=== block 1 ===
Fig. 1: block 1, cell classes on the final placement
The bar under the picture is 50 µm long.
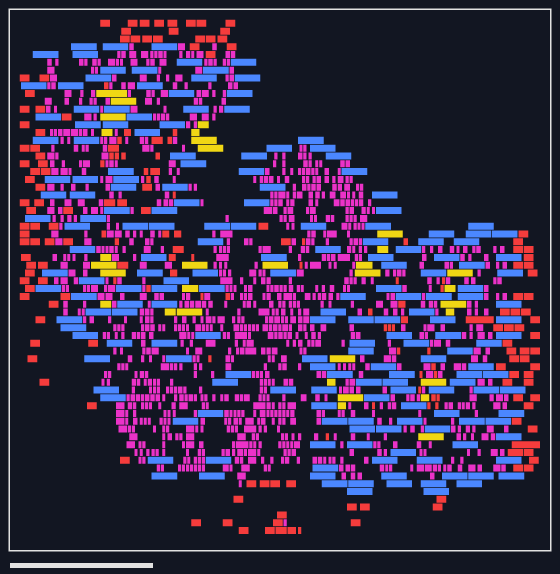

--- config.mk ---
export PLATFORM = sky130hd
export DESIGN_NAME = uart_cmd_initiator
export DESIGN_NICKNAME = d
export VERILOG_FILES = /design/src/rtl/uart_cmd_initiator.sv
export SDC_FILE = /design/constraint.sdc
export NUM_CORES = 1
export LEC_CHECK = 0
export ABC_AREA = 1
export CAP_MARGIN = 10
export CORE_MARGIN = 3
export CORE_UTILIZATION = 30
export DETAILED_ROUTE_END_ITERATION = 8
export GPL_ROUTABILITY_DRIVEN = 0
export GPL_TIMING_DRIVEN = 0
export SLEW_MARGIN = 20
export SYNTH_ARGS = -nofsm -noshare
export SYNTH_HDL_FRONTEND = slang
export SYNTH_SLANG_ARGS = --single-unit
--- constraint.sdc ---
create_clock -name clk -period 2.5 [get_ports clk]
set_input_delay 0.25 -clock clk [delete_from_list [all_inputs] [get_ports clk]]
set_output_delay 0.25 -clock clk [all_outputs]
set_load 0.1 [all_outputs]
--- src/rtl/uart_cmd_initiator.sv ---
// ----------------------------------------------------------------------------
// uart_cmd_initiator
//   Host-side initiator for the UART-AXI4 bridge frame protocol. Turns one
//   single-word read/write request into a command frame on a byte stream,
//   then parses the bridge's response frame and returns data and status.
//
// Ports
//   clk, rst_n           system clock, asynchronous active-low reset
//   req_valid/req_ready  request handshake (ready only while idle)
//   req_rw               1 = read, 0 = write
//   req_addr, req_wdata  32-bit AXI byte address / write data
//   tx_data/tx_valid     byte stream toward the UART transmitter
//   tx_ready             transmitter accepts the current byte
//   rx_data/rx_valid     byte strobe from the UART receiver (no backpressure)
//   rsp_valid/rsp_ready  response handshake
//   rsp_rdata            read data (0 for writes and errors)
//   rsp_status           STATUS byte returned by the bridge (0 on local error)
//   rsp_code             0 OK, 1 remote error, 2 CRC/format error, 3 timeout
//   busy                 high whenever a transaction is in flight
// ----------------------------------------------------------------------------
module uart_cmd_initiator #(
  parameter int unsigned TIMEOUT_CYCLES = 100000,
  parameter logic [7:0]  SOF_CMD        = 8'hA5,
  parameter logic [7:0]  SOF_RSP        = 8'h5A
) (
  input  logic        clk,
  input  logic        rst_n,
  input  logic        req_valid,
  output logic        req_ready,
  input  logic        req_rw,
  input  logic [31:0] req_addr,
  input  logic [31:0] req_wdata,
  output logic [7:0]  tx_data,
  output logic        tx_valid,
  input  logic        tx_ready,
  input  logic [7:0]  rx_data,
  input  logic        rx_valid,
  output logic        rsp_valid,
  input  logic        rsp_ready,
  output logic [31:0] rsp_rdata,
  output logic [7:0]  rsp_status,
  output logic [1:0]  rsp_code,
  output logic        busy
);

  localparam int unsigned   TW         = $clog2(TIMEOUT_CYCLES + 1);
  localparam logic [TW-1:0] TIMER_LAST = TW'(TIMEOUT_CYCLES - 1);

  localparam logic [3:0] IDLE      = 4'd0;
  localparam logic [3:0] TX_SOF    = 4'd1;
  localparam logic [3:0] TX_CMD    = 4'd2;
  localparam logic [3:0] TX_ADDR   = 4'd3;
  localparam logic [3:0] TX_DATA   = 4'd4;
  localparam logic [3:0] TX_CRC    = 4'd5;
  localparam logic [3:0] RX_SOF    = 4'd6;
  localparam logic [3:0] RX_STATUS = 4'd7;
  localparam logic [3:0] RX_CMD    = 4'd8;
  localparam logic [3:0] RX_DATA   = 4'd9;
  localparam logic [3:0] RX_CRC    = 4'd10;
  localparam logic [3:0] RESP      = 4'd11;

  // CRC8, polynomial 0x07, MSB-first, one byte at a time.
  function automatic logic [7:0] crc8(input logic [7:0] crc, input logic [7:0] din);
    logic [7:0] c;
    c = crc ^ din;
    for (int i = 0; i < 8; i++) c = c[7] ? ((c << 1) ^ 8'h07) : (c << 1);
    return c;
  endfunction

  logic [3:0]    state_q;
  logic          rw_q;
  logic [63:0]   payload_q;   // {wdata, addr}, shifted out LSB byte first
  logic [2:0]    byte_cnt;    // index of the address/data byte in flight
  logic [7:0]    crc_q;
  logic [TW-1:0] timer_q;
  logic [7:0]    status_q;
  logic [31:0]   rdata_q;
  logic          cmd_err_q;

  logic [7:0] cmd_byte;
  logic [7:0] crc_tx_next;
  logic [7:0] crc_rx_next;
  logic       last_payload;
  logic       in_rx;

  assign cmd_byte     = {rw_q, 1'b0, 2'b10, 4'h0};
  assign crc_tx_next  = crc8(crc_q, tx_data);
  assign crc_rx_next  = crc8(crc_q, rx_data);
  assign last_payload = rw_q ? (byte_cnt == 3'd3) : (byte_cnt == 3'd7);
  assign in_rx        = (state_q >= RX_SOF) && (state_q <= RX_CRC);

  // NOTE: req_ready and busy are decoded from the state register rather than
  // registered separately, so an asserted rst_n reaches them with no clock.
  assign req_ready = (state_q == IDLE);
  assign busy      = (state_q != IDLE);

  // NOTE: all state uses non-blocking assignments inside one clocked block;
  // blocking assignments here would make results depend on evaluation order.
  always_ff @(posedge clk or negedge rst_n) begin
    if (!rst_n) begin
      state_q    <= IDLE;
      rw_q       <= 1'b0;
      payload_q  <= '0;
      byte_cnt   <= '0;
      crc_q      <= '0;
      timer_q    <= '0;
      status_q   <= '0;
      rdata_q    <= '0;
      cmd_err_q  <= 1'b0;
      tx_data    <= '0;
      tx_valid   <= 1'b0;
      rsp_valid  <= 1'b0;
      rsp_rdata  <= '0;
      rsp_status <= '0;
      rsp_code   <= 2'd0;
    end else begin
      // Inter-byte timeout: any received byte restarts the window.
      if (in_rx) begin
        if (rx_valid) begin
          timer_q <= '0;
        end else if (timer_q == TIMER_LAST) begin
          state_q    <= RESP;
          rsp_valid  <= 1'b1;
          rsp_code   <= 2'd3;
          rsp_status <= '0;
          rsp_rdata  <= '0;
        end else begin
          timer_q <= timer_q + TW'(1);
        end
      end

      case (state_q)
        IDLE: begin
          if (req_valid) begin
            rw_q      <= req_rw;
            payload_q <= {req_wdata, req_addr};
            cmd_err_q <= 1'b0;
            crc_q     <= '0;
            tx_data   <= SOF_CMD;
            tx_valid  <= 1'b1;
            state_q   <= TX_SOF;
          end
        end
        TX_SOF: begin
          if (tx_ready) begin
            tx_data <= cmd_byte;
            state_q <= TX_CMD;
          end
        end
        TX_CMD: begin
          if (tx_ready) begin
            crc_q     <= crc_tx_next;
            tx_data   <= payload_q[7:0];
            payload_q <= payload_q >> 8;
            byte_cnt  <= '0;
            state_q   <= TX_ADDR;
          end
        end
        TX_ADDR, TX_DATA: begin
          if (tx_ready) begin
            crc_q <= crc_tx_next;
            if (last_payload) begin
              // The CRC byte already includes the byte leaving right now.
              tx_data <= crc_tx_next;
              state_q <= TX_CRC;
            end else begin
              tx_data   <= payload_q[7:0];
              payload_q <= payload_q >> 8;
              byte_cnt  <= byte_cnt + 3'd1;
              if (byte_cnt == 3'd3) state_q <= TX_DATA;
            end
          end
        end
        TX_CRC: begin
          if (tx_ready) begin
            tx_valid <= 1'b0;
            crc_q    <= '0;
            timer_q  <= '0;
            state_q  <= RX_SOF;
          end
        end
        RX_SOF: begin
          if (rx_valid && (rx_data == SOF_RSP)) begin
            crc_q   <= '0;
            state_q <= RX_STATUS;
          end
        end
        RX_STATUS: begin
          if (rx_valid) begin
            status_q <= rx_data;
            crc_q    <= crc_rx_next;
            state_q  <= RX_CMD;
          end
        end
        RX_CMD: begin
          if (rx_valid) begin
            cmd_err_q <= (rx_data != cmd_byte);
            crc_q     <= crc_rx_next;
            byte_cnt  <= '0;
            // Data bytes follow only for a read the bridge completed cleanly.
            state_q   <= (rw_q && (status_q == 8'h00)) ? RX_DATA : RX_CRC;
          end
        end
        RX_DATA: begin
          if (rx_valid) begin
            rdata_q  <= {rx_data, rdata_q[31:8]};
            crc_q    <= crc_rx_next;
            byte_cnt <= byte_cnt + 3'd1;
            if (byte_cnt == 3'd3) state_q <= RX_CRC;
          end
        end
        RX_CRC: begin
          if (rx_valid) begin
            rsp_valid <= 1'b1;
            state_q   <= RESP;
            if ((rx_data != crc_q) || cmd_err_q) begin
              rsp_code   <= 2'd2;
              rsp_status <= '0;
              rsp_rdata  <= '0;
            end else if (status_q != 8'h00) begin
              rsp_code   <= 2'd1;
              rsp_status <= status_q;
              rsp_rdata  <= '0;
            end else begin
              rsp_code   <= 2'd0;
              rsp_status <= '0;
              rsp_rdata  <= rw_q ? rdata_q : 32'h0;
            end
          end
        end
        RESP: begin
          if (rsp_ready) begin
            rsp_valid <= 1'b0;
            state_q   <= IDLE;
          end
        end
        default: state_q <= IDLE;
      endcase
    end
  end

endmodule

=== block 2 ===
--- config.mk ---
export PLATFORM = sky130hd
export DESIGN_NAME = render_slave_regs
export DESIGN_NICKNAME = d
export VERILOG_FILES = /design/src/rtl/render_slave_regs.sv
export SDC_FILE = /design/constraint.sdc
export NUM_CORES = 1
export LEC_CHECK = 0
export CORE_UTILIZATION = 30
export CTS_CLUSTER_DIAMETER = 200
export DETAILED_ROUTE_END_ITERATION = 8
export HOLD_SLACK_MARGIN = 0.08
export SLEW_MARGIN = 20
export SYNTH_ARGS = -nofsm -noshare
export SYNTH_HDL_FRONTEND = slang
export SYNTH_SLANG_ARGS = --single-unit
--- constraint.sdc ---
create_clock -name clk -period 2.8 [get_ports clk]
set_input_delay 0.7 -clock clk [delete_from_list [all_inputs] [get_ports clk]]
set_output_delay 0.7 -clock clk [all_outputs]
set_load 0.05 [all_outputs]
--- src/rtl/render_slave_regs.sv ---
// Avalon-MM register front end of the renderer: X/Y/TEXTURE latches, PLOT command FIFO
// feeding the pixel drawer over valid/ready, completed-draw counter and busy/full status.
module render_slave_regs #(
   parameter int CMD_DEPTH = 4,
   parameter int X_W       = 9,
   parameter int Y_W       = 8,
   parameter int TEX_W     = 7
) (
   input  logic             clk,
   input  logic             rst_n,
   input  logic [3:0]       slave_address,
   input  logic             slave_read,
   output logic [31:0]      slave_readdata,
   input  logic             slave_write,
   input  logic [31:0]      slave_writedata,
   output logic             slave_waitrequest,
   output logic             cmd_valid,
   input  logic             cmd_ready,
   output logic [X_W-1:0]   cmd_x,
   output logic [Y_W-1:0]   cmd_y,
   output logic [TEX_W-1:0] cmd_texture,
   input  logic             draw_busy,
   input  logic             draw_done
);
   localparam int AW = $clog2(CMD_DEPTH);
   localparam int CW = TEX_W + X_W + Y_W;

   logic [X_W-1:0]   x_reg;
   logic [Y_W-1:0]   y_reg;
   logic [TEX_W-1:0] tex_reg;
   logic [7:0]       done_cnt;
   logic [CW-1:0]    fifo_mem [CMD_DEPTH];
   logic [CW-1:0]    head;
   logic [AW:0]      wr_ptr, rd_ptr;
   logic             empty, full, busy;
   logic             wr_accept, push, pop, done_clr;
   logic             unused_wdata;

   assign unused_wdata = ^slave_writedata;

   // Extra pointer bit distinguishes full from empty when the indices coincide.
   assign empty = (wr_ptr == rd_ptr);
   assign full  = (wr_ptr[AW] != rd_ptr[AW]) && (wr_ptr[AW-1:0] == rd_ptr[AW-1:0]);
   assign busy  = ~empty | draw_busy;

   assign slave_waitrequest = rst_n | (slave_write & (slave_address == 4'd6) & full);
   assign wr_accept = slave_write & ~slave_waitrequest;
   assign push      = wr_accept & (slave_address == 4'd6);
   assign done_clr  = wr_accept & (slave_address == 4'd7);
   assign pop       = cmd_valid & cmd_ready;

   assign head        = fifo_mem[rd_ptr[AW-1:0]];
   assign cmd_valid   = ~empty;
   assign cmd_texture = empty ? '0 : head[CW-1 -: TEX_W];
   assign cmd_x       = empty ? '0 : head[X_W+Y_W-1 -: X_W];
   assign cmd_y       = empty ? '0 : head[Y_W-1:0];

   always_ff @(posedge clk) begin
      if (rst_n) begin
         x_reg    <= '0;
         y_reg    <= '0;
         tex_reg  <= '0;
         wr_ptr   <= '0;
         rd_ptr   <= '0;
         done_cnt <= '0;
      end else begin
         if (wr_accept) begin
            case (slave_address)
               4'd1:    x_reg   <= slave_writedata[X_W-1:0];
               4'd2:    y_reg   <= slave_writedata[Y_W-1:0];
               4'd4:    tex_reg <= slave_writedata[TEX_W-1:0];
               default: ;
            endcase
         end
         if (push) wr_ptr <= wr_ptr + 1'b1;
         if (pop)  rd_ptr <= rd_ptr + 1'b1;
         // A clear racing a completion keeps that completion.
         if (done_clr)       done_cnt <= {7'd0, draw_done};
         else if (draw_done) done_cnt <= done_cnt + 8'd1;
      end
   end

   always_ff @(posedge clk) begin
      if (push) fifo_mem[wr_ptr[AW-1:0]] <= {tex_reg, x_reg, y_reg};
   end

   always_comb begin
      slave_readdata = '0;
      if (slave_read) begin
         case (slave_address)
            4'd0:    slave_readdata = {16'b0, done_cnt, 6'b0, full, busy};
            4'd1:    slave_readdata = {{(32-X_W){1'b0}}, x_reg};
            4'd2:    slave_readdata = {{(32-Y_W){1'b0}}, y_reg};
            4'd4:    slave_readdata = {{(32-TEX_W){1'b0}}, tex_reg};
            default: slave_readdata = '0;
         endcase
      end
   end
endmodule

=== block 3 ===
<file path="src/rtl/r_alu_encoder_pkg.sv">
// Shared op codes, LEGv8 opcode fields and FSM state type for the ALU instruction encoder.
package r_alu_encoder_pkg;

    localparam logic [3:0] OP_ADD   = 4'd0;
    localparam logic [3:0] OP_ADDS  = 4'd1;
    localparam logic [3:0] OP_SUB   = 4'd2;
    localparam logic [3:0] OP_SUBS  = 4'd3;
    localparam logic [3:0] OP_AND   = 4'd4;
    localparam logic [3:0] OP_ANDS  = 4'd5;
    localparam logic [3:0] OP_ORR   = 4'd6;
    localparam logic [3:0] OP_EOR   = 4'd7;
    localparam logic [3:0] OP_ADDI  = 4'd8;
    localparam logic [3:0] OP_ADDIS = 4'd9;
    localparam logic [3:0] OP_SUBI  = 4'd10;
    localparam logic [3:0] OP_SUBIS = 4'd11;
    localparam logic [3:0] OP_ANDI  = 4'd12;
    localparam logic [3:0] OP_ORRI  = 4'd13;
    localparam logic [3:0] OP_EORI  = 4'd14;
    localparam logic [3:0] OP_ILL   = 4'd15;

    localparam logic [10:0] OPC_ADD  = 11'b10001011000;
    localparam logic [10:0] OPC_ADDS = 11'b10101011000;
    localparam logic [10:0] OPC_SUB  = 11'b11001011000;
    localparam logic [10:0] OPC_SUBS = 11'b11101011000;
    localparam logic [10:0] OPC_AND  = 11'b10001010000;
    localparam logic [10:0] OPC_ANDS = 11'b11101010000;
    localparam logic [10:0] OPC_ORR  = 11'b10101010000;
    localparam logic [10:0] OPC_EOR  = 11'b11001010000;

    localparam logic [9:0] OPC_ADDI  = 10'b1001000100;
    localparam logic [9:0] OPC_ADDIS = 10'b1011000100;
    localparam logic [9:0] OPC_SUBI  = 10'b1101000100;
    localparam logic [9:0] OPC_SUBIS = 10'b1111000100;
    localparam logic [9:0] OPC_ANDI  = 10'b1001001000;
    localparam logic [9:0] OPC_ORRI  = 10'b1011001000;
    localparam logic [9:0] OPC_EORI  = 10'b1101001000;

    typedef enum logic [1:0] {IDLE, WRITE, FULL} state_t;

    function automatic logic is_itype(input logic [3:0] op);
        return (op >= OP_ADDI) && (op <= OP_EORI);
    endfunction

endpackage

</file>
<file path="src/rtl/r_alu_encoder_encode.sv">
// Combinational field-to-word encoder for LEGv8 R-type and I-type ALU instructions.
module legv8_alu_encode
    import r_alu_encoder_pkg::*;
(
    input  logic [3:0]  op,
    input  logic [4:0]  rd,
    input  logic [4:0]  rn,
    input  logic [4:0]  rm,
    input  logic [5:0]  shamt,
    input  logic [11:0] imm12,
    output logic [31:0] word,
    output logic        legal
);
    logic [10:0] opc_r;
    logic [9:0]  opc_i;

    always_comb begin
        opc_r = '0;
        opc_i = '0;
        legal = 1'b1;
        case (op)
            OP_ADD:   opc_r = OPC_ADD;
            OP_ADDS:  opc_r = OPC_ADDS;
            OP_SUB:   opc_r = OPC_SUB;
            OP_SUBS:  opc_r = OPC_SUBS;
            OP_AND:   opc_r = OPC_AND;
            OP_ANDS:  opc_r = OPC_ANDS;
            OP_ORR:   opc_r = OPC_ORR;
            OP_EOR:   opc_r = OPC_EOR;
            OP_ADDI:  opc_i = OPC_ADDI;
            OP_ADDIS: opc_i = OPC_ADDIS;
            OP_SUBI:  opc_i = OPC_SUBI;
            OP_SUBIS: opc_i = OPC_SUBIS;
            OP_ANDI:  opc_i = OPC_ANDI;
            OP_ORRI:  opc_i = OPC_ORRI;
            OP_EORI:  opc_i = OPC_EORI;
            default:  legal = 1'b0;
        endcase
        // Unused format fields never reach the word.
        if (!legal)
            word = '0;
        else if (is_itype(op))
            word = {opc_i, imm12, rn, rd};
        else
            word = {opc_r, rm, shamt, rn, rd};
    end
endmodule

</file>
<file path="src/rtl/r_alu_encoder.sv">
// Accepts ALU op requests, encodes them and writes them sequentially into instruction memory.
module r_alu_encoder
    import r_alu_encoder_pkg::*;
#(
    parameter logic [63:0] BASE_ADDR   = 64'd0,
    parameter int          DEPTH_WORDS = 64,
    parameter int          CNT_W       = 7
) (
    input  logic             clock,
    input  logic             reset,
    input  logic             start,
    input  logic             in_valid,
    output logic             in_ready,
    input  logic [3:0]       op,
    input  logic [4:0]       rd,
    input  logic [4:0]       rn,
    input  logic [4:0]       rm,
    input  logic [5:0]       shamt,
    input  logic [11:0]      imm12,
    output logic             mem_we,
    output logic [63:0]      mem_addr,
    output logic [31:0]      mem_data,
    input  logic             mem_ack,
    output logic             full,
    output logic [CNT_W-1:0] count,
    output logic             err
);
    state_t      state;
    logic [31:0] word;
    logic        legal;

    legv8_alu_encode u_enc (
        .op    (op),
        .rd    (rd),
        .rn    (rn),
        .rm    (rm),
        .shamt (shamt),
        .imm12 (imm12),
        .word  (word),
        .legal (legal)
    );

    // start takes priority over a same-cycle request, so it blocks the handshake.
    assign in_ready = reset && (state == IDLE) && !start;

    always_ff @(posedge clock) begin
        if (!reset) begin
            state    <= IDLE;
            mem_we   <= 1'b0;
            mem_addr <= BASE_ADDR;
            mem_data <= '0;
            count    <= '0;
            full     <= 1'b0;
            err      <= 1'b0;
        end else begin
            case (state)
                IDLE: begin
                    if (start) begin
                        mem_addr <= BASE_ADDR;
                        count    <= '0;
                        full     <= 1'b0;
                        err      <= 1'b0;
                    end else if (in_valid) begin
                        if (legal) begin
                            mem_data <= word;
                            mem_we   <= 1'b1;
                            state    <= WRITE;
                        end else begin
                            err <= 1'b1;
                        end
                    end
                end
                WRITE: begin
                    if (mem_ack) begin
                        mem_we   <= 1'b0;
                        mem_addr <= mem_addr + 64'd4;
                        count    <= count + 1'b1;
                        if (count == CNT_W'(DEPTH_WORDS - 1)) begin
                            full  <= 1'b1;
                            state <= FULL;
                        end else begin
                            state <= IDLE;
                        end
                    end
                end
                FULL: begin
                    if (start) begin
                        mem_addr <= BASE_ADDR;
                        count    <= '0;
                        full     <= 1'b0;
                        err      <= 1'b0;
                        state    <= IDLE;
                    end
                end
                default: state <= IDLE;
            endcase
        end
    end
endmodule

</file>
<file path="config.mk">
export PLATFORM = sky130hd
export DESIGN_NAME = r_alu_encoder
export DESIGN_NICKNAME = d
export VERILOG_FILES = /design/src/rtl/r_alu_encoder_pkg.sv /design/src/rtl/r_alu_encoder_encode.sv /design/src/rtl/r_alu_encoder.sv
export SDC_FILE = /design/constraint.sdc
export NUM_CORES = 1
export LEC_CHECK = 0
export CORE_MARGIN = 2
export CORE_UTILIZATION = 25
export CTS_CLUSTER_SIZE = 8
export DETAILED_ROUTE_END_ITERATION = 8
export GPL_TIMING_DRIVEN = 0
export PLACE_DENSITY_LB_ADDON = 0.2
export SLEW_MARGIN = 20
export SYNTH_ARGS = -nofsm -noshare
export SYNTH_HDL_FRONTEND = slang
export SYNTH_HIERARCHICAL = 1
export SYNTH_SLANG_ARGS = --single-unit
</file>
<file path="constraint.sdc">
create_clock -name clock -period 2.4 [get_ports clock]
set_input_delay 0.24 -clock clock [delete_from_list [all_inputs] [get_ports clock]]
set_output_delay 0.24 -clock clock [all_outputs]
set_load 0.01 [all_outputs]
</file>
=== block 4 ===
===== src/rtl/ex_muldiv_unit.sv =====
// Iterative MIPS MULT/MULTU/DIV/DIVU unit for the EX stage; results land in HI/LO.
// Latency: WIDTH+2 cycles from start to done (divide-by-zero: 1 cycle).
// Backpressure: stall holds ID/EX and earlier stages; start is ignored while busy.
module ex_muldiv_unit #(
    parameter int WIDTH = 32
) (
    input  logic             clk,
    input  logic             rst,
    input  logic             start,
    input  logic [1:0]       op,
    input  logic [WIDTH-1:0] srcA,
    input  logic [WIDTH-1:0] srcB,
    output logic             busy,
    output logic             stall,
    output logic             done,
    output logic [WIDTH-1:0] hi,
    output logic [WIDTH-1:0] lo
);

    localparam int CW = (WIDTH > 1) ? $clog2(WIDTH) : 1;
    localparam logic [CW-1:0] LAST = CW'(WIDTH - 1);

    typedef enum logic [1:0] {
        S_IDLE = 2'd0,
        S_RUN  = 2'd1,
        S_FIX  = 2'd2
    } state_t;

    state_t r_state;
    state_t w_state_nxt;

    logic               r_busy;
    logic               r_done;
    logic [WIDTH-1:0]   r_hi;
    logic [WIDTH-1:0]   r_lo;
    logic [CW-1:0]      r_count;
    logic               r_is_div;
    logic               r_sign_a;
    logic               r_sign_b;
    // multiplicand for multiply, divisor for divide
    logic [WIDTH-1:0]   r_opnd;
    // multiply: {partial product, remaining multiplier}; divide: low half is dividend/quotient
    logic [2*WIDTH-1:0] r_acc;
    // partial remainder; one bit wider than the operands so the shift never overflows
    logic [WIDTH:0]     r_rem;

    logic               w_is_div;
    logic               w_signed;
    logic               w_sign_a;
    logic               w_sign_b;
    logic [WIDTH-1:0]   w_mag_a;
    logic [WIDTH-1:0]   w_mag_b;
    logic               w_start_ok;
    logic               w_div0;
    logic [WIDTH:0]     w_mul_sum;
    logic [WIDTH+1:0]   w_div_shift;
    logic [WIDTH+1:0]   w_div_diff;
    logic               w_div_borrow;
    logic [2*WIDTH-1:0] w_prod_fix;
    logic [WIDTH-1:0]   w_quo_fix;
    logic [WIDTH-1:0]   w_rem_fix;

    // Operand decode: signed ops work on magnitudes and remember the signs.
    assign w_is_div   = op[1];
    assign w_signed   = op[0];
    assign w_sign_a   = w_signed & srcA[WIDTH-1];
    assign w_sign_b   = w_signed & srcB[WIDTH-1];
    assign w_mag_a    = w_sign_a ? (WIDTH'(0) - srcA) : srcA;
    assign w_mag_b    = w_sign_b ? (WIDTH'(0) - srcB) : srcB;
    assign w_start_ok = start & (r_state == S_IDLE);
    assign w_div0     = w_start_ok & w_is_div & (srcB == '0);

    // One shift-add step: add multiplicand when the current multiplier LSB is set.
    assign w_mul_sum  = {1'b0, r_acc[2*WIDTH-1:WIDTH]} + (r_acc[0] ? {1'b0, r_opnd} : '0);

    // One restoring-divide step: the subtract borrow decides the quotient bit.
    assign w_div_shift  = {r_rem, r_acc[WIDTH-1]};
    assign w_div_diff   = w_div_shift - {2'b00, r_opnd};
    assign w_div_borrow = w_div_diff[WIDTH+1];

    // Sign correction; sign flags are zero for unsigned ops so no correction happens.
    assign w_prod_fix = (r_sign_a ^ r_sign_b) ? ((2*WIDTH)'(0) - r_acc) : r_acc;
    assign w_quo_fix  = (r_sign_a ^ r_sign_b) ? (WIDTH'(0) - r_acc[WIDTH-1:0]) : r_acc[WIDTH-1:0];
    assign w_rem_fix  = r_sign_a ? (WIDTH'(0) - r_rem[WIDTH-1:0]) : r_rem[WIDTH-1:0];

    assign busy  = r_busy;
    assign done  = r_done;
    assign hi    = r_hi;
    assign lo    = r_lo;
    assign stall = w_start_ok | r_busy;

    // State register.
    always_ff @(posedge clk) begin
        if (rst) r_state <= S_IDLE;
        else     r_state <= w_state_nxt;
    end

    // Next-state logic: divide-by-zero completes from IDLE without running.
    always_comb begin
        w_state_nxt = r_state;
        case (r_state)
            S_IDLE:  if (w_start_ok && !w_div0) w_state_nxt = S_RUN;
            S_RUN:   if (r_count == LAST) w_state_nxt = S_FIX;
            S_FIX:   w_state_nxt = S_IDLE;
            default: w_state_nxt = S_IDLE;
        endcase
    end

    // Datapath: operand capture, iteration, and HI/LO write-back.
    always_ff @(posedge clk) begin
        if (rst) begin
            r_busy   <= 1'b0;
            r_done   <= 1'b0;
            r_hi     <= '0;
            r_lo     <= '0;
            r_count  <= '0;
            r_is_div <= 1'b0;
            r_sign_a <= 1'b0;
            r_sign_b <= 1'b0;
            r_opnd   <= '0;
            r_acc    <= '0;
            r_rem    <= '0;
        end else begin
            r_done <= 1'b0;
            case (r_state)
                S_IDLE: begin
                    if (w_div0) begin
                        r_hi   <= srcA;
                        r_lo   <= '1;
                        r_done <= 1'b1;
                    end else if (w_start_ok) begin
                        r_is_div <= w_is_div;
                        r_sign_a <= w_sign_a;
                        r_sign_b <= w_sign_b;
                        r_opnd   <= w_is_div ? w_mag_b : w_mag_a;
                        r_acc    <= {{WIDTH{1'b0}}, (w_is_div ? w_mag_a : w_mag_b)};
                        r_rem    <= '0;
                        r_count  <= '0;
                        r_busy   <= 1'b1;
                    end
                end
                S_RUN: begin
                    r_count <= r_count + CW'(1);
                    if (r_is_div) begin
                        r_rem <= w_div_borrow ? w_div_shift[WIDTH:0] : w_div_diff[WIDTH:0];
                        r_acc[WIDTH-1:0] <= {r_acc[WIDTH-2:0], ~w_div_borrow};
                    end else begin
                        r_acc <= {w_mul_sum, r_acc[WIDTH-1:1]};
                    end
                end
                S_FIX: begin
                    if (r_is_div) begin
                        r_hi <= w_rem_fix;
                        r_lo <= w_quo_fix;
                    end else begin
                        r_hi <= w_prod_fix[2*WIDTH-1:WIDTH];
                        r_lo <= w_prod_fix[WIDTH-1:0];
                    end
                    r_done <= 1'b1;
                    r_busy <= 1'b0;
                end
                default: ;
            endcase
        end
    end

endmodule

===== config.mk =====
export PLATFORM = sky130hd
export DESIGN_NAME = ex_muldiv_unit
export DESIGN_NICKNAME = d
export VERILOG_FILES = /design/src/rtl/ex_muldiv_unit.sv
export SDC_FILE = /design/constraint.sdc
export NUM_CORES = 1
export LEC_CHECK = 0
export ABC_CLOCK_PERIOD_IN_PS = 3680
export CAP_MARGIN = 10
export CORE_ASPECT_RATIO = 2
export CORE_UTILIZATION = 60
export DETAILED_ROUTE_END_ITERATION = 10
export GPL_TIMING_DRIVEN = 1
export PLACE_DENSITY_LB_ADDON = 0.15
export REMOVE_ABC_BUFFERS = 1
export SETUP_SLACK_MARGIN = 0.15
export SLEW_MARGIN = 15
export SYNTH_ARGS = -nofsm -noshare
export SYNTH_HDL_FRONTEND = slang
export SYNTH_SLANG_ARGS = --single-unit

===== constraint.sdc =====
create_clock -name clk -period 3.68 [get_ports clk]
set_input_delay 0.736 -clock clk [delete_from_list [all_inputs] [get_ports clk]]
set_output_delay 0.736 -clock clk [all_outputs]
set_load 0.02 [all_outputs]

Fig. 2: block 4, clock network drawn from the DEF
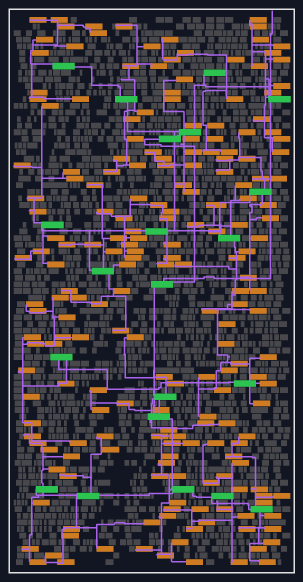
- clock wires: purple (length 3030 µm)
- flip-flops: orange (count 205)
- cells driving clock nets: green (count 21)
- flops lie: spread over the die

Fig. 3: block 4, placement view
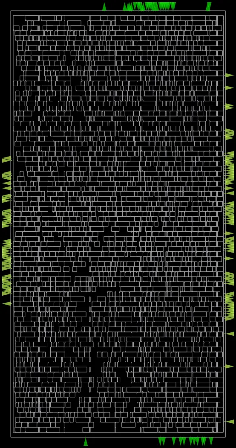
Fillers: 2126
# rows: 83
core area: 0.02575 mm²

==> impl_metrics.yaml, block 4 <==
# generated from flow reports
grt:
  grtUsageTotal: 0.4475
  gr-total-overflow: 0
  met3_usage: 0.09963
  antenna_found_initial: 1
  busiest_layer: "met2"
power_and_ir_drop:
  intPower_mw: 4.230
  p_seq_frac: 0.383
  power_mw: 6.331
  switchingPower_mw: 2.101
worst_setup_path:
  cp_common_cell: "a211oi_1"
  slowest_stage: "or4_1"
  crit_path_end: "hi[3]"
  critPathKind: "flop to flop"
min_path:
  worstHoldEndpoint: "r_opnd[25]"
  worstHoldStart: "r_opnd[25]"
placement:
  gp_congestion: 1.049
  dpl_cell_area_mm2: 0.01803
logic_synthesis:
  yosysSeqAreaShare: 0.2605
  postSynthAreaPerCell_um2: 7.859
  muxShareOfSynthArea: 0.07194
  common_cells: "nor2_1, dfxtp_1, nand2_1"
  adder_share: 0.05813
layout:
  reg_top3: "r_acc x64, r_rem x33"
  register_area_mm2: 0.004108
  synthToLayoutAreaGrowth_pct: 19.61
  drive_above_1_share: 0.1051
  largest_register_ffs: 64
sta:
  worst_slew_pin_slew_ns: 0.9209
detailed_routing:
  via_count: 16730
clocking:
  cts-root-buf: "clkbuf_16"
  cts_resized: 1
die:
  die_area_mm2: 0.02695
status:
  status: "complete, no violations"
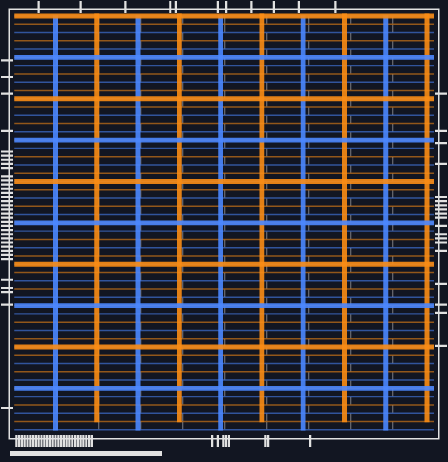
Fig. 4. PDN straps and rails (block 2).
The bar under the picture is 50 µm long. Pins as bars on the die edge. Tap cells in grey.
- VDD: orange
- VSS: blue
- met5 straps: 10
- rows: 50

Fig. 5: block 2, cell classes on the final placement
The bar under the picture is 50 µm long.
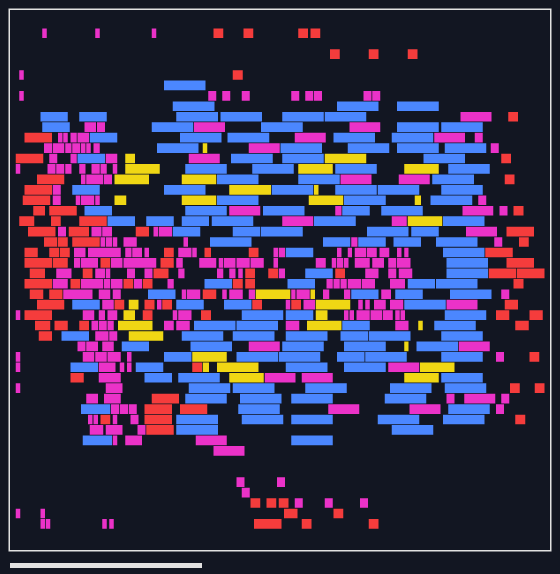
- all other logic: magenta (cells 236)
- flops: blue (cells 136)
- other buffers and delay cells: red (cells 97)
- clock drivers and dummy loads: yellow (cells 32)
post-route design area: 0.007632 mm²
core area: 0.01877 mm²
sequential share of cell area: 0.4830

==> impl_metrics.yaml, block 2 <==
# generated from flow reports
status:
  status: "complete, no violations"
placement:
  gp_congestion: 0.8446
sta:
  fin_crit_sh: 0.9986
  setup_violations: 0
  fin_setup_tns_ns: 0
  finalHoldViolCount: 0
die:
  die-width_um: 140.7
worst_setup_path:
  critical_path_required_ns: 2.10
  cp-startpoint: "slave_address[2]"
logic_synthesis:
  edf_count: 96
  async_flop_share: 0
  synth_cells: 397
  yosysChipArea_mm2: 0.005771
  synth_top_cell_by_area: "edfxtp_1"
  top_cell: "edfxtp_1"
  postSynthAreaPerCell_um2: 14.54
grt:
  gr-total-overflow: 0
  busiest_layer: "met2"
layout:
  drive_above_1_share: 0.3034
  inverters: 2
  fin_nets: 537
  clockBufferCount: 19
  mostFrequentLayoutCells: "edfxtp_1, buf_4, dfxtp_1"
  comb_cells: 234
detailed_routing:
  ant_nets: 0
  wirelength_mm: 12.15
  drt-initial-drc-count: 299
  wl_met2_mm: 5.918
  vias_per_cell: 4.780
  drc: 0
clocking:
  post_cts_buffers: 2
  cts_tree: "yes"
  cts_sinks: 136
  clkTransAtPathRegs_ns: 0.05
power_and_ir_drop:
  clockPowerShare: 0.477
  p_leak_nw: 2.857
  power_mw: 4.571
job:
  drv_cap: 0
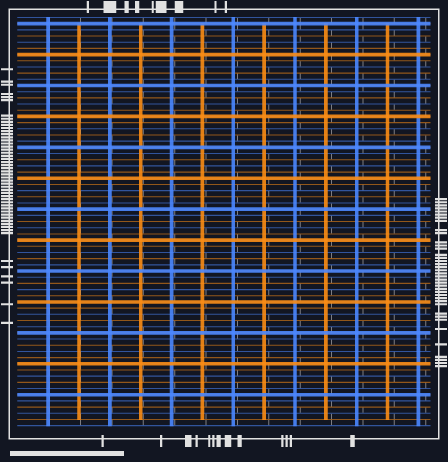
Fig. 6. PDN straps and rails (block 1).
The bar under the picture is 50 µm long. Pins as bars on the die edge. Tap cells in grey.
- VDD: orange
- VSS: blue
- met4 straps: 13
- signal pins: 133
- tap cells: 442
- rows: 66

About Fig. 1:
- clock drivers and dummy loads: yellow (cells 32)
- all other logic: magenta (cells 1050)
- other buffers and delay cells: red (cells 188)
- flops: blue (cells 190)
Finished Core Util: 0.3839
# rows: 66
sequential share of cell area: 0.3797

==> impl_metrics.yaml, block 1 <==
# generated from flow reports
status:
  status: "complete, no violations"
sta:
  fin_crit_sh: 0.9473
  fin_setup_tns_ns: 0
  fin_crit_ns: 2.368
  setup_violations: 0
  finalHoldViolCount: 0
layout:
  design_area_mm2: 0.01252
  fin_nets: 1533
  clockBufferCount: 17
  drive_above_1_share: 0.06575
  largest_class: "flip-flops and latches"
  clk_share: 0.04876
  inverters: 183
  comb_cells: 867
  top_register: "payload_q"
power_and_ir_drop:
  pg_seq_mw: 4.41
  switchingPower_mw: 6.407
  p_sw_frac: 0.4568
logic_synthesis:
  ys_sh_aoi: 0.1523
  synth_top_cell_by_area: "dfrtp_1"
  netlist_area_mm2: 0.009965
  synth_cells: 1293
  ys_top_cells_by_area: "dfrtp_1, nand2_1, inv_1, o21ai_0, nand3_1"
  postSynthAreaPerCell_um2: 7.707
  syn_nets: 1379
  yosysWarnings: 0
  async_flop_share: 1.000
  netlist.area_leader.share: 0.4771
  adder_share: 0.008790
clocking:
  post_cts_buffers: 0
  clkTransAtPathRegs_ns: 0.08
detailed_routing:
  wl_met2_mm: 12.43
  wl_met3_mm: 1.454
  top_layer: "met5"
  ant_nets: 0
worst_setup_path:
  critPathTopFamily: "buffers and inverters"
  slowest_stage: "dlygate4sd2_1"
  crit_arrival_ns: 2.12
grt:
  gr-total-overflow: 0
  antenna_found_initial: 2
  grt_pass1_wl_mm: 45.87
  grt_max_degree: 94
die:
  ios: 133
  die-width_um: 188.3
  taps: 442
placement:
  numPlacedInstances: 1867
  port_buffers: 130
Fig. 7: block 3, PDN straps and rails
The bar under the picture is 50 µm long. Pins as bars on the die edge. Tap cells in grey.
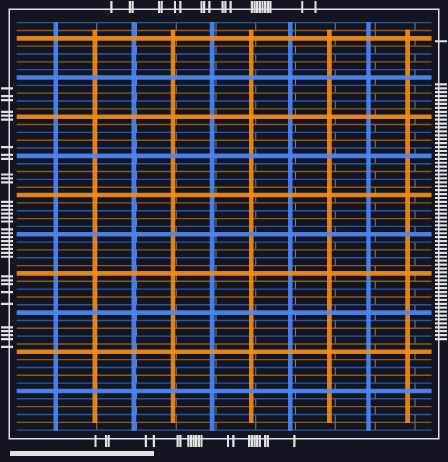
- VDD: orange
- VSS: blue
- rows: 52
- met5 straps: 10
core area: 0.02036 mm²
die span in y: 148.6 µm
Max VDD drop: 0.0003804 V
die width: 148.6 µm

==> impl_metrics.yaml, block 3 <==
# generated from flow reports
status:
  status: "complete, no violations"
logic_synthesis:
  netlist_area_mm2: 0.005224
  adder_share: 0.004790
  synth.distinct_cells: 52
  synth_cells: 639
  synth-simple-area-share: 0.3246
  common_cells: "nand2_1, dfxtp_1, nor2_1"
  ys_top_cells_by_area: "dfxtp_1, nand2_1, a21boi_0, xor2_1, a21oi_1"
  postSynthAreaPerCell_um2: 8.175
  muxShareOfSynthArea: 0.002156
  edf_count: 0
placement:
  dpl_cell_area_mm2: 0.007024
  hpwl_mm: 11.62
  gp_congestion: 0.7901
detailed_routing:
  via_count: 5035
  wl_met1_mm: 7.749
  wl_met2_mm: 6.982
grt:
  met3_usage: 0.03221
  antenna_found_initial: 0
  gr-total-overflow: 0
  grt_pass1_vias: 4673
min_path:
  whs_path_depth: 5
  hp-class: "input port to flop"
worst_setup_path:
  r2r_start: "mem_addr[9]"
  crit_chain: "nand4_4 -> nor4_4 -> nand4_1 -> buf_4 -> or4_1 -> a21oi_1"
  r2r_cells: 6
  critical_path_required_ns: 2.69
  crit_arrival_ns: 2.56
  worstSetupStartpointType: "flop"
  end_kind: "flop"
  critPathTopFamily: "simple AND/OR/NAND/NOR gates"
  cp_max_fo: 6
  cp-startpoint: "mem_addr[9]"
layout:
  inverters: 15
  final_common_cell: "clkdlybuf4s50_1"
  largest_class: "logic gates"
  nFillCells: 2155
  buf_share: 0.2340
  n_antenna_cell: 0
  design_area_mm2: 0.007551
  register_area_mm2: 0.002126
  top_register: "mem_addr"
  sh_comb_area: 0.3902
sta:
  fin_ws_ns: 0.1291
  fin_hold_ws_ns: 0.2899
  clock-skew-final_ns: 0.009157
  fin_crit_sh: 0.9462
  report.final.slew_viol_count: 0
  worst_slew_pin_slew_ns: 0.6096
die:
  ios: 149
  die_area_mm2: 0.02207
clocking:
  cts_sinks: 106
  post_cts_buffers: 2
  cts_hold_buf: 0
power_and_ir_drop:
  p_seq_frac: 0.474
  power_mw: 3.824
  clockPowerShare: 0.425
  intPower_mw: 2.909
  pg_seq_mw: 1.81
job:
  warning_count: 27

## Gallery

Signal wires by layer.
image #1
The bar under the picture is 50 µm long. Only two layers are drawn.
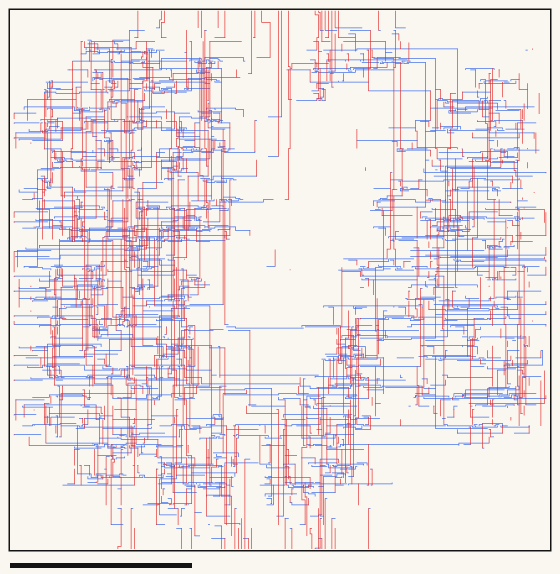
image #2
The bar under the picture is 50 µm long. Only two layers are drawn.
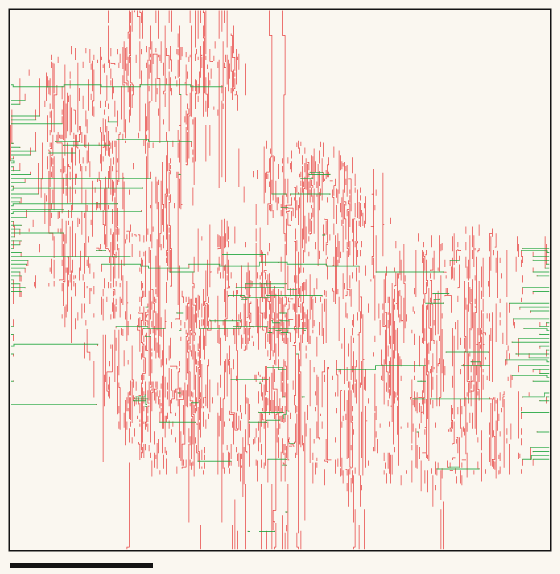
image #3
The bar under the picture is 50 µm long. Only two layers are drawn.
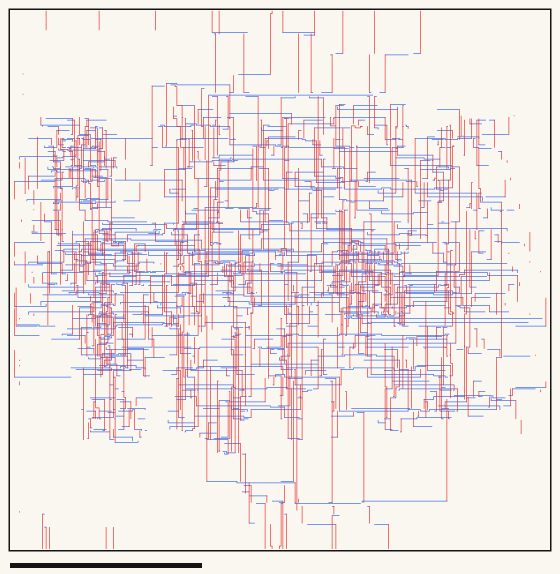
image #4
The bar under the picture is 20 µm long. Only two layers are drawn.
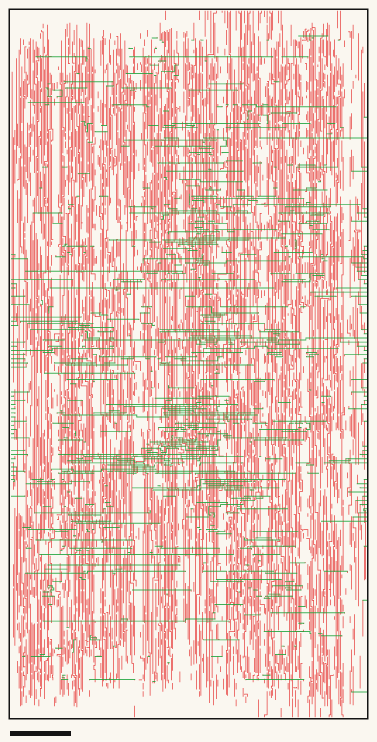
For block 4, see image #4.
For block 1, see image #2.
For block 3, see image #1.
For block 2, see image #3.
The one with the most wire is image #4.
The one with the least wire is image #3.


=== block 5 ===
**config.mk**
```make
export PLATFORM = sky130hd
export DESIGN_NAME = nco_phase_gen
export DESIGN_NICKNAME = d
export VERILOG_FILES = /design/src/rtl/nco_pkg.sv /design/src/rtl/nco_rate_div.sv /design/src/rtl/nco_phase_gen.sv
export SDC_FILE = /design/constraint.sdc
export NUM_CORES = 1
export LEC_CHECK = 0
export ABC_AREA = 1
export CAP_MARGIN = 10
export CELL_PAD_IN_SITES_DETAIL_PLACEMENT = 1
export CELL_PAD_IN_SITES_GLOBAL_PLACEMENT = 2
export CORE_UTILIZATION = 36
export CTS_BUF_LIST = sky130_fd_sc_hd__clkbuf_4 sky130_fd_sc_hd__clkbuf_8
export CTS_CLUSTER_SIZE = 12
export DETAILED_ROUTE_END_ITERATION = 6
export GPL_TIMING_DRIVEN = 0
export PLACE_DENSITY = 0.86
export SYNTH_ARGS = -nofsm -noshare
export SYNTH_HDL_FRONTEND = slang
export SYNTH_SLANG_ARGS = --single-unit
```
**constraint.sdc**
```tcl
create_clock -name clk -period 7.35 [get_ports clk]
set_input_delay 1.47 -clock clk [delete_from_list [all_inputs] [get_ports clk]]
set_output_delay 1.47 -clock clk [all_outputs]
set_load 0.01 [all_outputs]
```
**src/rtl/nco_pkg.sv**
```systemverilog
// Shared widths and state encoding for the NCO phase generator.
package nco_pkg;

  localparam int PHASE_BITS_DEF = 47;
  localparam int CNT_BITS_DEF   = 32;
  localparam int DIV_BITS_DEF   = 16;

  typedef enum logic [1:0] {
    IDLE = 2'd0,
    RUN  = 2'd1,
    DONE = 2'd2
  } nco_state_e;

endpackage

```
**src/rtl/nco_rate_div.sv**
```systemverilog
// Loadable down-counter that ticks once every (load_val_i + 1) enabled cycles.
module nco_rate_div #(
  parameter int DIV_BITS = 16
) (
  input  logic                clk,
  input  logic                resetn,
  input  logic                clear_i,
  input  logic                en_i,
  input  logic [DIV_BITS-1:0] load_val_i,
  output logic                tick_o
);

  logic [DIV_BITS-1:0] cnt_q;
  logic [DIV_BITS-1:0] cnt_d;

  // Next count: clear wins, reload on tick, otherwise count down.
  always_comb begin
    cnt_d = cnt_q;
    if (clear_i) begin
      cnt_d = {DIV_BITS{1'b0}};
    end else if (en_i) begin
      if (cnt_q == {DIV_BITS{1'b0}}) begin
        cnt_d = load_val_i;
      end else begin
        cnt_d = cnt_q - {{(DIV_BITS-1){1'b0}}, 1'b1};
      end
    end else begin
      cnt_d = cnt_q;
    end
  end

  // Counter register.
  always_ff @(posedge clk or negedge resetn) begin
    if (!resetn) begin
      cnt_q <= {DIV_BITS{1'b0}};
    end else begin
      cnt_q <= cnt_d;
    end
  end

  assign tick_o = (cnt_q == {DIV_BITS{1'b0}});

endmodule

```
**src/rtl/nco_phase_gen.sv**
```systemverilog
// Programmable NCO / chirp phase source feeding the sine interpolation stage.
module nco_phase_gen
  import nco_pkg::*;
#(
  parameter int PHASE_BITS = PHASE_BITS_DEF,
  parameter int CNT_BITS   = CNT_BITS_DEF,
  parameter int DIV_BITS   = DIV_BITS_DEF
) (
  input  logic                  clk,
  input  logic                  resetn,
  input  logic                  start_i,
  input  logic                  stop_i,
  input  logic [PHASE_BITS-1:0] ftw_i,
  input  logic [PHASE_BITS-1:0] dftw_i,
  input  logic [PHASE_BITS-1:0] poff_i,
  input  logic [CNT_BITS-1:0]   nsamp_i,
  input  logic [DIV_BITS-1:0]   div_i,
  output logic                  valid_o,
  output logic [PHASE_BITS-1:0] phase_o,
  output logic                  busy_o,
  output logic                  done_o
);

  nco_state_e state_q, state_d;
  logic [PHASE_BITS-1:0] acc_q, acc_d;
  logic [PHASE_BITS-1:0] ftw_cur_q, ftw_cur_d;
  logic [PHASE_BITS-1:0] dftw_q, dftw_d;
  logic [PHASE_BITS-1:0] poff_q, poff_d;
  logic [CNT_BITS-1:0]   nsamp_q, nsamp_d;
  logic [CNT_BITS-1:0]   smp_cnt_q, smp_cnt_d;
  logic [DIV_BITS-1:0]   div_q, div_d;
  logic                  valid_q, valid_d;
  logic [PHASE_BITS-1:0] phase_q, phase_d;
  logic                  busy_q, busy_d;
  logic                  done_q, done_d;
  logic                  div_clr_s;
  logic                  div_en_s;
  logic                  div_tick_s;

  nco_rate_div #(
    .DIV_BITS (DIV_BITS)
  ) u_rate_div (
    .clk        (clk),
    .resetn     (resetn),
    .clear_i    (div_clr_s),
    .en_i       (div_en_s),
    .load_val_i (div_q),
    .tick_o     (div_tick_s)
  );

  // FSM next state, sample generation and configuration latching.
  always_comb begin
    state_d   = state_q;
    acc_d     = acc_q;
    ftw_cur_d = ftw_cur_q;
    dftw_d    = dftw_q;
    poff_d    = poff_q;
    nsamp_d   = nsamp_q;
    smp_cnt_d = smp_cnt_q;
    div_d     = div_q;
    valid_d   = 1'b0;
    phase_d   = phase_q;
    done_d    = 1'b0;
    div_clr_s = 1'b0;
    div_en_s  = 1'b0;
    case (state_q)
      IDLE: begin
        if (start_i && !stop_i) begin
          acc_d     = {PHASE_BITS{1'b0}};
          ftw_cur_d = ftw_i;
          dftw_d    = dftw_i;
          poff_d    = poff_i;
          nsamp_d   = nsamp_i;
          smp_cnt_d = {CNT_BITS{1'b0}};
          div_d     = div_i;
          div_clr_s = 1'b1;
          state_d   = RUN;
        end else begin
          state_d = IDLE;
        end
      end
      RUN: begin
        if (stop_i) begin
          state_d = IDLE;
        end else begin
          div_en_s = 1'b1;
          if (div_tick_s) begin
            valid_d   = 1'b1;
            phase_d   = acc_q + poff_q;
            acc_d     = acc_q + ftw_cur_q;
            ftw_cur_d = ftw_cur_q + dftw_q;
            smp_cnt_d = smp_cnt_q + {{(CNT_BITS-1){1'b0}}, 1'b1};
            // nsamp of zero means continuous: the counter just wraps.
            if ((nsamp_q != {CNT_BITS{1'b0}}) && (smp_cnt_d == nsamp_q)) begin
              state_d = DONE;
            end else begin
              state_d = RUN;
            end
          end else begin
            state_d = RUN;
          end
        end
      end
      DONE: begin
        done_d  = 1'b1;
        state_d = IDLE;
      end
      default: begin
        state_d = IDLE;
      end
    endcase
    busy_d = (state_d == RUN);
  end

  // State, datapath and output registers.
  always_ff @(posedge clk or negedge resetn) begin
    if (!resetn) begin
      state_q   <= IDLE;
      acc_q     <= {PHASE_BITS{1'b0}};
      ftw_cur_q <= {PHASE_BITS{1'b0}};
      dftw_q    <= {PHASE_BITS{1'b0}};
      poff_q    <= {PHASE_BITS{1'b0}};
      nsamp_q   <= {CNT_BITS{1'b0}};
      smp_cnt_q <= {CNT_BITS{1'b0}};
      div_q     <= {DIV_BITS{1'b0}};
      valid_q   <= 1'b0;
      phase_q   <= {PHASE_BITS{1'b0}};
      busy_q    <= 1'b0;
      done_q    <= 1'b0;
    end else begin
      state_q   <= state_d;
      acc_q     <= acc_d;
      ftw_cur_q <= ftw_cur_d;
      dftw_q    <= dftw_d;
      poff_q    <= poff_d;
      nsamp_q   <= nsamp_d;
      smp_cnt_q <= smp_cnt_d;
      div_q     <= div_d;
      valid_q   <= valid_d;
      phase_q   <= phase_d;
      busy_q    <= busy_d;
      done_q    <= done_d;
    end
  end

  assign valid_o = valid_q;
  assign phase_o = phase_q;
  assign busy_o  = busy_q;
  assign done_o  = done_q;

endmodule
```
=== block 6 ===
### src/rtl/booth_pkg.sv
// Shared types and widths for the Booth multiplier issue stage and its wrappers.
// Latency: n/a (types and constants only).
// Backpressure: n/a.
package booth_pkg;

  localparam int OP_W   = 32;
  localparam int PROD_W = 64;

  // Sequencer state: one multiply in flight at a time.
  typedef enum logic [1:0] {
    S_IDLE  = 2'd0,
    S_ISSUE = 2'd1,
    S_WAIT  = 2'd2,
    S_OUT   = 2'd3
  } state_t;

  // Operand pair as queued and presented to the multiplier. The tag width is a
  // per-instance parameter, so it is carried alongside this struct.
  typedef struct packed {
    logic [OP_W-1:0] x;
    logic [OP_W-1:0] y;
  } op_pair_t;

endpackage

### src/rtl/booth_op_fifo.sv
// Synchronous operand FIFO; pop_data shows the head combinationally.
// Latency: a push is visible at the head one cycle later.
// Backpressure: caller gates push on !full; push/pop in the same cycle keep count.
// Ports: clk, reset (sync, active-low), push/push_data, pop/pop_data,
//        full, empty, count.
module booth_op_fifo #(
  parameter int DEPTH = 4,
  parameter int W     = 8
) (
  input  logic                   clk,
  input  logic                   reset,
  input  logic                   push,
  input  logic [W-1:0]           push_data,
  input  logic                   pop,
  output logic [W-1:0]           pop_data,
  output logic                   full,
  output logic                   empty,
  output logic [$clog2(DEPTH):0] count
);

  localparam int AW = $clog2(DEPTH);

  if (DEPTH < 2 || (DEPTH & (DEPTH - 1)) != 0) begin : g_depth_chk
    $error("booth_op_fifo: DEPTH must be a power of two >= 2");
  end

  logic [W-1:0]  mem [DEPTH];
  logic [AW-1:0] wr_ptr;
  logic [AW-1:0] rd_ptr;
  logic          do_push;
  logic          do_pop;

  assign full     = (count == (AW+1)'(DEPTH));
  assign empty    = (count == '0);
  assign do_push  = push && !full;
  assign do_pop   = pop && !empty;
  assign pop_data = mem[rd_ptr];

  // Storage needs no reset; only the pointers and count define validity.
  always_ff @(posedge clk) begin
    if (do_push) begin
      mem[wr_ptr] <= push_data;
    end
  end

  // Pointers are exactly AW bits wide, so they wrap modulo DEPTH.
  always_ff @(posedge clk) begin
    if (!reset) begin
      wr_ptr <= '0;
      rd_ptr <= '0;
      count  <= '0;
    end else begin
      if (do_push) wr_ptr <= wr_ptr + 1'b1;
      if (do_pop)  rd_ptr <= rd_ptr + 1'b1;
      case ({do_push, do_pop})
        2'b10:   count <= count + 1'b1;
        2'b01:   count <= count - 1'b1;
        default: count <= count;
      endcase
    end
  end

endmodule

### src/rtl/booth_mul_issue.sv
// Issue/sequencer for the 32x32 Booth multiplier: queue operands, start one multiply, return tagged product.
// Latency: push at T -> pop at T+1, mul_start during T+1..T+2, res_valid the cycle after mul_valid.
// Backpressure: in_ready = !full; result held on res_* until res_ready, which also stalls the next issue.
// Ports: in_* operand push (valid/ready), mul_* multiplier interface, res_* result (valid/ready), busy.
// Optional: define BOOTH_ISSUE_TIMEOUT_EN to add a WAIT watchdog and a sticky err output.
module booth_mul_issue
  import booth_pkg::*;
#(
  parameter int DEPTH   = 4,
  parameter int TAG_W   = 4,
  parameter int TIMEOUT = 64
) (
  input  logic              clk,
  input  logic              reset,
  input  logic              in_valid,
  output logic              in_ready,
  input  logic [OP_W-1:0]   in_x,
  input  logic [OP_W-1:0]   in_y,
  input  logic [TAG_W-1:0]  in_tag,
  output logic              mul_start,
  output logic [OP_W-1:0]   mul_x,
  output logic [OP_W-1:0]   mul_y,
  input  logic [PROD_W-1:0] mul_result,
  input  logic              mul_valid,
  output logic              res_valid,
  input  logic              res_ready,
  output logic [PROD_W-1:0] res_data,
  output logic [TAG_W-1:0]  res_tag,
  output logic              busy
`ifdef BOOTH_ISSUE_TIMEOUT_EN
  ,
  output logic              err
`endif
);

  localparam int ENTRY_W = TAG_W + $bits(op_pair_t);

  if (TIMEOUT < 1) begin : g_timeout_chk
    $error("booth_mul_issue: TIMEOUT must be >= 1");
  end

  state_t                 state;
  logic [TAG_W-1:0]       op_tag;
  op_pair_t               in_pair;
  op_pair_t               head_pair;
  logic [TAG_W-1:0]       head_tag;
  logic [ENTRY_W-1:0]     fifo_rd;
  logic                   fifo_full;
  logic                   fifo_empty;
  logic [$clog2(DEPTH):0] fifo_count;
  logic                   pop;

  assign in_pair               = '{x: in_x, y: in_y};
  assign {head_tag, head_pair} = fifo_rd;

  // in_ready ignores a same-cycle pop so it never combinationally depends on res_ready.
  assign in_ready = !fifo_full;

  // Pop from IDLE, or straight out of OUT on the accepting edge to avoid an IDLE bubble.
  assign pop = !fifo_empty &&
               ((state == S_IDLE) || ((state == S_OUT) && res_ready));

  // Pure decodes of the state register, so each is clean and mul_start can't repeat.
  assign mul_start = (state == S_ISSUE);
  assign res_valid = (state == S_OUT);
  assign busy      = (state != S_IDLE) || (fifo_count != '0);

  booth_op_fifo #(
    .DEPTH (DEPTH),
    .W     (ENTRY_W)
  ) u_fifo (
    .clk       (clk),
    .reset     (reset),
    .push      (in_valid && in_ready),
    .push_data ({in_tag, in_pair}),
    .pop       (pop),
    .pop_data  (fifo_rd),
    .full      (fifo_full),
    .empty     (fifo_empty),
    .count     (fifo_count)
  );

`ifdef BOOTH_ISSUE_TIMEOUT_EN
  localparam int TW = $clog2(TIMEOUT + 1);
  logic [TW-1:0] wait_cnt;
`endif

  always_ff @(posedge clk) begin
    if (!reset) begin
      state    <= S_IDLE;
      mul_x    <= '0;
      mul_y    <= '0;
      op_tag   <= '0;
      res_data <= '0;
      res_tag  <= '0;
`ifdef BOOTH_ISSUE_TIMEOUT_EN
      wait_cnt <= '0;
      err      <= 1'b0;
`endif
    end else begin
      case (state)
        S_IDLE: begin
          if (!fifo_empty) state <= S_ISSUE;
        end
        S_ISSUE: begin
          state <= S_WAIT;
`ifdef BOOTH_ISSUE_TIMEOUT_EN
          wait_cnt <= '0;
`endif
        end
        S_WAIT: begin
          // mul_valid is a one-cycle pulse; outside WAIT it is simply not looked at.
          if (mul_valid) begin
            res_data <= mul_result;
            res_tag  <= op_tag;
            state    <= S_OUT;
          end
`ifdef BOOTH_ISSUE_TIMEOUT_EN
          else if (wait_cnt == TW'(TIMEOUT - 1)) begin
            // Watchdog: return a zero product under the original tag and flag it.
            res_data <= '0;
            res_tag  <= op_tag;
            err      <= 1'b1;
            state    <= S_OUT;
          end else begin
            wait_cnt <= wait_cnt + 1'b1;
          end
`endif
        end
        S_OUT: begin
          if (res_ready) state <= fifo_empty ? S_IDLE : S_ISSUE;
        end
        default: state <= S_IDLE;
      endcase

      // Operands only change on a pop, so they hold from ISSUE through capture.
      if (pop) begin
        mul_x  <= head_pair.x;
        mul_y  <= head_pair.y;
        op_tag <= head_tag;
      end
    end
  end

endmodule
### config.mk
export PLATFORM = sky130hd
export DESIGN_NAME = booth_mul_issue
export DESIGN_NICKNAME = d
export VERILOG_FILES = /design/src/rtl/booth_pkg.sv /design/src/rtl/booth_op_fifo.sv /design/src/rtl/booth_mul_issue.sv
export SDC_FILE = /design/constraint.sdc
export NUM_CORES = 1
export LEC_CHECK = 0
export CORE_UTILIZATION = 53
export CTS_CLUSTER_DIAMETER = 60
export DETAILED_ROUTE_END_ITERATION = 7
export PLACE_DENSITY = 0.81
export SLEW_MARGIN = 20
export SYNTH_ARGS = -nofsm -noshare
export SYNTH_HDL_FRONTEND = slang
export SYNTH_SLANG_ARGS = --single-unit
### constraint.sdc
create_clock -name clk -period 5.4 [get_ports clk]
set_input_delay 1.08 -clock clk [delete_from_list [all_inputs] [get_ports clk]]
set_output_delay 1.08 -clock clk [all_outputs]
set_load 0.1 [all_outputs]

==> layout pictures side by side <==
Cell classes on the final placement.
(a)
The bar under the picture is 100 µm long.
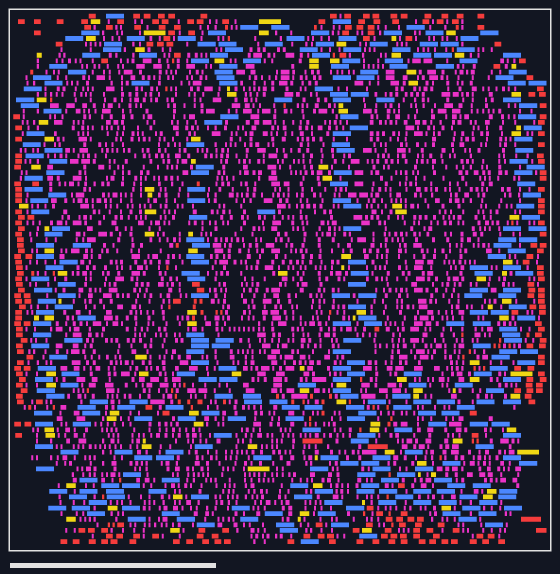
(b)
The bar under the picture is 50 µm long.
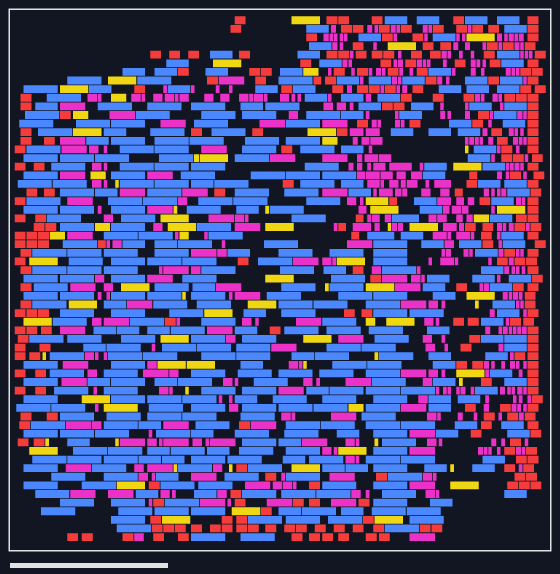
- (b) = block 6
- (a) = block 5

Fig. 8: block 6, signal wires by layer
The bar under the picture is 50 µm long. Only two layers are drawn.
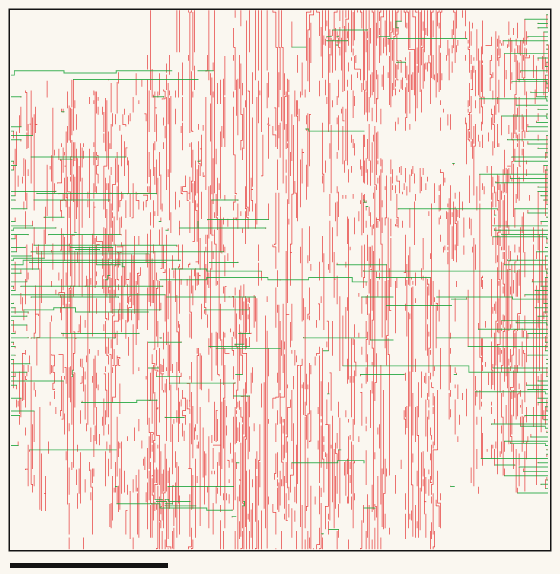
- met3: green (wire length 2500 µm)
- met2: red (wire length 16500 µm)
vias after detailed routing: 8768
drt wl/cell: 19.84 µm

==> impl_metrics.yaml, block 6 <==
# generated from flow reports
status:
  status: "complete, no violations"
detailed_routing:
  wl_met3_mm: 2.502
  vias_per_cell: 5.416
  drt-initial-drc-count: 631
  wl_met1_mm: 12.32
layout:
  buf_share: 0.1433
  fin_nets: 1357
  n_all_buffers: 279
  nFillCells: 1809
  drive_above_1_share: 0.1169
worst_setup_path:
  max_stage_delay_ns: 1.00
  rr_endpoint: "u_fifo.count[2]"
  cp-startpoint: "state[1]"
sta:
  fin_ws_ns: 1.571
logic_synthesis:
  synth.comb.largest_family: "multiplexers"
  syn_nets: 1098
  async_flop_share: 0
  muxShareOfSynthArea: 0.1024
  ys_top_cells_by_area: "edfxtp_1, dfxtp_1, mux4_2, nand2_1, o2bb2ai_1"
power_and_ir_drop:
  p_seq_frac: 0.398
  clockPowerShare: 0.258
  switchingPower_mw: 4.038
  comb-power_mw: 3.63
  pg_seq_mw: 4.18
  powerDensity_mw_per_mm2: 543.7
grt:
  grt_max_degree: 78
min_path:
  hp-class: "flop to flop"
  worstHoldStart: "res_data[42]"
placement:
  place_ws_ns: 2.014
Fig. 9: block 5, signal wires by layer
The bar under the picture is 100 µm long. Only two layers are drawn.
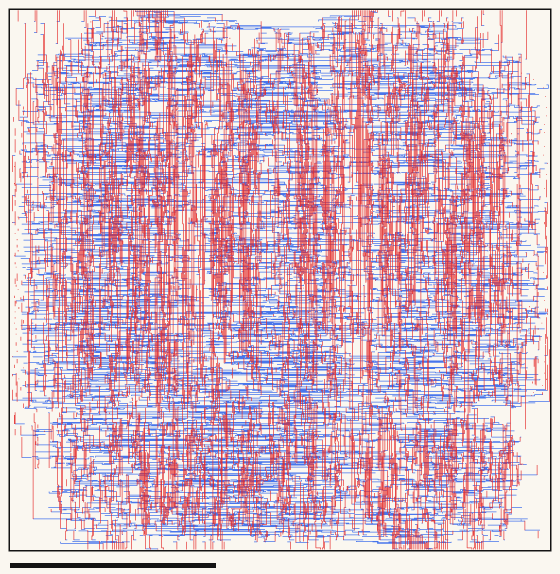
- met2: red (wire length 46.9 mm)
- met1: blue (wire length 48.9 mm)

==> impl_metrics.yaml, block 5 <==
# generated from flow reports
status:
  status: "complete, no violations"
grt:
  grt_pass1_vias: 26890
  grtUsageTotal: 0.2979
  met3_usage: 0.02924
  use_met2: 0.4916
worst_setup_path:
  crit_chain: "clkdlybuf4s50_1 -> inv_1 -> nand4_1 -> inv_1 -> clkbuf_1 -> clkbuf_2 -> buf_2 -> nand2_1 -> nand2_1"
  critical_path_required_ns: 7.98
  r2r_cells: 15
  cp-startpoint: "stop_i"
  max_stage_delay_ns: 0.73
power_and_ir_drop:
  p_sw_frac: 0.4715
  p_clk_mw: 2.13
  p_leak_nw: 14.00
  top_power_group: "combinational logic"
detailed_routing:
  wl_met1_mm: 48.92
  drt-initial-drc-count: 1659
  via_count: 25890
logic_synthesis:
  synth-simple-area-share: 0.3466
  synth.distinct_cells: 45
  netlist_area_mm2: 0.02447
placement:
  dpl_cell_area_mm2: 0.02808
  numPlacedInstances: 4809
layout:
  register_area_mm2: 0.008408
  mostFrequentLayoutCells: "nand2_1, nor2_1, dfrtp_1"
  buf_share: 0.09701
  fin_nets: 4334
clocking:
  cts_tree: "yes"
sta:
  fin_ws_ns: 3.050

=== block 7 ===
Fig. 10: block 7, cell classes on the final placement
The bar under the picture is 20 µm long.
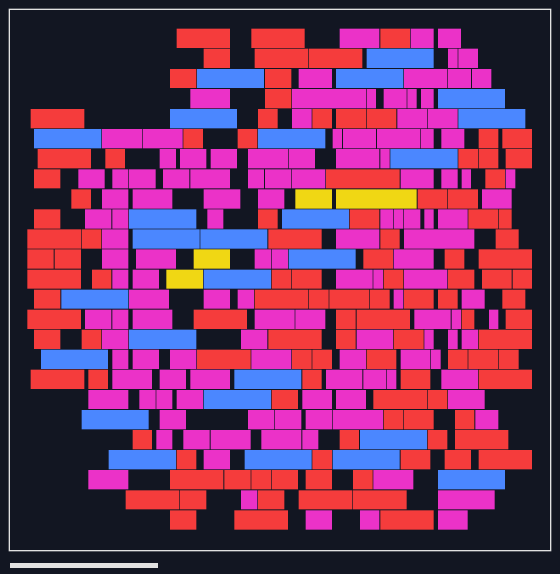

--- config.mk ---
export PLATFORM = sky130hd
export DESIGN_NAME = lsr_seq
export DESIGN_NICKNAME = d
export VERILOG_FILES = /design/src/rtl/lsr_seq_pkg.sv /design/src/rtl/lsr_seq_ctrl.sv /design/src/rtl/lsr_seq.sv
export SDC_FILE = /design/constraint.sdc
export NUM_CORES = 1
export LEC_CHECK = 0
export CAP_MARGIN = 20
export CORE_MARGIN = 2
export CORE_UTILIZATION = 36
export CTS_BUF_LIST = sky130_fd_sc_hd__clkbuf_4 sky130_fd_sc_hd__clkbuf_8
export CTS_CLUSTER_DIAMETER = 200
export CTS_CLUSTER_SIZE = 24
export DETAILED_ROUTE_END_ITERATION = 16
export PLACE_DENSITY = 0.67
export SYNTH_ARGS = -nofsm -noshare
export SYNTH_HDL_FRONTEND = slang
export SYNTH_SLANG_ARGS = --single-unit
--- constraint.sdc ---
create_clock -name clk -period 1.59 [get_ports clk]
set_input_delay 0.318 -clock clk [delete_from_list [all_inputs] [get_ports clk]]
set_output_delay 0.318 -clock clk [all_outputs]
set_load 0.1 [all_outputs]
--- src/rtl/lsr_seq_pkg.sv ---
// rtl/lsr_seq_pkg.sv - shared FSM state type and direction encodings for lsr_seq
package lsr_seq_pkg;

    typedef enum logic [1:0] {
        IDLE = 2'd0,
        RUN  = 2'd1,
        DONE = 2'd2
    } state_t;

    localparam logic DIR_LEFT  = 1'b0;
    localparam logic DIR_RIGHT = 1'b1;

endpackage

--- src/rtl/lsr_seq_ctrl.sv ---
// rtl/lsr_seq_ctrl.sv - sequence FSM and down-counter, emits one step enable per RUN cycle
module lsr_seq_ctrl
    import lsr_seq_pkg::*;
#(
    parameter int CNT_W = 5
) (
    input  logic             clk,
    input  logic             reset,
    input  logic             clr,
    input  logic             start,
    input  logic [CNT_W-1:0] amount,
    output logic             busy,
    output logic             done,
    output logic             step
);

    state_t           state, state_nxt;
    logic [CNT_W-1:0] cnt, cnt_nxt;

    always_ff @(negedge clk or negedge reset) begin
        if (!reset) begin
            state <= IDLE;
            cnt   <= '0;
        end else begin
            state <= state_nxt;
            cnt   <= cnt_nxt;
        end
    end

    always_comb begin
        state_nxt = state;
        cnt_nxt   = cnt;
        case (state)
            RUN: begin
                cnt_nxt = cnt - CNT_W'(1);
                if (cnt == CNT_W'(1)) begin
                    state_nxt = DONE;
                end
            end
            default: begin
                // DONE is not busy, so a start on that edge is honoured like in IDLE
                state_nxt = IDLE;
                if (start) begin
                    cnt_nxt   = amount;
                    state_nxt = (amount == '0) ? DONE : RUN;
                end
            end
        endcase
        if (clr) begin
            state_nxt = IDLE;
            cnt_nxt   = '0;
        end
    end

    assign busy = (state == RUN);
    assign step = (state == RUN);
    assign done = (state == DONE);

endmodule

--- src/rtl/lsr_seq.sv ---
// rtl/lsr_seq.sv - shift register with multi-step sequencer; LSR_SEQ_ROTATE_EN adds rotate mode
module lsr_seq
    import lsr_seq_pkg::*;
#(
    parameter int WIDTH = 16,
    parameter int CNT_W = $clog2(WIDTH + 1)
) (
    input  logic             clk,
    input  logic             reset,
    input  logic             clr,
    input  logic             load,
    input  logic [WIDTH-1:0] in_A,
    input  logic             start,
    input  logic [CNT_W-1:0] amount,
    input  logic             dir,
    input  logic             arith,
    input  logic             shift,
    input  logic             load_R0,
    input  logic             in_bit,
`ifdef LSR_SEQ_ROTATE_EN
    input  logic             rot,
`endif
    output logic [WIDTH-1:0] out_r,
    output logic             out_bit,
    output logic             busy,
    output logic             done
);

    logic             start_acc;
    logic [CNT_W-1:0] amount_clamped;
    logic             step;
    logic             dir_q;
    logic             arith_q;
    logic             rot_q;
    logic [WIDTH-1:0] step_r;
    logic             step_bit;
    logic             fill;

    assign start_acc      = start && !busy && !clr && !load;
    assign amount_clamped = (amount > CNT_W'(WIDTH)) ? CNT_W'(WIDTH) : amount;

    lsr_seq_ctrl #(
        .CNT_W (CNT_W)
    ) u_ctrl (
        .clk    (clk),
        .reset  (reset),
        .clr    (clr),
        .start  (start_acc),
        .amount (amount_clamped),
        .busy   (busy),
        .done   (done),
        .step   (step)
    );

`ifdef LSR_SEQ_ROTATE_EN
    always_ff @(negedge clk or negedge reset) begin
        if (!reset) begin
            rot_q <= 1'b0;
        end else if (start_acc) begin
            rot_q <= rot;
        end
    end
`else
    assign rot_q = 1'b0;
`endif

    // Rotate takes precedence over arithmetic fill on right shifts
    always_comb begin
        fill     = 1'b0;
        step_r   = out_r;
        step_bit = out_bit;
        if (dir_q == DIR_LEFT) begin
            step_bit = out_r[WIDTH-1];
            fill     = rot_q & out_r[WIDTH-1];
            step_r   = {out_r[WIDTH-2:0], fill};
        end else begin
            step_bit = out_r[0];
            fill     = rot_q ? out_r[0] : (arith_q & out_r[WIDTH-1]);
            step_r   = {fill, out_r[WIDTH-1:1]};
        end
    end

    always_ff @(negedge clk or negedge reset) begin
        if (!reset) begin
            out_r   <= '0;
            out_bit <= 1'b0;
            dir_q   <= DIR_LEFT;
            arith_q <= 1'b0;
        end else if (clr) begin
            out_r   <= '0;
            out_bit <= 1'b0;
        end else if (busy) begin
            if (step) begin
                out_r   <= step_r;
                out_bit <= step_bit;
            end
        end else if (load) begin
            out_r <= in_A;
        end else if (start) begin
            dir_q   <= dir;
            arith_q <= arith;
        end else if (shift) begin
            out_r   <= {out_r[WIDTH-2:0], 1'b0};
            out_bit <= out_r[WIDTH-1];
        end else if (load_R0) begin
            out_r[0] <= in_bit;
        end
    end

endmodule

=== block 8 ===
[config.mk]
export PLATFORM = sky130hd
export DESIGN_NAME = iwht_transform_flat
export DESIGN_NICKNAME = d
export VERILOG_FILES = /design/src/rtl/iwht_pkg.sv /design/src/rtl/iwht_transform_if.sv /design/src/rtl/iwht_butterfly.sv /design/src/rtl/iwht_transform.sv /design/src/flat_wrapper.sv
export SDC_FILE = /design/constraint.sdc
export NUM_CORES = 1
export LEC_CHECK = 0
export CAP_MARGIN = 20
export CORE_MARGIN = 3
export CORE_UTILIZATION = 35
export CTS_BUF_LIST = sky130_fd_sc_hd__clkbuf_16
export CTS_CLUSTER_DIAMETER = 60
export CTS_CLUSTER_SIZE = 30
export DETAILED_ROUTE_END_ITERATION = 8
export PLACE_DENSITY = 0.59
export SYNTH_ARGS = -nofsm -noshare
export SYNTH_HDL_FRONTEND = slang
export SYNTH_SLANG_ARGS = --single-unit
[constraint.sdc]
create_clock -name clk -period 19.2 [get_ports clk]
set_input_delay 3.84 -clock clk [delete_from_list [all_inputs] [get_ports clk]]
set_output_delay 3.84 -clock clk [all_outputs]
set_load 0.1 [all_outputs]
[src/rtl/iwht_pkg.sv]
// Shared definitions for the inverse 4x4 Walsh-Hadamard transform block:
// FSM state encoding, default coefficient width, internal width growth,
// rounding constant and a small index helper.
package iwht_pkg;

  // Default width of signed coefficients and results.
  localparam int COEF_W_DEF = 16;

  // Growth after the vertical pass (sum of four terms): COEF_W+2.
  localparam int T_EXTRA    = 2;

  // Growth inside the horizontal pass (four more terms plus rounding): COEF_W+4.
  localparam int EXT_EXTRA  = 4;

  // Rounding offset added to the DC term before the final divide by 8.
  localparam int RND_C      = 3;

  // Final normalisation shift (divide by 8).
  localparam int OUT_SH     = 3;

  // Number of coefficients in one 4x4 block.
  localparam int NCOEF      = 16;

  typedef enum logic [1:0] {
    ST_IDLE = 2'd0,
    ST_VERT = 2'd1,
    ST_HORZ = 2'd2
  } state_t;

  // Raster index of element (row, col) in the 4x4 block.
  function automatic logic [3:0] f_idx(input logic [1:0] row, input logic [1:0] col);
    return {row, col};
  endfunction

endpackage

[src/rtl/iwht_transform_if.sv]
// Block-transfer interface for iwht_transform: a start strobe with the
// 16-coefficient input block, and the result block with busy/done status.
interface iwht_transform_if #(
  parameter int COEF_W = iwht_pkg::COEF_W_DEF
);

  logic                 start;
  logic [16*COEF_W-1:0] in;
  logic [16*COEF_W-1:0] out;
  logic                 busy;
  logic                 done;

  // Requester side: issues blocks, observes results.
  modport master (
    output start,
    output in,
    input  out,
    input  busy,
    input  done
  );

  // Transform side.
  modport slave (
    input  start,
    input  in,
    output out,
    output busy,
    output done
  );

endinterface

[src/rtl/iwht_butterfly.sv]
// Combinational 4-point Hadamard butterfly. Shared between the column
// (vertical) and row (horizontal) passes of the inverse transform; the
// caller sizes W so that no intermediate sum can overflow.
module iwht_butterfly #(
  parameter int W = 20
) (
  input  logic signed [W-1:0] i_x0,
  input  logic signed [W-1:0] i_x1,
  input  logic signed [W-1:0] i_x2,
  input  logic signed [W-1:0] i_x3,
  output logic signed [W-1:0] o_y0,
  output logic signed [W-1:0] o_y1,
  output logic signed [W-1:0] o_y2,
  output logic signed [W-1:0] o_y3
);

  logic signed [W-1:0] w_a0;
  logic signed [W-1:0] w_a1;
  logic signed [W-1:0] w_a2;
  logic signed [W-1:0] w_a3;

  // Two butterfly stages: outer/inner pair sums and differences, then recombine.
  always_comb begin
    w_a0 = i_x0 + i_x3;
    w_a1 = i_x1 + i_x2;
    w_a2 = i_x1 - i_x2;
    w_a3 = i_x0 - i_x3;
    o_y0 = w_a0 + w_a1;
    o_y1 = w_a3 + w_a2;
    o_y2 = w_a0 - w_a1;
    o_y3 = w_a3 - w_a2;
  end

endmodule

[src/rtl/iwht_transform.sv]
// Inverse 4x4 Walsh-Hadamard transform.
// A start strobe captures a 16-coefficient block; four column passes (VERT)
// fill an exact COEF_W+2 intermediate buffer, then four row passes (HORZ)
// add the rounding offset, divide by 8 and write the result block. A single
// combinational butterfly is time-shared by both passes.
// Build option: define IWHT_SAT_EN to saturate results to the signed COEF_W
// range; otherwise results wrap to their low COEF_W bits.
module iwht_transform
  import iwht_pkg::*;
#(
  parameter int COEF_W = COEF_W_DEF
) (
  input logic             clk,
  input logic             rst,
  iwht_transform_if.slave bus
);

  localparam int T_W   = COEF_W + T_EXTRA;
  localparam int EXT_W = COEF_W + EXT_EXTRA;

`ifdef IWHT_SAT_EN
  localparam logic signed [EXT_W-1:0] SAT_MAX = EXT_W'((2 ** (COEF_W - 1)) - 1);
  localparam logic signed [EXT_W-1:0] SAT_MIN = EXT_W'(-(2 ** (COEF_W - 1)));
`endif

  state_t                   r_state;
  logic [1:0]               r_cnt;
  logic                     r_busy;
  logic                     r_done;

  logic signed [COEF_W-1:0] r_c   [NCOEF];
  logic signed [T_W-1:0]    r_t   [NCOEF];
  logic signed [COEF_W-1:0] r_out [NCOEF];

  logic signed [EXT_W-1:0]  w_x0;
  logic signed [EXT_W-1:0]  w_x1;
  logic signed [EXT_W-1:0]  w_x2;
  logic signed [EXT_W-1:0]  w_x3;
  logic signed [EXT_W-1:0]  w_y0;
  logic signed [EXT_W-1:0]  w_y1;
  logic signed [EXT_W-1:0]  w_y2;
  logic signed [EXT_W-1:0]  w_y3;
  logic                     w_last;

  // Divide by 8 (arithmetic, floors toward -inf) and fit into COEF_W bits.
  function automatic logic signed [COEF_W-1:0] f_clip(input logic signed [EXT_W-1:0] v);
    logic signed [EXT_W-1:0] sh;
    sh = v >>> OUT_SH;
`ifdef IWHT_SAT_EN
    if (sh > SAT_MAX) begin
      return COEF_W'(SAT_MAX);
    end else if (sh < SAT_MIN) begin
      return COEF_W'(SAT_MIN);
    end else begin
      return COEF_W'(sh);
    end
`else
    return COEF_W'(sh);
`endif
  endfunction

  assign w_last = (r_cnt == 2'd3);

  // Butterfly operand select: column cnt of the input block, or row cnt of the
  // intermediate block with the rounding offset folded into the DC term.
  always_comb begin
    w_x0 = '0;
    w_x1 = '0;
    w_x2 = '0;
    w_x3 = '0;
    unique case (r_state)
      ST_VERT: begin
        w_x0 = EXT_W'(r_c[f_idx(2'd0, r_cnt)]);
        w_x1 = EXT_W'(r_c[f_idx(2'd1, r_cnt)]);
        w_x2 = EXT_W'(r_c[f_idx(2'd2, r_cnt)]);
        w_x3 = EXT_W'(r_c[f_idx(2'd3, r_cnt)]);
      end
      ST_HORZ: begin
        w_x0 = EXT_W'(r_t[f_idx(r_cnt, 2'd0)]) + EXT_W'(RND_C);
        w_x1 = EXT_W'(r_t[f_idx(r_cnt, 2'd1)]);
        w_x2 = EXT_W'(r_t[f_idx(r_cnt, 2'd2)]);
        w_x3 = EXT_W'(r_t[f_idx(r_cnt, 2'd3)]);
      end
      default: ;
    endcase
  end

  iwht_butterfly #(
    .W (EXT_W)
  ) u_bfly (
    .i_x0 (w_x0),
    .i_x1 (w_x1),
    .i_x2 (w_x2),
    .i_x3 (w_x3),
    .o_y0 (w_y0),
    .o_y1 (w_y1),
    .o_y2 (w_y2),
    .o_y3 (w_y3)
  );

  // Sequencer: IDLE -> 4 column passes -> 4 row passes -> IDLE with a done pulse.
  always_ff @(posedge clk) begin
    if (rst) begin
      r_state <= ST_IDLE;
      r_cnt   <= 2'd0;
      r_busy  <= 1'b0;
      r_done  <= 1'b0;
    end else begin
      r_done <= 1'b0;
      unique case (r_state)
        ST_IDLE: begin
          if (bus.start) begin
            r_state <= ST_VERT;
            r_cnt   <= 2'd0;
            r_busy  <= 1'b1;
          end
        end
        ST_VERT: begin
          if (w_last) begin
            r_state <= ST_HORZ;
            r_cnt   <= 2'd0;
          end else begin
            r_cnt <= r_cnt + 2'd1;
          end
        end
        ST_HORZ: begin
          if (w_last) begin
            r_state <= ST_IDLE;
            r_cnt   <= 2'd0;
            r_busy  <= 1'b0;
            r_done  <= 1'b1;
          end else begin
            r_cnt <= r_cnt + 2'd1;
          end
        end
        default: begin
          r_state <= ST_IDLE;
          r_cnt   <= 2'd0;
          r_busy  <= 1'b0;
        end
      endcase
    end
  end

  // Block buffers: input capture, exact column results, final row results.
  always_ff @(posedge clk) begin
    if (rst) begin
      for (int k = 0; k < NCOEF; k++) begin
        r_c[k]   <= '0;
        r_t[k]   <= '0;
        r_out[k] <= '0;
      end
    end else begin
      unique case (r_state)
        ST_IDLE: begin
          if (bus.start) begin
            for (int k = 0; k < NCOEF; k++) begin
              r_c[k] <= bus.in[COEF_W*k +: COEF_W];
            end
          end
        end
        ST_VERT: begin
          r_t[f_idx(2'd0, r_cnt)] <= T_W'(w_y0);
          r_t[f_idx(2'd1, r_cnt)] <= T_W'(w_y1);
          r_t[f_idx(2'd2, r_cnt)] <= T_W'(w_y2);
          r_t[f_idx(2'd3, r_cnt)] <= T_W'(w_y3);
        end
        ST_HORZ: begin
          r_out[f_idx(2'd0, r_cnt)] <= f_clip(w_y0);
          r_out[f_idx(2'd1, r_cnt)] <= f_clip(w_y1);
          r_out[f_idx(2'd2, r_cnt)] <= f_clip(w_y2);
          r_out[f_idx(2'd3, r_cnt)] <= f_clip(w_y3);
        end
        default: ;
      endcase
    end
  end

  assign bus.busy = r_busy;
  assign bus.done = r_done;

  for (genvar g = 0; g < NCOEF; g++) begin : g_out
    assign bus.out[COEF_W*g +: COEF_W] = r_out[g];
  end

endmodule

[src/flat_wrapper.sv]
// flat-port wrapper written by rule: the top's interface ports become plain ports
module iwht_transform_flat import iwht_pkg::*;
#(
  parameter int COEF_W = COEF_W_DEF
)
  (clk, rst, bus_start, bus_in, bus_out, bus_busy, bus_done);
  iwht_transform_if #(.COEF_W(COEF_W)) bus_i ();
  input logic clk;
  input logic rst;
  input wire logic [$bits(bus_i.start)-1:0] bus_start;
  input wire logic [$bits(bus_i.in)-1:0] bus_in;
  output wire logic [$bits(bus_i.out)-1:0] bus_out;
  output wire logic [$bits(bus_i.busy)-1:0] bus_busy;
  output wire logic [$bits(bus_i.done)-1:0] bus_done;
  assign bus_i.start = bus_start;
  assign bus_i.in = bus_in;
  assign bus_out = bus_i.out;
  assign bus_busy = bus_i.busy;
  assign bus_done = bus_i.done;
  iwht_transform #(.COEF_W(COEF_W)) u_core (.clk(clk), .rst(rst), .bus(bus_i));
endmodule
Fig. 11: block 7, clock network drawn from the DEF
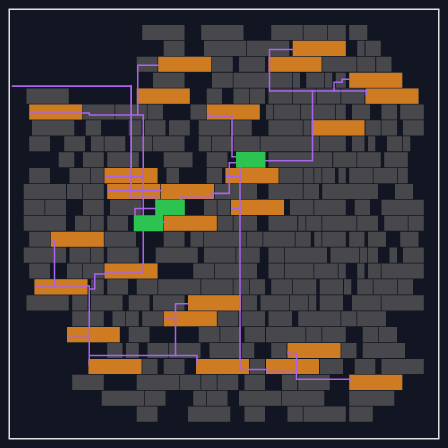
- clock wires: purple (length 367 µm)
- flip-flops: orange (count 26)
- cells driving clock nets: green (count 3)
- routed clock nets: 4

About Fig. 10:
- all other logic: magenta (cells 129)
- flops: blue (cells 26)
- clock drivers and dummy loads: yellow (cells 4)
- other buffers and delay cells: red (cells 113)
# rows: 25
post-route design area: 0.003445 mm²
Finished Core Util: 0.7391
sequential share of cell area: 0.1889
core area: 0.004661 mm²

==> impl_metrics.yaml, block 7 <==
# generated from flow reports
status:
  status: "finished, violations left"
  failed_checks: "negative setup slack"
worst_setup_path:
  critical_path_required_ns: 1.27
  path_depth: 3
  rr_endpoint: "out_r[5]"
layout:
  fin_nets: 306
  logic_area_mm2: 0.001286
  clockBufferCount: 3
  reg_top3: "out_r x16, u_ctrl.cnt x5, u_ctrl.state x2"
clocking:
  cts_max_path_buffers: 2
  post_cts_buffers: 16
die:
  fp_util: 0.3699
min_path:
  whs_path_depth: 2
grt:
  grt_max_degree: 27
  gr-total-overflow: 0
  grtUsageMet1: 0.3101
sta:
  fin_ws_ns: -0.6363
  setup_violations: 45
power_and_ir_drop:
  p_seq_frac: 0.290
  top_power_group: "combinational logic"
logic_synthesis:
  ys_top_cells_by_area: "dfrtn_1, mux2i_1, mux2_2, o22ai_1, nor2_1"
Fig. 12: block 8, signal wires by layer
The bar under the picture is 100 µm long. Only two layers are drawn.
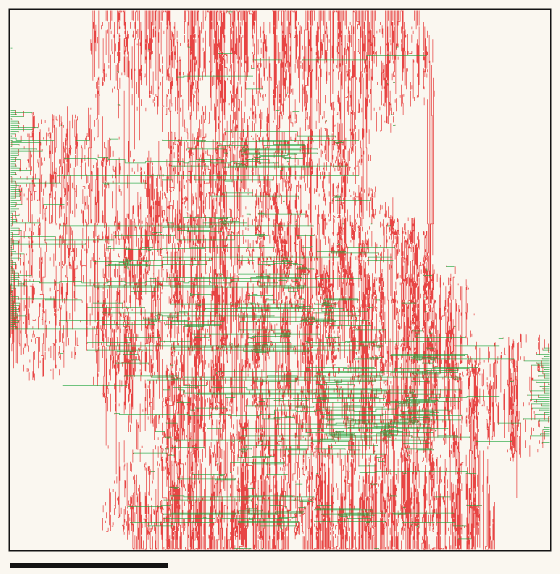
- met3: green (wire length 11800 µm)
- met2: red (wire length 62.2 mm)
DRT Wirelength: 128.8 mm
drt wl/cell: 25.04 µm
GRT Resource Usage Total: 0.2146
vias after detailed routing: 26950

==> impl_metrics.yaml, block 8 <==
# generated from flow reports
layout:
  drive_above_1_share: 0.1015
  largest_register_ffs: 280
  logic_area_mm2: 0.01489
  seq_share: 0.4839
  design_area_mm2: 0.04949
  fin_util: 0.4435
  register_area_mm2: 0.02395
  sh_comb_area: 0.3010
  n_antenna_cell: 2
die:
  core_area_mm2: 0.1116
  rows: 122
logic_synthesis:
  adder_share: 0.05193
  ys_seq_elements: 800
  ys_top_cells_by_area: "edfxtp_1, mux4_2, nor2_1, ha_1, and2_1"
  ys_sh_xor: 0.02993
  yosysWarnings: 0
  edf_count: 792
  synth_cells: 3124
worst_setup_path:
  regToRegSetupSlack_ns: 11.16
  max_stage_delay_ns: 0.91
  critical_path_required_ns: 19.58
  slowest_stage: "dfxtp_4"
  crit_chain: "buf_4 -> mux4_2 -> inv_1 -> ha_1 -> nor4b_2 -> nand2_1 -> xnor2_1 -> a22oi_1 -> nor2b_1 -> ha_1 -> nand3_1 -> a2111oi_0 -> o31ai_1 -> a21oi_1 -> nor2_1 -> xnor2_1 -> ha_1 -> nor4_1 -> o21ai_0 -> o21a_1 -> o21a_1 -> a211oi_1 -> buf_4 -> nor2_1"
  path_depth: 24
  end_kind: "flop"
clocking:
  cts_sinks: 800
  cts-root-buf: "clkbuf_16"
  clkTransAtPathRegs_ns: 0.08
  post_cts_buffers: 0
sta:
  fin_crit_sh: 0.4190
  setup_violations: 0
  slew_headroom: 0.1857
power_and_ir_drop:
  comb_power_share: 0.294
  comb-power_mw: 1.51
grt:
  use_met2: 0.3466
  grt_max_degree: 175
min_path:
  whs_path_depth: 2
placement:
  hpwl_mm: 91.93
status:
  status: "complete, no violations"

=== block 9 ===
<file path="config.mk">
export PLATFORM = sky130hd
export DESIGN_NAME = fft_stage_scheduler
export DESIGN_NICKNAME = d
export VERILOG_FILES = /design/src/rtl/fft_stage_scheduler.sv
export SDC_FILE = /design/constraint.sdc
export NUM_CORES = 1
export LEC_CHECK = 0
export ABC_AREA = 0
export ABC_CLOCK_PERIOD_IN_PS = 2050
export CORE_MARGIN = 1
export CORE_UTILIZATION = 25
export DETAILED_ROUTE_END_ITERATION = 8
export HOLD_SLACK_MARGIN = 0.05
export PLACE_DENSITY = 0.41
export SKIP_LAST_GASP = 1
export SYNTH_ARGS = -nofsm -noshare
export SYNTH_HDL_FRONTEND = slang
export SYNTH_SLANG_ARGS = --single-unit
</file>
<file path="constraint.sdc">
create_clock -name i_clk -period 2.05 [get_ports i_clk]
set_input_delay 0.5125 -clock i_clk [delete_from_list [all_inputs] [get_ports i_clk]]
set_output_delay 0.5125 -clock i_clk [all_outputs]
set_load 0.005 [all_outputs]
</file>
<file path="src/rtl/fft_stage_scheduler.sv">
// Butterfly issue sequencer for the in-place radix-2 FFT: walks stages and pair ids,
// throttles on an in-flight credit limit and drains the pipeline before each bank swap.
module fft_stage_scheduler #(
  parameter int N            = 32,
  parameter int MAX_INFLIGHT = 8,
  parameter int STAGE_W      = $clog2($clog2(N)),
  parameter int PAIR_W       = $clog2(N/2)
) (
  input  logic               i_clk,
  input  logic               i_reset,
  input  logic               i_start,
  input  logic               i_retire,
  output logic               o_issue_valid,
  output logic [STAGE_W-1:0] o_stage,
  output logic [PAIR_W-1:0]  o_pair_id,
  output logic               o_bank_select,
  output logic               o_busy,
  output logic               o_fft_done,
  output logic               o_retire_err
);

  localparam int LOG2N = $clog2(N);
  localparam int CNT_W = $clog2(MAX_INFLIGHT + 1);
  localparam logic [STAGE_W-1:0] LAST_STAGE = STAGE_W'(LOG2N - 1);
  localparam logic [PAIR_W-1:0]  LAST_PAIR  = PAIR_W'(N/2 - 1);
  localparam logic [CNT_W-1:0]   MAX_CNT    = CNT_W'(MAX_INFLIGHT);

  typedef enum logic [1:0] {
    S_IDLE,
    S_ISSUE,
    S_DRAIN,
    S_DONE
  } state_t;

  state_t             r_state;
  state_t             w_next;
  logic [CNT_W-1:0]   r_inflight;
  logic [STAGE_W-1:0] r_stage;
  logic [PAIR_W-1:0]  r_pair;
  logic               r_bank;
  logic               r_busy;
  logic               r_done;
  logic               r_err;
  logic               w_issue;
  logic               w_drained;

  assign w_issue   = (r_state == S_ISSUE) && (r_inflight < MAX_CNT);
  // A retire still landing this cycle means the last write-back is not yet in RAM.
  assign w_drained = (r_inflight == '0) && !i_retire;

  always_comb begin
    w_next = r_state;
    case (r_state)
      S_IDLE:  if (i_start) w_next = S_ISSUE;
      S_ISSUE: if (w_issue && (r_pair == LAST_PAIR)) w_next = S_DRAIN;
      S_DRAIN: if (w_drained) w_next = (r_stage == LAST_STAGE) ? S_DONE : S_ISSUE;
      S_DONE:  w_next = S_IDLE;
      default: w_next = S_IDLE;
    endcase
  end

  always_ff @(posedge i_clk) begin
    if (!i_reset) r_state <= S_IDLE;
    else          r_state <= w_next;
  end

  always_ff @(posedge i_clk) begin
    if (!i_reset) begin
      r_inflight <= '0;
      r_stage    <= '0;
      r_pair     <= '0;
      r_bank     <= 1'b0;
      r_busy     <= 1'b0;
      r_done     <= 1'b0;
      r_err      <= 1'b0;
    end else begin
      r_busy <= (w_next != S_IDLE);
      r_done <= (w_next == S_DONE);

      if (w_issue && !i_retire) begin
        r_inflight <= r_inflight + CNT_W'(1);
      end else if (!w_issue && i_retire) begin
        if (r_inflight == '0) r_err      <= 1'b1;
        else                  r_inflight <= r_inflight - CNT_W'(1);
      end

      case (r_state)
        S_IDLE: begin
          if (i_start) begin
            r_stage <= '0;
            r_pair  <= '0;
            r_bank  <= 1'b0;
          end
        end
        S_ISSUE: begin
          if (w_issue) r_pair <= (r_pair == LAST_PAIR) ? '0 : r_pair + PAIR_W'(1);
        end
        S_DRAIN: begin
          if (w_drained && (r_stage != LAST_STAGE)) begin
            r_stage <= r_stage + STAGE_W'(1);
            r_bank  <= ~r_bank;
          end
        end
        default: ;
      endcase
    end
  end

  assign o_issue_valid = w_issue;
  assign o_stage       = r_stage;
  assign o_pair_id     = r_pair;
  assign o_bank_select = r_bank;
  assign o_busy        = r_busy;
  assign o_fft_done    = r_done;
  assign o_retire_err  = r_err;

endmodule

</file>
=== block 10 ===
<file path="config.mk">
export PLATFORM = sky130hd
export DESIGN_NAME = alu_uart_ctrl
export DESIGN_NICKNAME = d
export VERILOG_FILES = /design/src/rtl/alu_uart_ctrl_pkg.sv /design/src/rtl/inter_byte_timer.sv /design/src/rtl/alu_uart_ctrl.sv
export SDC_FILE = /design/constraint.sdc
export NUM_CORES = 1
export LEC_CHECK = 0
export CAP_MARGIN = 20
export CORE_MARGIN = 5
export CORE_UTILIZATION = 50
export DETAILED_ROUTE_END_ITERATION = 8
export PLACE_DENSITY = 0.78
export SLEW_MARGIN = 30
export SYNTH_ARGS = -nofsm -noshare
export SYNTH_HDL_FRONTEND = slang
export SYNTH_SLANG_ARGS = --single-unit
</file>
<file path="constraint.sdc">
create_clock -name i_clk -period 5 [get_ports i_clk]
set_input_delay 1 -clock i_clk [delete_from_list [all_inputs] [get_ports i_clk]]
set_output_delay 1 -clock i_clk [all_outputs]
set_load 0.02 [all_outputs]
</file>
<file path="src/rtl/alu_uart_ctrl_pkg.sv">
// Shared ALU opcode encodings, sequencer state encodings and flag bit positions.
// Imported by the ALU front-end sequencer. The ALU core uses the same opcode values.
package alu_uart_ctrl_pkg;

  localparam logic [5:0] OP_ADD = 6'b100000;
  localparam logic [5:0] OP_SUB = 6'b100010;
  localparam logic [5:0] OP_AND = 6'b100100;
  localparam logic [5:0] OP_OR  = 6'b100101;
  localparam logic [5:0] OP_XOR = 6'b100110;
  localparam logic [5:0] OP_SRA = 6'b000011;
  localparam logic [5:0] OP_SRL = 6'b000010;
  localparam logic [5:0] OP_NOR = 6'b100111;

  localparam int FLG_CARRY   = 0;
  localparam int FLG_INVALID = 1;

  typedef enum logic [2:0] {
    ST_WAIT_A,
    ST_WAIT_B,
    ST_WAIT_OP,
    ST_EXEC,
    ST_SEND_RES,
    ST_WAIT_RES,
    ST_SEND_FLG,
    ST_WAIT_FLG
  } state_t;

  function automatic logic op_known(input logic [5:0] op);
    logic known;
    known = 1'b0;
    case (op)
      OP_ADD, OP_SUB, OP_AND, OP_OR,
      OP_XOR, OP_SRA, OP_SRL, OP_NOR: known = 1'b1;
      default:                        known = 1'b0;
    endcase
    return known;
  endfunction

endpackage

</file>
<file path="src/rtl/inter_byte_timer.sv">
// Idle-gap timer between command bytes; expire is combinational and only fires while enabled.
// Clear always overrides expiry in the same cycle; the counter saturates instead of wrapping.
module inter_byte_timer #(
  parameter int TIMEOUT_CYC = 1000000
) (
  input  logic i_clk,
  input  logic i_rst_n,
  input  logic i_clear,
  input  logic i_enable,
  output logic o_expire
);

  localparam int CW = (TIMEOUT_CYC > 1) ? $clog2(TIMEOUT_CYC) : 1;
  localparam logic [CW-1:0] LAST = CW'(TIMEOUT_CYC - 1);

  logic [CW-1:0] cnt;

  always_ff @(posedge i_clk) begin
    if (!i_rst_n) begin
      cnt <= '0;
    end else if (i_clear) begin
      cnt <= '0;
    end else if (i_enable && (cnt != LAST)) begin
      cnt <= cnt + 1'b1;
    end
  end

  assign o_expire = i_enable && !i_clear && (cnt == LAST);

endmodule

</file>
<file path="src/rtl/alu_uart_ctrl.sv">
// Byte-stream ALU sequencer: rx A, B, opcode -> ALU -> tx result then flags; result tx_start 2 cycles after opcode byte.
// Flow control is the UART strobes only: tx waits on i_tx_done, rx bytes arriving while not collecting are dropped.
module alu_uart_ctrl
  import alu_uart_ctrl_pkg::*;
#(
  parameter int NB_DATA     = 8,
  parameter int NB_OP       = 6,
  parameter int TIMEOUT_CYC = 1000000
) (
  input  logic               i_clk,
  input  logic               i_rst_n,
  input  logic [NB_DATA-1:0] i_rx_data,
  input  logic               i_rx_done,
  output logic [NB_DATA-1:0] o_tx_data,
  output logic               o_tx_start,
  input  logic               i_tx_done,
  output logic [NB_DATA-1:0] o_alu_a,
  output logic [NB_DATA-1:0] o_alu_b,
  output logic [NB_OP-1:0]   o_alu_op,
  input  logic [NB_DATA-1:0] i_alu_res,
  input  logic               i_alu_carry,
  output logic               o_busy,
  output logic               o_timeout
);

  state_t             state;
  state_t             state_nxt;
  logic [NB_DATA-1:0] result_q;
  logic [NB_DATA-1:0] flags_q;
  logic [NB_DATA-1:0] flags_nxt;
  logic               invalid_q;
  logic               op_ok;
  logic               expire;
  logic               timer_clear;
  logic               timer_en;
  logic               ld_a;
  logic               ld_b;
  logic               ld_op;
  logic               capture;
  logic               timeout_nxt;

  // Upper opcode-byte bits must be zero on top of the low bits being a known opcode.
  assign op_ok = (i_rx_data[NB_DATA-1:NB_OP] == '0) && op_known(i_rx_data[NB_OP-1:0]);

  assign timer_en    = (state == ST_WAIT_B) || (state == ST_WAIT_OP);
  assign timer_clear = i_rx_done || (state == ST_WAIT_A);

  inter_byte_timer #(
    .TIMEOUT_CYC (TIMEOUT_CYC)
  ) u_timer (
    .i_clk    (i_clk),
    .i_rst_n  (i_rst_n),
    .i_clear  (timer_clear),
    .i_enable (timer_en),
    .o_expire (expire)
  );

  always_ff @(posedge i_clk) begin
    if (!i_rst_n) begin
      state <= ST_WAIT_A;
    end else begin
      state <= state_nxt;
    end
  end

  always_comb begin
    state_nxt   = state;
    ld_a        = 1'b0;
    ld_b        = 1'b0;
    ld_op       = 1'b0;
    capture     = 1'b0;
    timeout_nxt = 1'b0;
    case (state)
      ST_WAIT_A: begin
        if (i_rx_done) begin
          ld_a      = 1'b1;
          state_nxt = ST_WAIT_B;
        end
      end
      ST_WAIT_B: begin
        if (i_rx_done) begin
          ld_b      = 1'b1;
          state_nxt = ST_WAIT_OP;
        end else if (expire) begin
          timeout_nxt = 1'b1;
          state_nxt   = ST_WAIT_A;
        end
      end
      ST_WAIT_OP: begin
        if (i_rx_done) begin
          ld_op     = 1'b1;
          state_nxt = ST_EXEC;
        end else if (expire) begin
          timeout_nxt = 1'b1;
          state_nxt   = ST_WAIT_A;
        end
      end
      ST_EXEC: begin
        capture   = 1'b1;
        state_nxt = ST_SEND_RES;
      end
      ST_SEND_RES: state_nxt = ST_WAIT_RES;
      ST_WAIT_RES: if (i_tx_done) state_nxt = ST_SEND_FLG;
      ST_SEND_FLG: state_nxt = ST_WAIT_FLG;
      ST_WAIT_FLG: if (i_tx_done) state_nxt = ST_WAIT_A;
      default:     state_nxt = ST_WAIT_A;
    endcase
  end

  always_comb begin
    o_busy     = (state != ST_WAIT_A);
    o_tx_start = (state == ST_SEND_RES) || (state == ST_SEND_FLG);
    o_tx_data  = result_q;
    if ((state == ST_SEND_FLG) || (state == ST_WAIT_FLG)) begin
      o_tx_data = flags_q;
    end
  end

  always_comb begin
    flags_nxt              = '0;
    flags_nxt[FLG_INVALID] = invalid_q;
    flags_nxt[FLG_CARRY]   = !invalid_q && i_alu_carry;
  end

  always_ff @(posedge i_clk) begin
    if (!i_rst_n) begin
      o_alu_a   <= '0;
      o_alu_b   <= '0;
      o_alu_op  <= NB_OP'(OP_ADD);
      invalid_q <= 1'b0;
      result_q  <= '0;
      flags_q   <= '0;
      o_timeout <= 1'b0;
    end else begin
      o_timeout <= timeout_nxt;
      if (ld_a) o_alu_a <= i_rx_data;
      if (ld_b) o_alu_b <= i_rx_data;
      // A rejected opcode leaves the ALU on its previous operation; the result is forced to zero instead.
      if (ld_op) begin
        invalid_q <= !op_ok;
        if (op_ok) o_alu_op <= i_rx_data[NB_OP-1:0];
      end
      if (capture) begin
        result_q <= invalid_q ? '0 : i_alu_res;
        flags_q  <= flags_nxt;
      end
    end
  end

endmodule

</file>
=== block 11 ===
### config.mk
export PLATFORM = sky130hd
export DESIGN_NAME = rat_reduce_flat
export DESIGN_NICKNAME = d
export VERILOG_FILES = /design/src/rtl/rat_reduce_if.sv /design/src/rtl/rat_reduce.sv /design/src/flat_wrapper.sv
export SDC_FILE = /design/constraint.sdc
export NUM_CORES = 1
export LEC_CHECK = 0
export CAP_MARGIN = 20
export CORE_UTILIZATION = 40
export CTS_CLUSTER_SIZE = 28
export DETAILED_ROUTE_END_ITERATION = 7
export GPL_TIMING_DRIVEN = 0
export PLACE_DENSITY_LB_ADDON = 0.1
export SLEW_MARGIN = 20
export SYNTH_ARGS = -nofsm -noshare
export SYNTH_HDL_FRONTEND = slang
export SYNTH_SLANG_ARGS = --single-unit
### constraint.sdc
create_clock -name clk -period 7.45 [get_ports clk]
set_clock_uncertainty 0.05 [all_clocks]
set_input_delay 0.745 -clock clk [delete_from_list [all_inputs] [get_ports clk]]
set_output_delay 0.745 -clock clk [all_outputs]
set_load 0.01 [all_outputs]
### src/rtl/rat_reduce_if.sv
// Handshake bus for rat_reduce: fraction in, reduced fraction out.
interface rat_reduce_if #(
    parameter int unsigned WIDTH = 32
);
    logic             in_valid;
    logic             in_ready;
    logic [WIDTH-1:0] in_num;
    logic [WIDTH-1:0] in_den;
    logic             out_valid;
    logic             out_ready;
    logic [WIDTH-1:0] out_num;
    logic [WIDTH-1:0] out_den;
    logic             out_err;

    // Producer/consumer side (drives fractions, accepts results)
    modport master (
        output in_valid, in_num, in_den, out_ready,
        input  in_ready, out_valid, out_num, out_den, out_err
    );

    // Normalizer side
    modport slave (
        input  in_valid, in_num, in_den, out_ready,
        output in_ready, out_valid, out_num, out_den, out_err
    );
endinterface

### src/rtl/rat_reduce.sv
// Rational normalizer: binary GCD followed by two parallel restoring dividers.
module rat_reduce #(
    parameter int unsigned WIDTH = 32
) (
    input  logic         clk,
    input  logic         rst,
    rat_reduce_if.slave  bus
);
    localparam int unsigned KW = $clog2(WIDTH) + 1;
    localparam int unsigned CW = $clog2(WIDTH);

    localparam logic [1:0] IDLE = 2'd0;
    localparam logic [1:0] GCD  = 2'd1;
    localparam logic [1:0] DIV  = 2'd2;
    localparam logic [1:0] DONE = 2'd3;

    logic [1:0]       state, state_nxt;
    logic             rdy, rdy_nxt;
    logic             ov, ov_nxt;
    logic [WIDTH-1:0] onum, onum_nxt;
    logic [WIDTH-1:0] oden, oden_nxt;
    logic             oerr, oerr_nxt;
    logic             sign, sign_nxt;
    logic [WIDTH-1:0] mag, mag_nxt;
    logic [WIDTH-1:0] den, den_nxt;
    logic [WIDTH-1:0] a, a_nxt;
    logic [WIDTH-1:0] b, b_nxt;
    logic [KW-1:0]    k, k_nxt;
    logic [WIDTH-1:0] g, g_nxt;
    logic [CW-1:0]    cnt, cnt_nxt;
    logic [WIDTH-1:0] rem_n, rem_n_nxt;
    logic [WIDTH-1:0] rem_d, rem_d_nxt;
    logic [WIDTH-1:0] q_n, q_n_nxt;
    logic [WIDTH-1:0] q_d, q_d_nxt;

    logic [WIDTH:0]   step_n, step_d;
    logic [WIDTH-1:0] qn_sh, qd_sh;

    // One restoring-division step: returns {quotient_bit, new_remainder}.
    // The remainder stays below the divisor, so it always fits WIDTH bits.
    function automatic logic [WIDTH:0] div_step(input logic [WIDTH-1:0] rem,
                                                input logic             bit_in,
                                                input logic [WIDTH-1:0] d);
        logic [WIDTH:0] sh;
        logic [WIDTH:0] diff;
        sh   = {rem, bit_in};
        diff = sh - {1'b0, d};
        if (sh >= {1'b0, d}) begin
            div_step = {1'b1, diff[WIDTH-1:0]};
        end else begin
            div_step = {1'b0, sh[WIDTH-1:0]};
        end
    endfunction

    assign bus.in_ready  = rdy;
    assign bus.out_valid = ov;
    assign bus.out_num   = onum;
    assign bus.out_den   = oden;
    assign bus.out_err   = oerr;

    // State and datapath registers
    always_ff @(posedge clk) begin
        if (rst) begin
            state <= IDLE;
            rdy   <= 1'b1;
            ov    <= 1'b0;
            onum  <= '0;
            oden  <= '0;
            oerr  <= 1'b0;
            sign  <= 1'b0;
            mag   <= '0;
            den   <= '0;
            a     <= '0;
            b     <= '0;
            k     <= '0;
            g     <= '0;
            cnt   <= '0;
            rem_n <= '0;
            rem_d <= '0;
            q_n   <= '0;
            q_d   <= '0;
        end else begin
            state <= state_nxt;
            rdy   <= rdy_nxt;
            ov    <= ov_nxt;
            onum  <= onum_nxt;
            oden  <= oden_nxt;
            oerr  <= oerr_nxt;
            sign  <= sign_nxt;
            mag   <= mag_nxt;
            den   <= den_nxt;
            a     <= a_nxt;
            b     <= b_nxt;
            k     <= k_nxt;
            g     <= g_nxt;
            cnt   <= cnt_nxt;
            rem_n <= rem_n_nxt;
            rem_d <= rem_d_nxt;
            q_n   <= q_n_nxt;
            q_d   <= q_d_nxt;
        end
    end

    // Next-state and datapath update for accept, Stein GCD, divide and hand-off
    always_comb begin
        state_nxt = state;
        ov_nxt    = ov;
        onum_nxt  = onum;
        oden_nxt  = oden;
        oerr_nxt  = oerr;
        sign_nxt  = sign;
        mag_nxt   = mag;
        den_nxt   = den;
        a_nxt     = a;
        b_nxt     = b;
        k_nxt     = k;
        g_nxt     = g;
        cnt_nxt   = cnt;
        rem_n_nxt = rem_n;
        rem_d_nxt = rem_d;
        q_n_nxt   = q_n;
        q_d_nxt   = q_d;

        step_n = div_step(rem_n, mag[WIDTH-1], g);
        step_d = div_step(rem_d, den[WIDTH-1], g);
        qn_sh  = {q_n[WIDTH-2:0], step_n[WIDTH]};
        qd_sh  = {q_d[WIDTH-2:0], step_d[WIDTH]};

        case (state)
            IDLE: begin
                if (bus.in_valid) begin
                    sign_nxt = bus.in_num[WIDTH-1];
                    mag_nxt  = bus.in_num[WIDTH-1] ? WIDTH'(-bus.in_num) : bus.in_num;
                    den_nxt  = bus.in_den;
                    if (bus.in_den == '0) begin
                        onum_nxt  = bus.in_num;
                        oden_nxt  = '0;
                        oerr_nxt  = 1'b1;
                        ov_nxt    = 1'b1;
                        state_nxt = DONE;
                    end else if (bus.in_num == '0) begin
                        onum_nxt  = '0;
                        oden_nxt  = WIDTH'(1);
                        oerr_nxt  = 1'b0;
                        ov_nxt    = 1'b1;
                        state_nxt = DONE;
                    end else begin
                        a_nxt     = bus.in_num[WIDTH-1] ? WIDTH'(-bus.in_num) : bus.in_num;
                        b_nxt     = bus.in_den;
                        k_nxt     = '0;
                        state_nxt = GCD;
                    end
                end
            end
            GCD: begin
                if (a == '0 || b == '0) begin
                    g_nxt     = (a | b) << k;
                    cnt_nxt   = '0;
                    rem_n_nxt = '0;
                    rem_d_nxt = '0;
                    q_n_nxt   = '0;
                    q_d_nxt   = '0;
                    state_nxt = DIV;
                end else if (!a[0] && !b[0]) begin
                    a_nxt = a >> 1;
                    b_nxt = b >> 1;
                    k_nxt = k + KW'(1);
                end else if (!a[0]) begin
                    a_nxt = a >> 1;
                end else if (!b[0]) begin
                    b_nxt = b >> 1;
                end else if (a >= b) begin
                    a_nxt = (a - b) >> 1;
                end else begin
                    b_nxt = (b - a) >> 1;
                end
            end
            DIV: begin
                mag_nxt   = mag << 1;
                den_nxt   = den << 1;
                rem_n_nxt = step_n[WIDTH-1:0];
                rem_d_nxt = step_d[WIDTH-1:0];
                q_n_nxt   = qn_sh;
                q_d_nxt   = qd_sh;
                cnt_nxt   = cnt + CW'(1);
                if (cnt == CW'(WIDTH - 1)) begin
                    onum_nxt  = sign ? WIDTH'(-qn_sh) : qn_sh;
                    oden_nxt  = qd_sh;
                    oerr_nxt  = 1'b0;
                    ov_nxt    = 1'b1;
                    state_nxt = DONE;
                end
            end
            DONE: begin
                if (bus.out_ready) begin
                    ov_nxt    = 1'b0;
                    state_nxt = IDLE;
                end
            end
            default: begin
                state_nxt = IDLE;
            end
        endcase

        rdy_nxt = (state_nxt == IDLE);
    end
endmodule

### src/flat_wrapper.sv
// flat-port wrapper written by rule: the top's interface ports become plain ports
module rat_reduce_flat 
#(
    parameter int unsigned WIDTH = 32
)
  (clk, rst, bus_in_valid, bus_in_num, bus_in_den, bus_out_ready, bus_in_ready, bus_out_valid, bus_out_num, bus_out_den, bus_out_err);
  rat_reduce_if #(.WIDTH(WIDTH)) bus_i ();
  input  logic clk;
  input  logic rst;
  input wire logic [$bits(bus_i.in_valid)-1:0] bus_in_valid;
  input wire logic [$bits(bus_i.in_num)-1:0] bus_in_num;
  input wire logic [$bits(bus_i.in_den)-1:0] bus_in_den;
  input wire logic [$bits(bus_i.out_ready)-1:0] bus_out_ready;
  output wire logic [$bits(bus_i.in_ready)-1:0] bus_in_ready;
  output wire logic [$bits(bus_i.out_valid)-1:0] bus_out_valid;
  output wire logic [$bits(bus_i.out_num)-1:0] bus_out_num;
  output wire logic [$bits(bus_i.out_den)-1:0] bus_out_den;
  output wire logic [$bits(bus_i.out_err)-1:0] bus_out_err;
  assign bus_i.in_valid = bus_in_valid;
  assign bus_i.in_num = bus_in_num;
  assign bus_i.in_den = bus_in_den;
  assign bus_i.out_ready = bus_out_ready;
  assign bus_in_ready = bus_i.in_ready;
  assign bus_out_valid = bus_i.out_valid;
  assign bus_out_num = bus_i.out_num;
  assign bus_out_den = bus_i.out_den;
  assign bus_out_err = bus_i.out_err;
  rat_reduce #(.WIDTH(WIDTH)) u_core (.clk(clk), .rst(rst), .bus(bus_i));
endmodule

==> gallery <==
Signal wires by layer.
shot_01.png
The bar under the picture is 20 µm long. Only two layers are drawn.
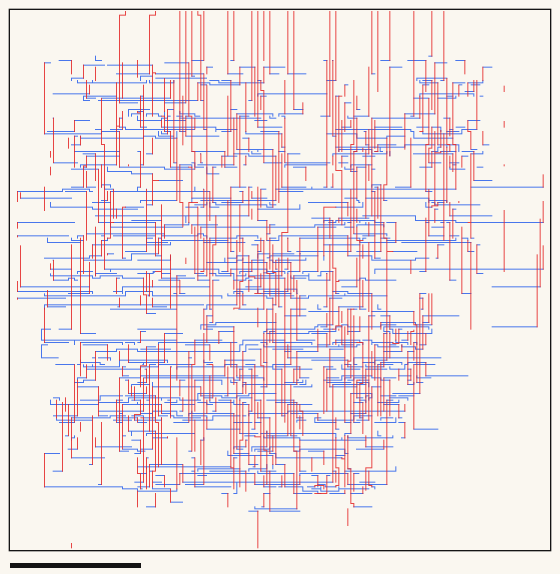
shot_02.png
The bar under the picture is 100 µm long. Only two layers are drawn.
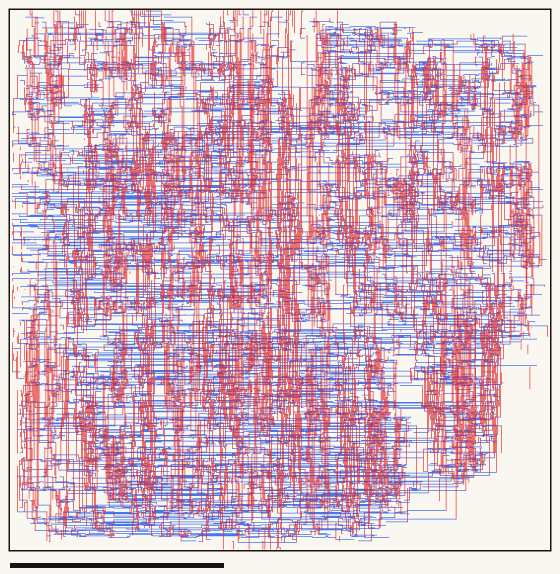
shot_03.png
The bar under the picture is 20 µm long. Only two layers are drawn.
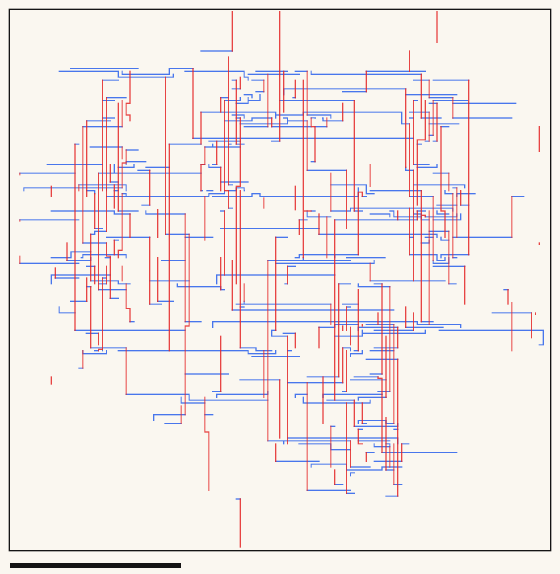
Block 11 is shot_02.png.
Block 10 is shot_01.png.
Block 9 is shot_03.png.

Key to shot_01.png:
- met1: blue (wire length 2910 µm)
- met2: red (wire length 2860 µm)

Fig. 13: block 11, clock network drawn from the DEF
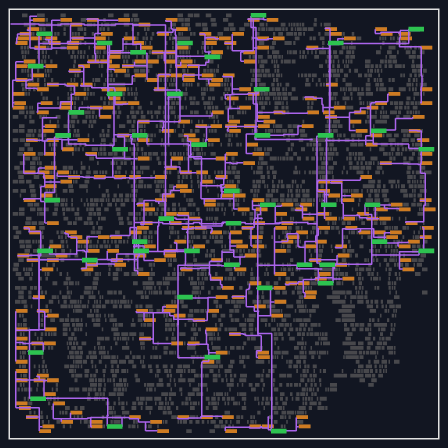
- cells driving clock nets: green (count 46)
- flip-flops: orange (count 367)
- clock wires: purple (length 5760 µm)
- flops lie: spread over the die
Clk pwr share: 0.369
latest clock arrival within the worst-skew pair: 0.62 ns
clock network power: 2.42 mW

==> impl_metrics.yaml, block 11 <==
# generated from flow reports
grt:
  grtUsageTotal: 0.3209
placement:
  place_ws_ns: 1.268
detailed_routing:
  drc: 17
  top_layer: "met4"
power_and_ir_drop:
  ir_drop_v: 0.0001814
  intPower_mw: 4.176
logic_synthesis:
  ys_cells: 3243
die:
  rows: 91
  fp_util: 0.4051
worst_setup_path:
  r2r_cells: 20
layout:
  drive_above_1_share: 0.04595
  fin_util: 0.4704
  final_common_cell: "dfxtp_1"
status:
  status: "finished, violations left"
  failed_checks: "design-rule violations"
sta:
  rsz0062_at_grt: "no"
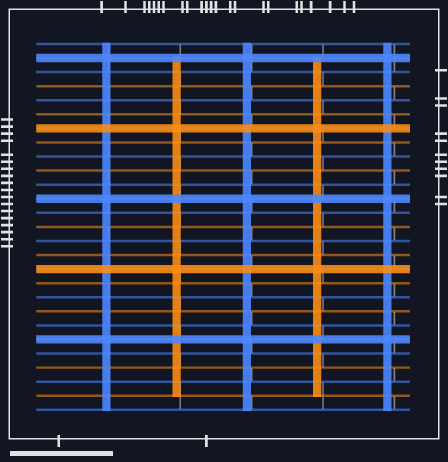
Fig. 14. PDN straps and rails (block 10).
The bar under the picture is 20 µm long. Pins as bars on the die edge. Tap cells in grey.
- VDD: orange
- VSS: blue
- rows: 26
- met1 rails: 27
- met5 straps: 5
die width: 82.72 µm
Max VDD drop: 0.0002097 V
die span in y: 82.72 µm
core area: 0.005107 mm²

==> impl_metrics.yaml, block 10 <==
# generated from flow reports
worst_setup_path:
  worstSetupStartpointType: "flop"
  cp_max_fo: 16
detailed_routing:
  drt-initial-drc-count: 138
  top_layer: "met4"
logic_synthesis:
  top_cell: "dfxtp_1"
  yosysChipArea_mm2: 0.002644
  muxShareOfSynthArea: 0.09181
  postSynthAreaPerCell_um2: 8.420
sta:
  report.final.slew_viol_count: 0
die:
  fp_util: 0.5176
layout:
  clockBufferCount: 12
  mostFrequentLayoutCells: "dfxtp_1, clkdlybuf4s50_1, nand2_1"
job:
  warning_count: 26
clocking:
  cts_hold_buf: 0
power_and_ir_drop:
  p_sw_frac: 0.2564
status:
  status: "complete, no violations"
Fig. 15: block 9, clock network drawn from the DEF
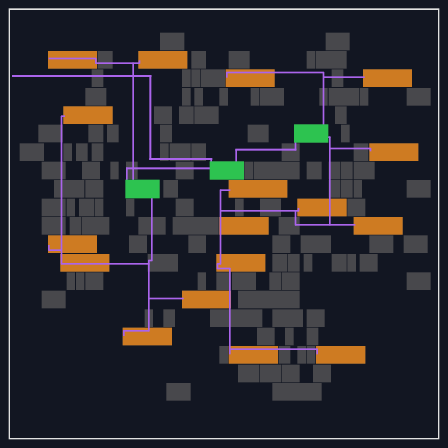
- flip-flops: orange (count 17)
- clock wires: purple (length 295 µm)
- cells driving clock nets: green (count 3)
- flops lie: spread over the die
- routed clock nets: 4

==> impl_metrics.yaml, block 9 <==
# generated from flow reports
power_and_ir_drop:
  switchingPower_mw: 0.4647
  pg_seq_mw: 0.446
  p_sw_frac: 0.3555
sta:
  max_clock_freq_mhz: 501.9
  fin_ws_ns: 0.05771
grt:
  busiest_layer: "met2"
min_path:
  worstHoldEndpoint: "o_retire_err"
job:
  warning_count: 29
placement:
  gp_congestion: 0.6968
  hpwl_mm: 1.620
clocking:
  cts_max_path_buffers: 2
  cts_sinks: 17
  clkTransAtPathRegs_ns: 0.08
layout:
  fin_util: 0.3763
  synthToLayoutAreaGrowth_pct: 39.81
  seq_share: 0.2637
  inverters: 7
worst_setup_path:
  critical_path_required_ns: 1.54
  max_stage_delay_ns: 0.49
  path_depth: 3
  r2r_cells: 8
  worstSetupStartpointType: "flop"
logic_synthesis:
  synth-simple-area-share: 0.2453
  yosysWarnings: 0
  synth.distinct_cells: 36
  syn_nets: 117
  ys_sh_xor: 0.02815
  edf_count: 0
die:
  rows: 21
  die_y_um: 63.11
status:
  status: "complete, no violations"

=== block 12 ===
Fig. 16: block 12, clock network drawn from the DEF
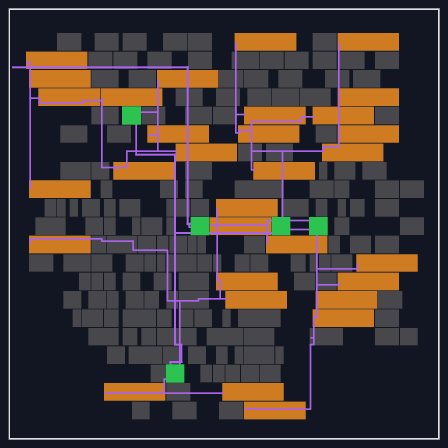
Fig. 17: block 12, PDN straps and rails
The bar under the picture is 20 µm long. Pins as bars on the die edge. Tap cells in grey.
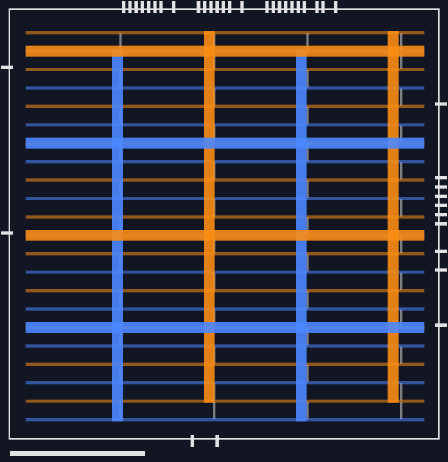
Fig. 18: block 12, placement view
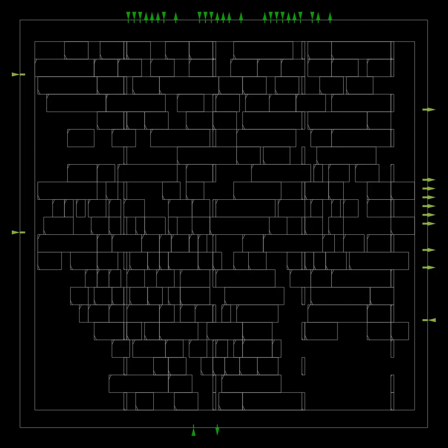
[config.mk]
export PLATFORM = sky130hd
export DESIGN_NAME = bus_write_sequencer
export DESIGN_NICKNAME = d
export VERILOG_FILES = /design/src/rtl/bus_write_sequencer.sv
export SDC_FILE = /design/constraint.sdc
export NUM_CORES = 1
export LEC_CHECK = 0
export CORE_MARGIN = 2
export CORE_UTILIZATION = 45
export CTS_CLUSTER_SIZE = 14
export DETAILED_ROUTE_END_ITERATION = 16
export GPL_ROUTABILITY_DRIVEN = 0
export PLACE_DENSITY = 0.75
export SLEW_MARGIN = 20
export SYNTH_ARGS = -nofsm -noshare
export SYNTH_HDL_FRONTEND = slang
export SYNTH_SLANG_ARGS = --single-unit
export TNS_END_PERCENT = 1
[constraint.sdc]
create_clock -name clk -period 1.9 [get_ports clk]
set_input_delay 0.38 -clock clk [delete_from_list [all_inputs] [get_ports clk]]
set_output_delay 0.38 -clock clk [all_outputs]
set_load 0.005 [all_outputs]
[src/rtl/bus_write_sequencer.sv]
// Qualifies a bus write strobe, waits for the data lines to settle, then captures
// address and data and issues a single write pulse. All outputs are registered.
module bus_write_sequencer #(
   parameter int QUAL_CYCLES   = 2,
   parameter int SETTLE_CYCLES = 2
) (
   input  logic        clk,
   input  logic        _reset_in,
   input  logic        base_decode,
   input  logic        _ds,
   input  logic [11:8] adr_l,
   input  logic [7:0]  data,
   output logic        wr_stb,
   output logic [3:0]  wr_adr,
   output logic [7:0]  wr_data,
   output logic        busy,
   output logic        abort,
   output logic [7:0]  acc_cnt
);

   typedef enum logic [1:0] {IDLE, QUAL, SETTLE, WAIT_END} state_t;

   localparam logic [2:0] QUAL_N   = 3'(QUAL_CYCLES);
   localparam logic [2:0] SETTLE_N = 3'(SETTLE_CYCLES);

   state_t     state, state_nxt;
   logic [2:0] qual_cnt, qual_cnt_nxt;
   logic [2:0] settle_cnt, settle_cnt_nxt;
   logic       stb_nxt, abort_nxt;
   logic       cond;

   assign cond = base_decode & ~_ds;

   always_comb begin
      state_nxt      = state;
      qual_cnt_nxt   = qual_cnt;
      settle_cnt_nxt = settle_cnt;
      stb_nxt        = 1'b0;
      abort_nxt      = 1'b0;
      case (state)
         IDLE: begin
            if (cond) begin
               qual_cnt_nxt   = 3'd1;
               settle_cnt_nxt = 3'd0;
               state_nxt      = (QUAL_N == 3'd1) ? SETTLE : QUAL;
            end
         end
         QUAL: begin
            if (cond) begin
               qual_cnt_nxt = qual_cnt + 3'd1;
               if (qual_cnt + 3'd1 == QUAL_N) begin
                  state_nxt      = SETTLE;
                  settle_cnt_nxt = 3'd0;
               end
            end else begin
               state_nxt    = IDLE;
               qual_cnt_nxt = 3'd0;
               abort_nxt    = 1'b1;
            end
         end
         SETTLE: begin
            // Only the data strobe matters here; base_decode may already be moving.
            if (!_ds) begin
               settle_cnt_nxt = settle_cnt + 3'd1;
               if (settle_cnt + 3'd1 == SETTLE_N) begin
                  state_nxt = WAIT_END;
                  stb_nxt   = 1'b1;
               end
            end else begin
               state_nxt      = IDLE;
               qual_cnt_nxt   = 3'd0;
               settle_cnt_nxt = 3'd0;
               abort_nxt      = 1'b1;
            end
         end
         WAIT_END: begin
            if (_ds) begin
               state_nxt      = IDLE;
               qual_cnt_nxt   = 3'd0;
               settle_cnt_nxt = 3'd0;
            end
         end
         default: state_nxt = IDLE;
      endcase
   end

   always_ff @(posedge clk or negedge _reset_in) begin
      if (!_reset_in) begin
         state      <= IDLE;
         qual_cnt   <= 3'd0;
         settle_cnt <= 3'd0;
         wr_stb     <= 1'b0;
         abort      <= 1'b0;
         busy       <= 1'b0;
         wr_adr     <= 4'd0;
         wr_data    <= 8'd0;
         acc_cnt    <= 8'd0;
      end else begin
         state      <= state_nxt;
         qual_cnt   <= qual_cnt_nxt;
         settle_cnt <= settle_cnt_nxt;
         wr_stb     <= stb_nxt;
         abort      <= abort_nxt;
         busy       <= (state_nxt != IDLE);
         if (stb_nxt) begin
            wr_adr  <= adr_l;
            wr_data <= data;
            acc_cnt <= acc_cnt + 8'd1;
         end
      end
   end

endmodule

==> impl_metrics.yaml <==
# generated from flow reports
detailed_routing:
  wl_per_cell_um: 13.15
  wl_met2_mm: 1.562
  ant_nets: 0
  wl_met1_mm: 1.337
  wirelength_mm: 3.076
logic_synthesis:
  yosysWarnings: 0
  ys_cells: 131
  synth.distinct_cells: 42
  async_flop_share: 1.000
  ys_seq_elements: 31
  ys_top_cells_by_area: "dfrtp_1, mux2_2, ha_1, xnor2_1, o21ai_0"
  edf_count: 0
  common_cells: "dfrtp_1, mux2_2, ha_1"
  yosysSeqAreaShare: 0.4921
  yosysChipArea_mm2: 0.001577
  synth_cells: 131
  top_cell: "dfrtp_1"
  ys_sh_aoi: 0.09444
  flop_cell: "dfrtp_1"
placement:
  hpwl_mm: 2.333
  numPlacedInstances: 227
  dpl_cell_area_mm2: 0.002113
sta:
  finalHoldViolCount: 0
  setup_violations: 0
  clock-skew-final_ns: 0.007937
  fin_hold_ws_ns: 0.4356
  max_clock_freq_mhz: 556.8
worst_setup_path:
  crit_path_end: "settle_cnt[0]"
  critPathBufInv: 1
  critPathTopFamily: "simple AND/OR/NAND/NOR gates"
  crit_chain: "inv_1 -> ha_1 -> or2_2 -> o32ai_2 -> or2_1 -> mux2_4"
  worstSetupStartpointType: "flop"
  rr_endpoint: "settle_cnt[0]"
job:
  warning_count: 32
layout:
  clk_share: 0.02595
  largest_class: "flip-flops and latches"
  mostFrequentLayoutCells: "clkdlybuf4s50_1, dfrtp_1, mux2_2"
  clockBufferCount: 6
  n_antenna_cell: 0
  register_area_um2: 775.7
  reg_top3: "acc_cnt x8, wr_data x8, wr_adr x4"
  n_all_buffers: 52
power_and_ir_drop:
  p_leak_nw: 0.9876
  powerDensity_mw_per_mm2: 735.1
  clockPowerShare: 0.245
  intPower_mw: 1.127
  comb_power_share: 0.303
  comb-power_mw: 0.484
  switchingPower_mw: 0.4681
  p_sw_frac: 0.2935
  top_power_group: "sequential cells"
die:
  fp_util: 0.4687
  ios: 39
  die_area_mm2: 0.003993
min_path:
  hp-class: "input port to async pin"
status:
  status: "complete, no violations"
clocking:
  cts-root-buf: "clkbuf_4"
  cts_sinks: 31
  cts_hold_buf: 0
grt:
  grtUsageMet1: 0.2102
  busiest_layer: "met2"
  grt_pass1_wl_mm: 5.278
Notes on Fig. 16 above:
- clock wires: purple (length 418 µm)
- cells driving clock nets: green (count 5)
- flip-flops: orange (count 31)
- routed clock nets: 6

Notes on Fig. 17 above:
- VSS: blue
- VDD: orange
- signal pins: 39
- met4 straps: 4
die span in y: 63.19 µm
Max VDD drop: 0.0004665 V
die width: 63.19 µm
core area: 0.003363 mm²

Notes on Fig. 18 above:
Finished Core Util: 0.6451
sequential share of cell area: 0.3576
Tapcell Cnt: 46



## Gallery

Clock network drawn from the DEF.
panel A
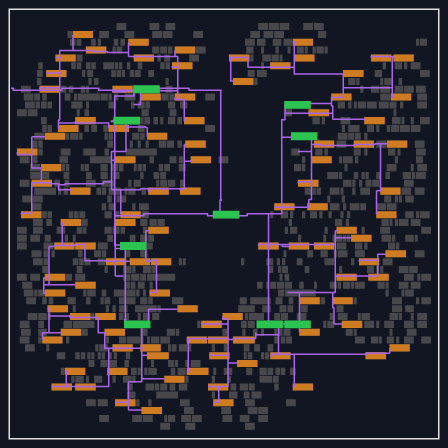
panel B
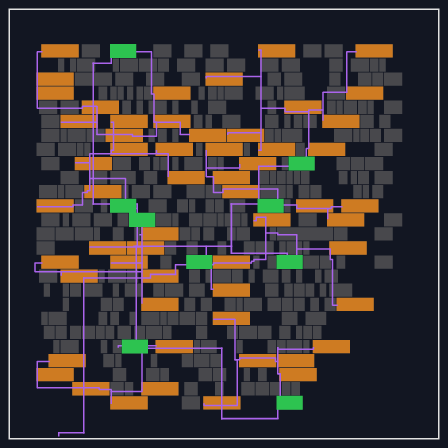
panel C
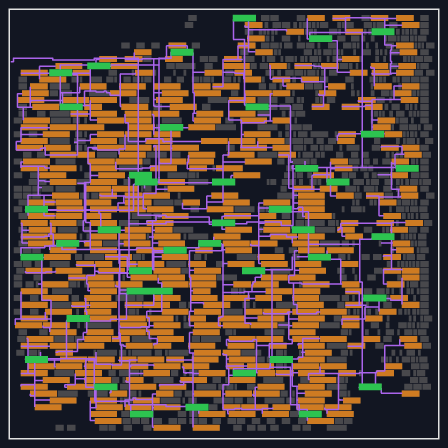
panel D
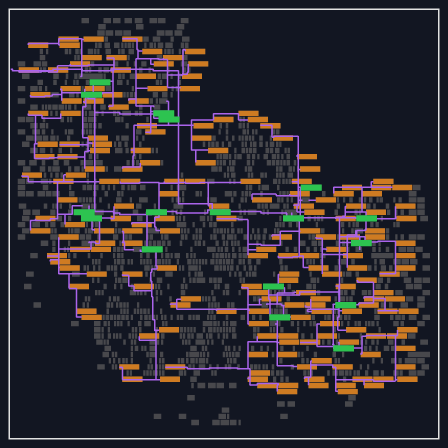
panel E
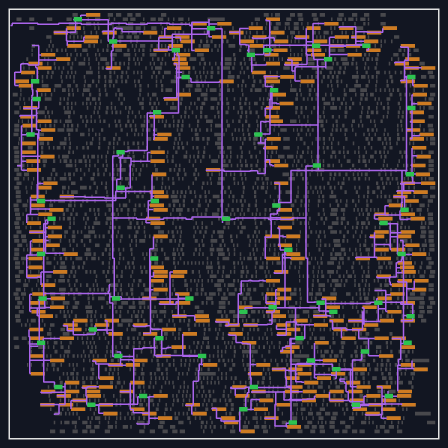
panel F
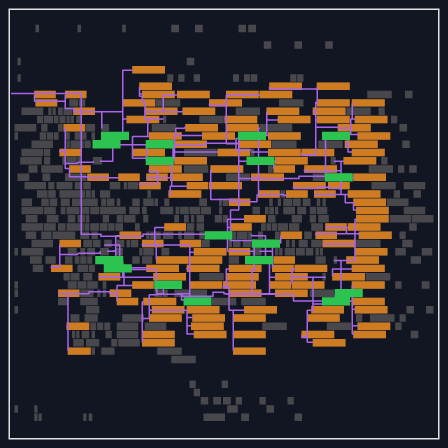
panel A: block 3
panel C: block 6
panel E: block 5
panel D: block 1
panel F: block 2
panel B: block 10
- most sequential cells: panel C

Key to panel E:
- clock wires: purple (length 5780 µm)
- cells driving clock nets: green (count 60)
- flip-flops: orange (count 336)
- routed clock nets: 61
- flops lie: spread over the die


==> notes/layouts.md <==
Pictures saved along the way, in no particular order.

Cell classes on the final placement.
picture 1
The bar under the picture is 20 µm long.
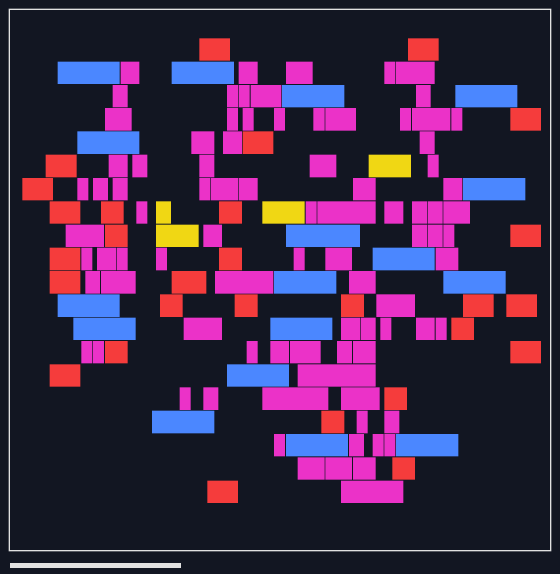
picture 2
The bar under the picture is 100 µm long.
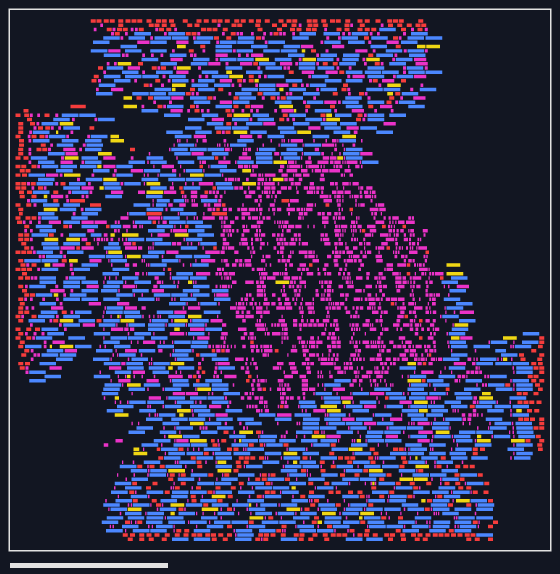
picture 3
The bar under the picture is 100 µm long.
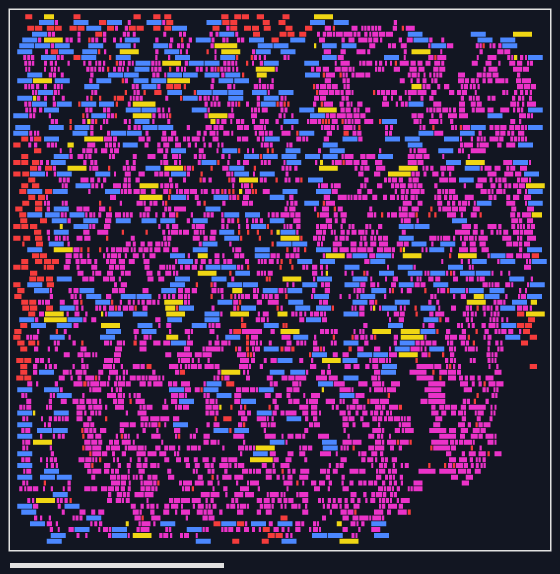
picture 4
The bar under the picture is 20 µm long.
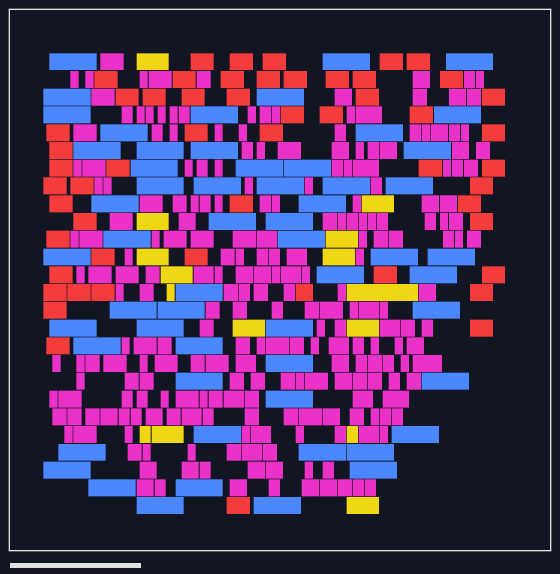
The one with the largest die is picture 2.
The one with the fewest cells is picture 1.
- block 8 = picture 2
- block 10 = picture 4
- block 9 = picture 1
- block 11 = picture 3

No activity file was given, so power comes from the tool's default toggle rates.
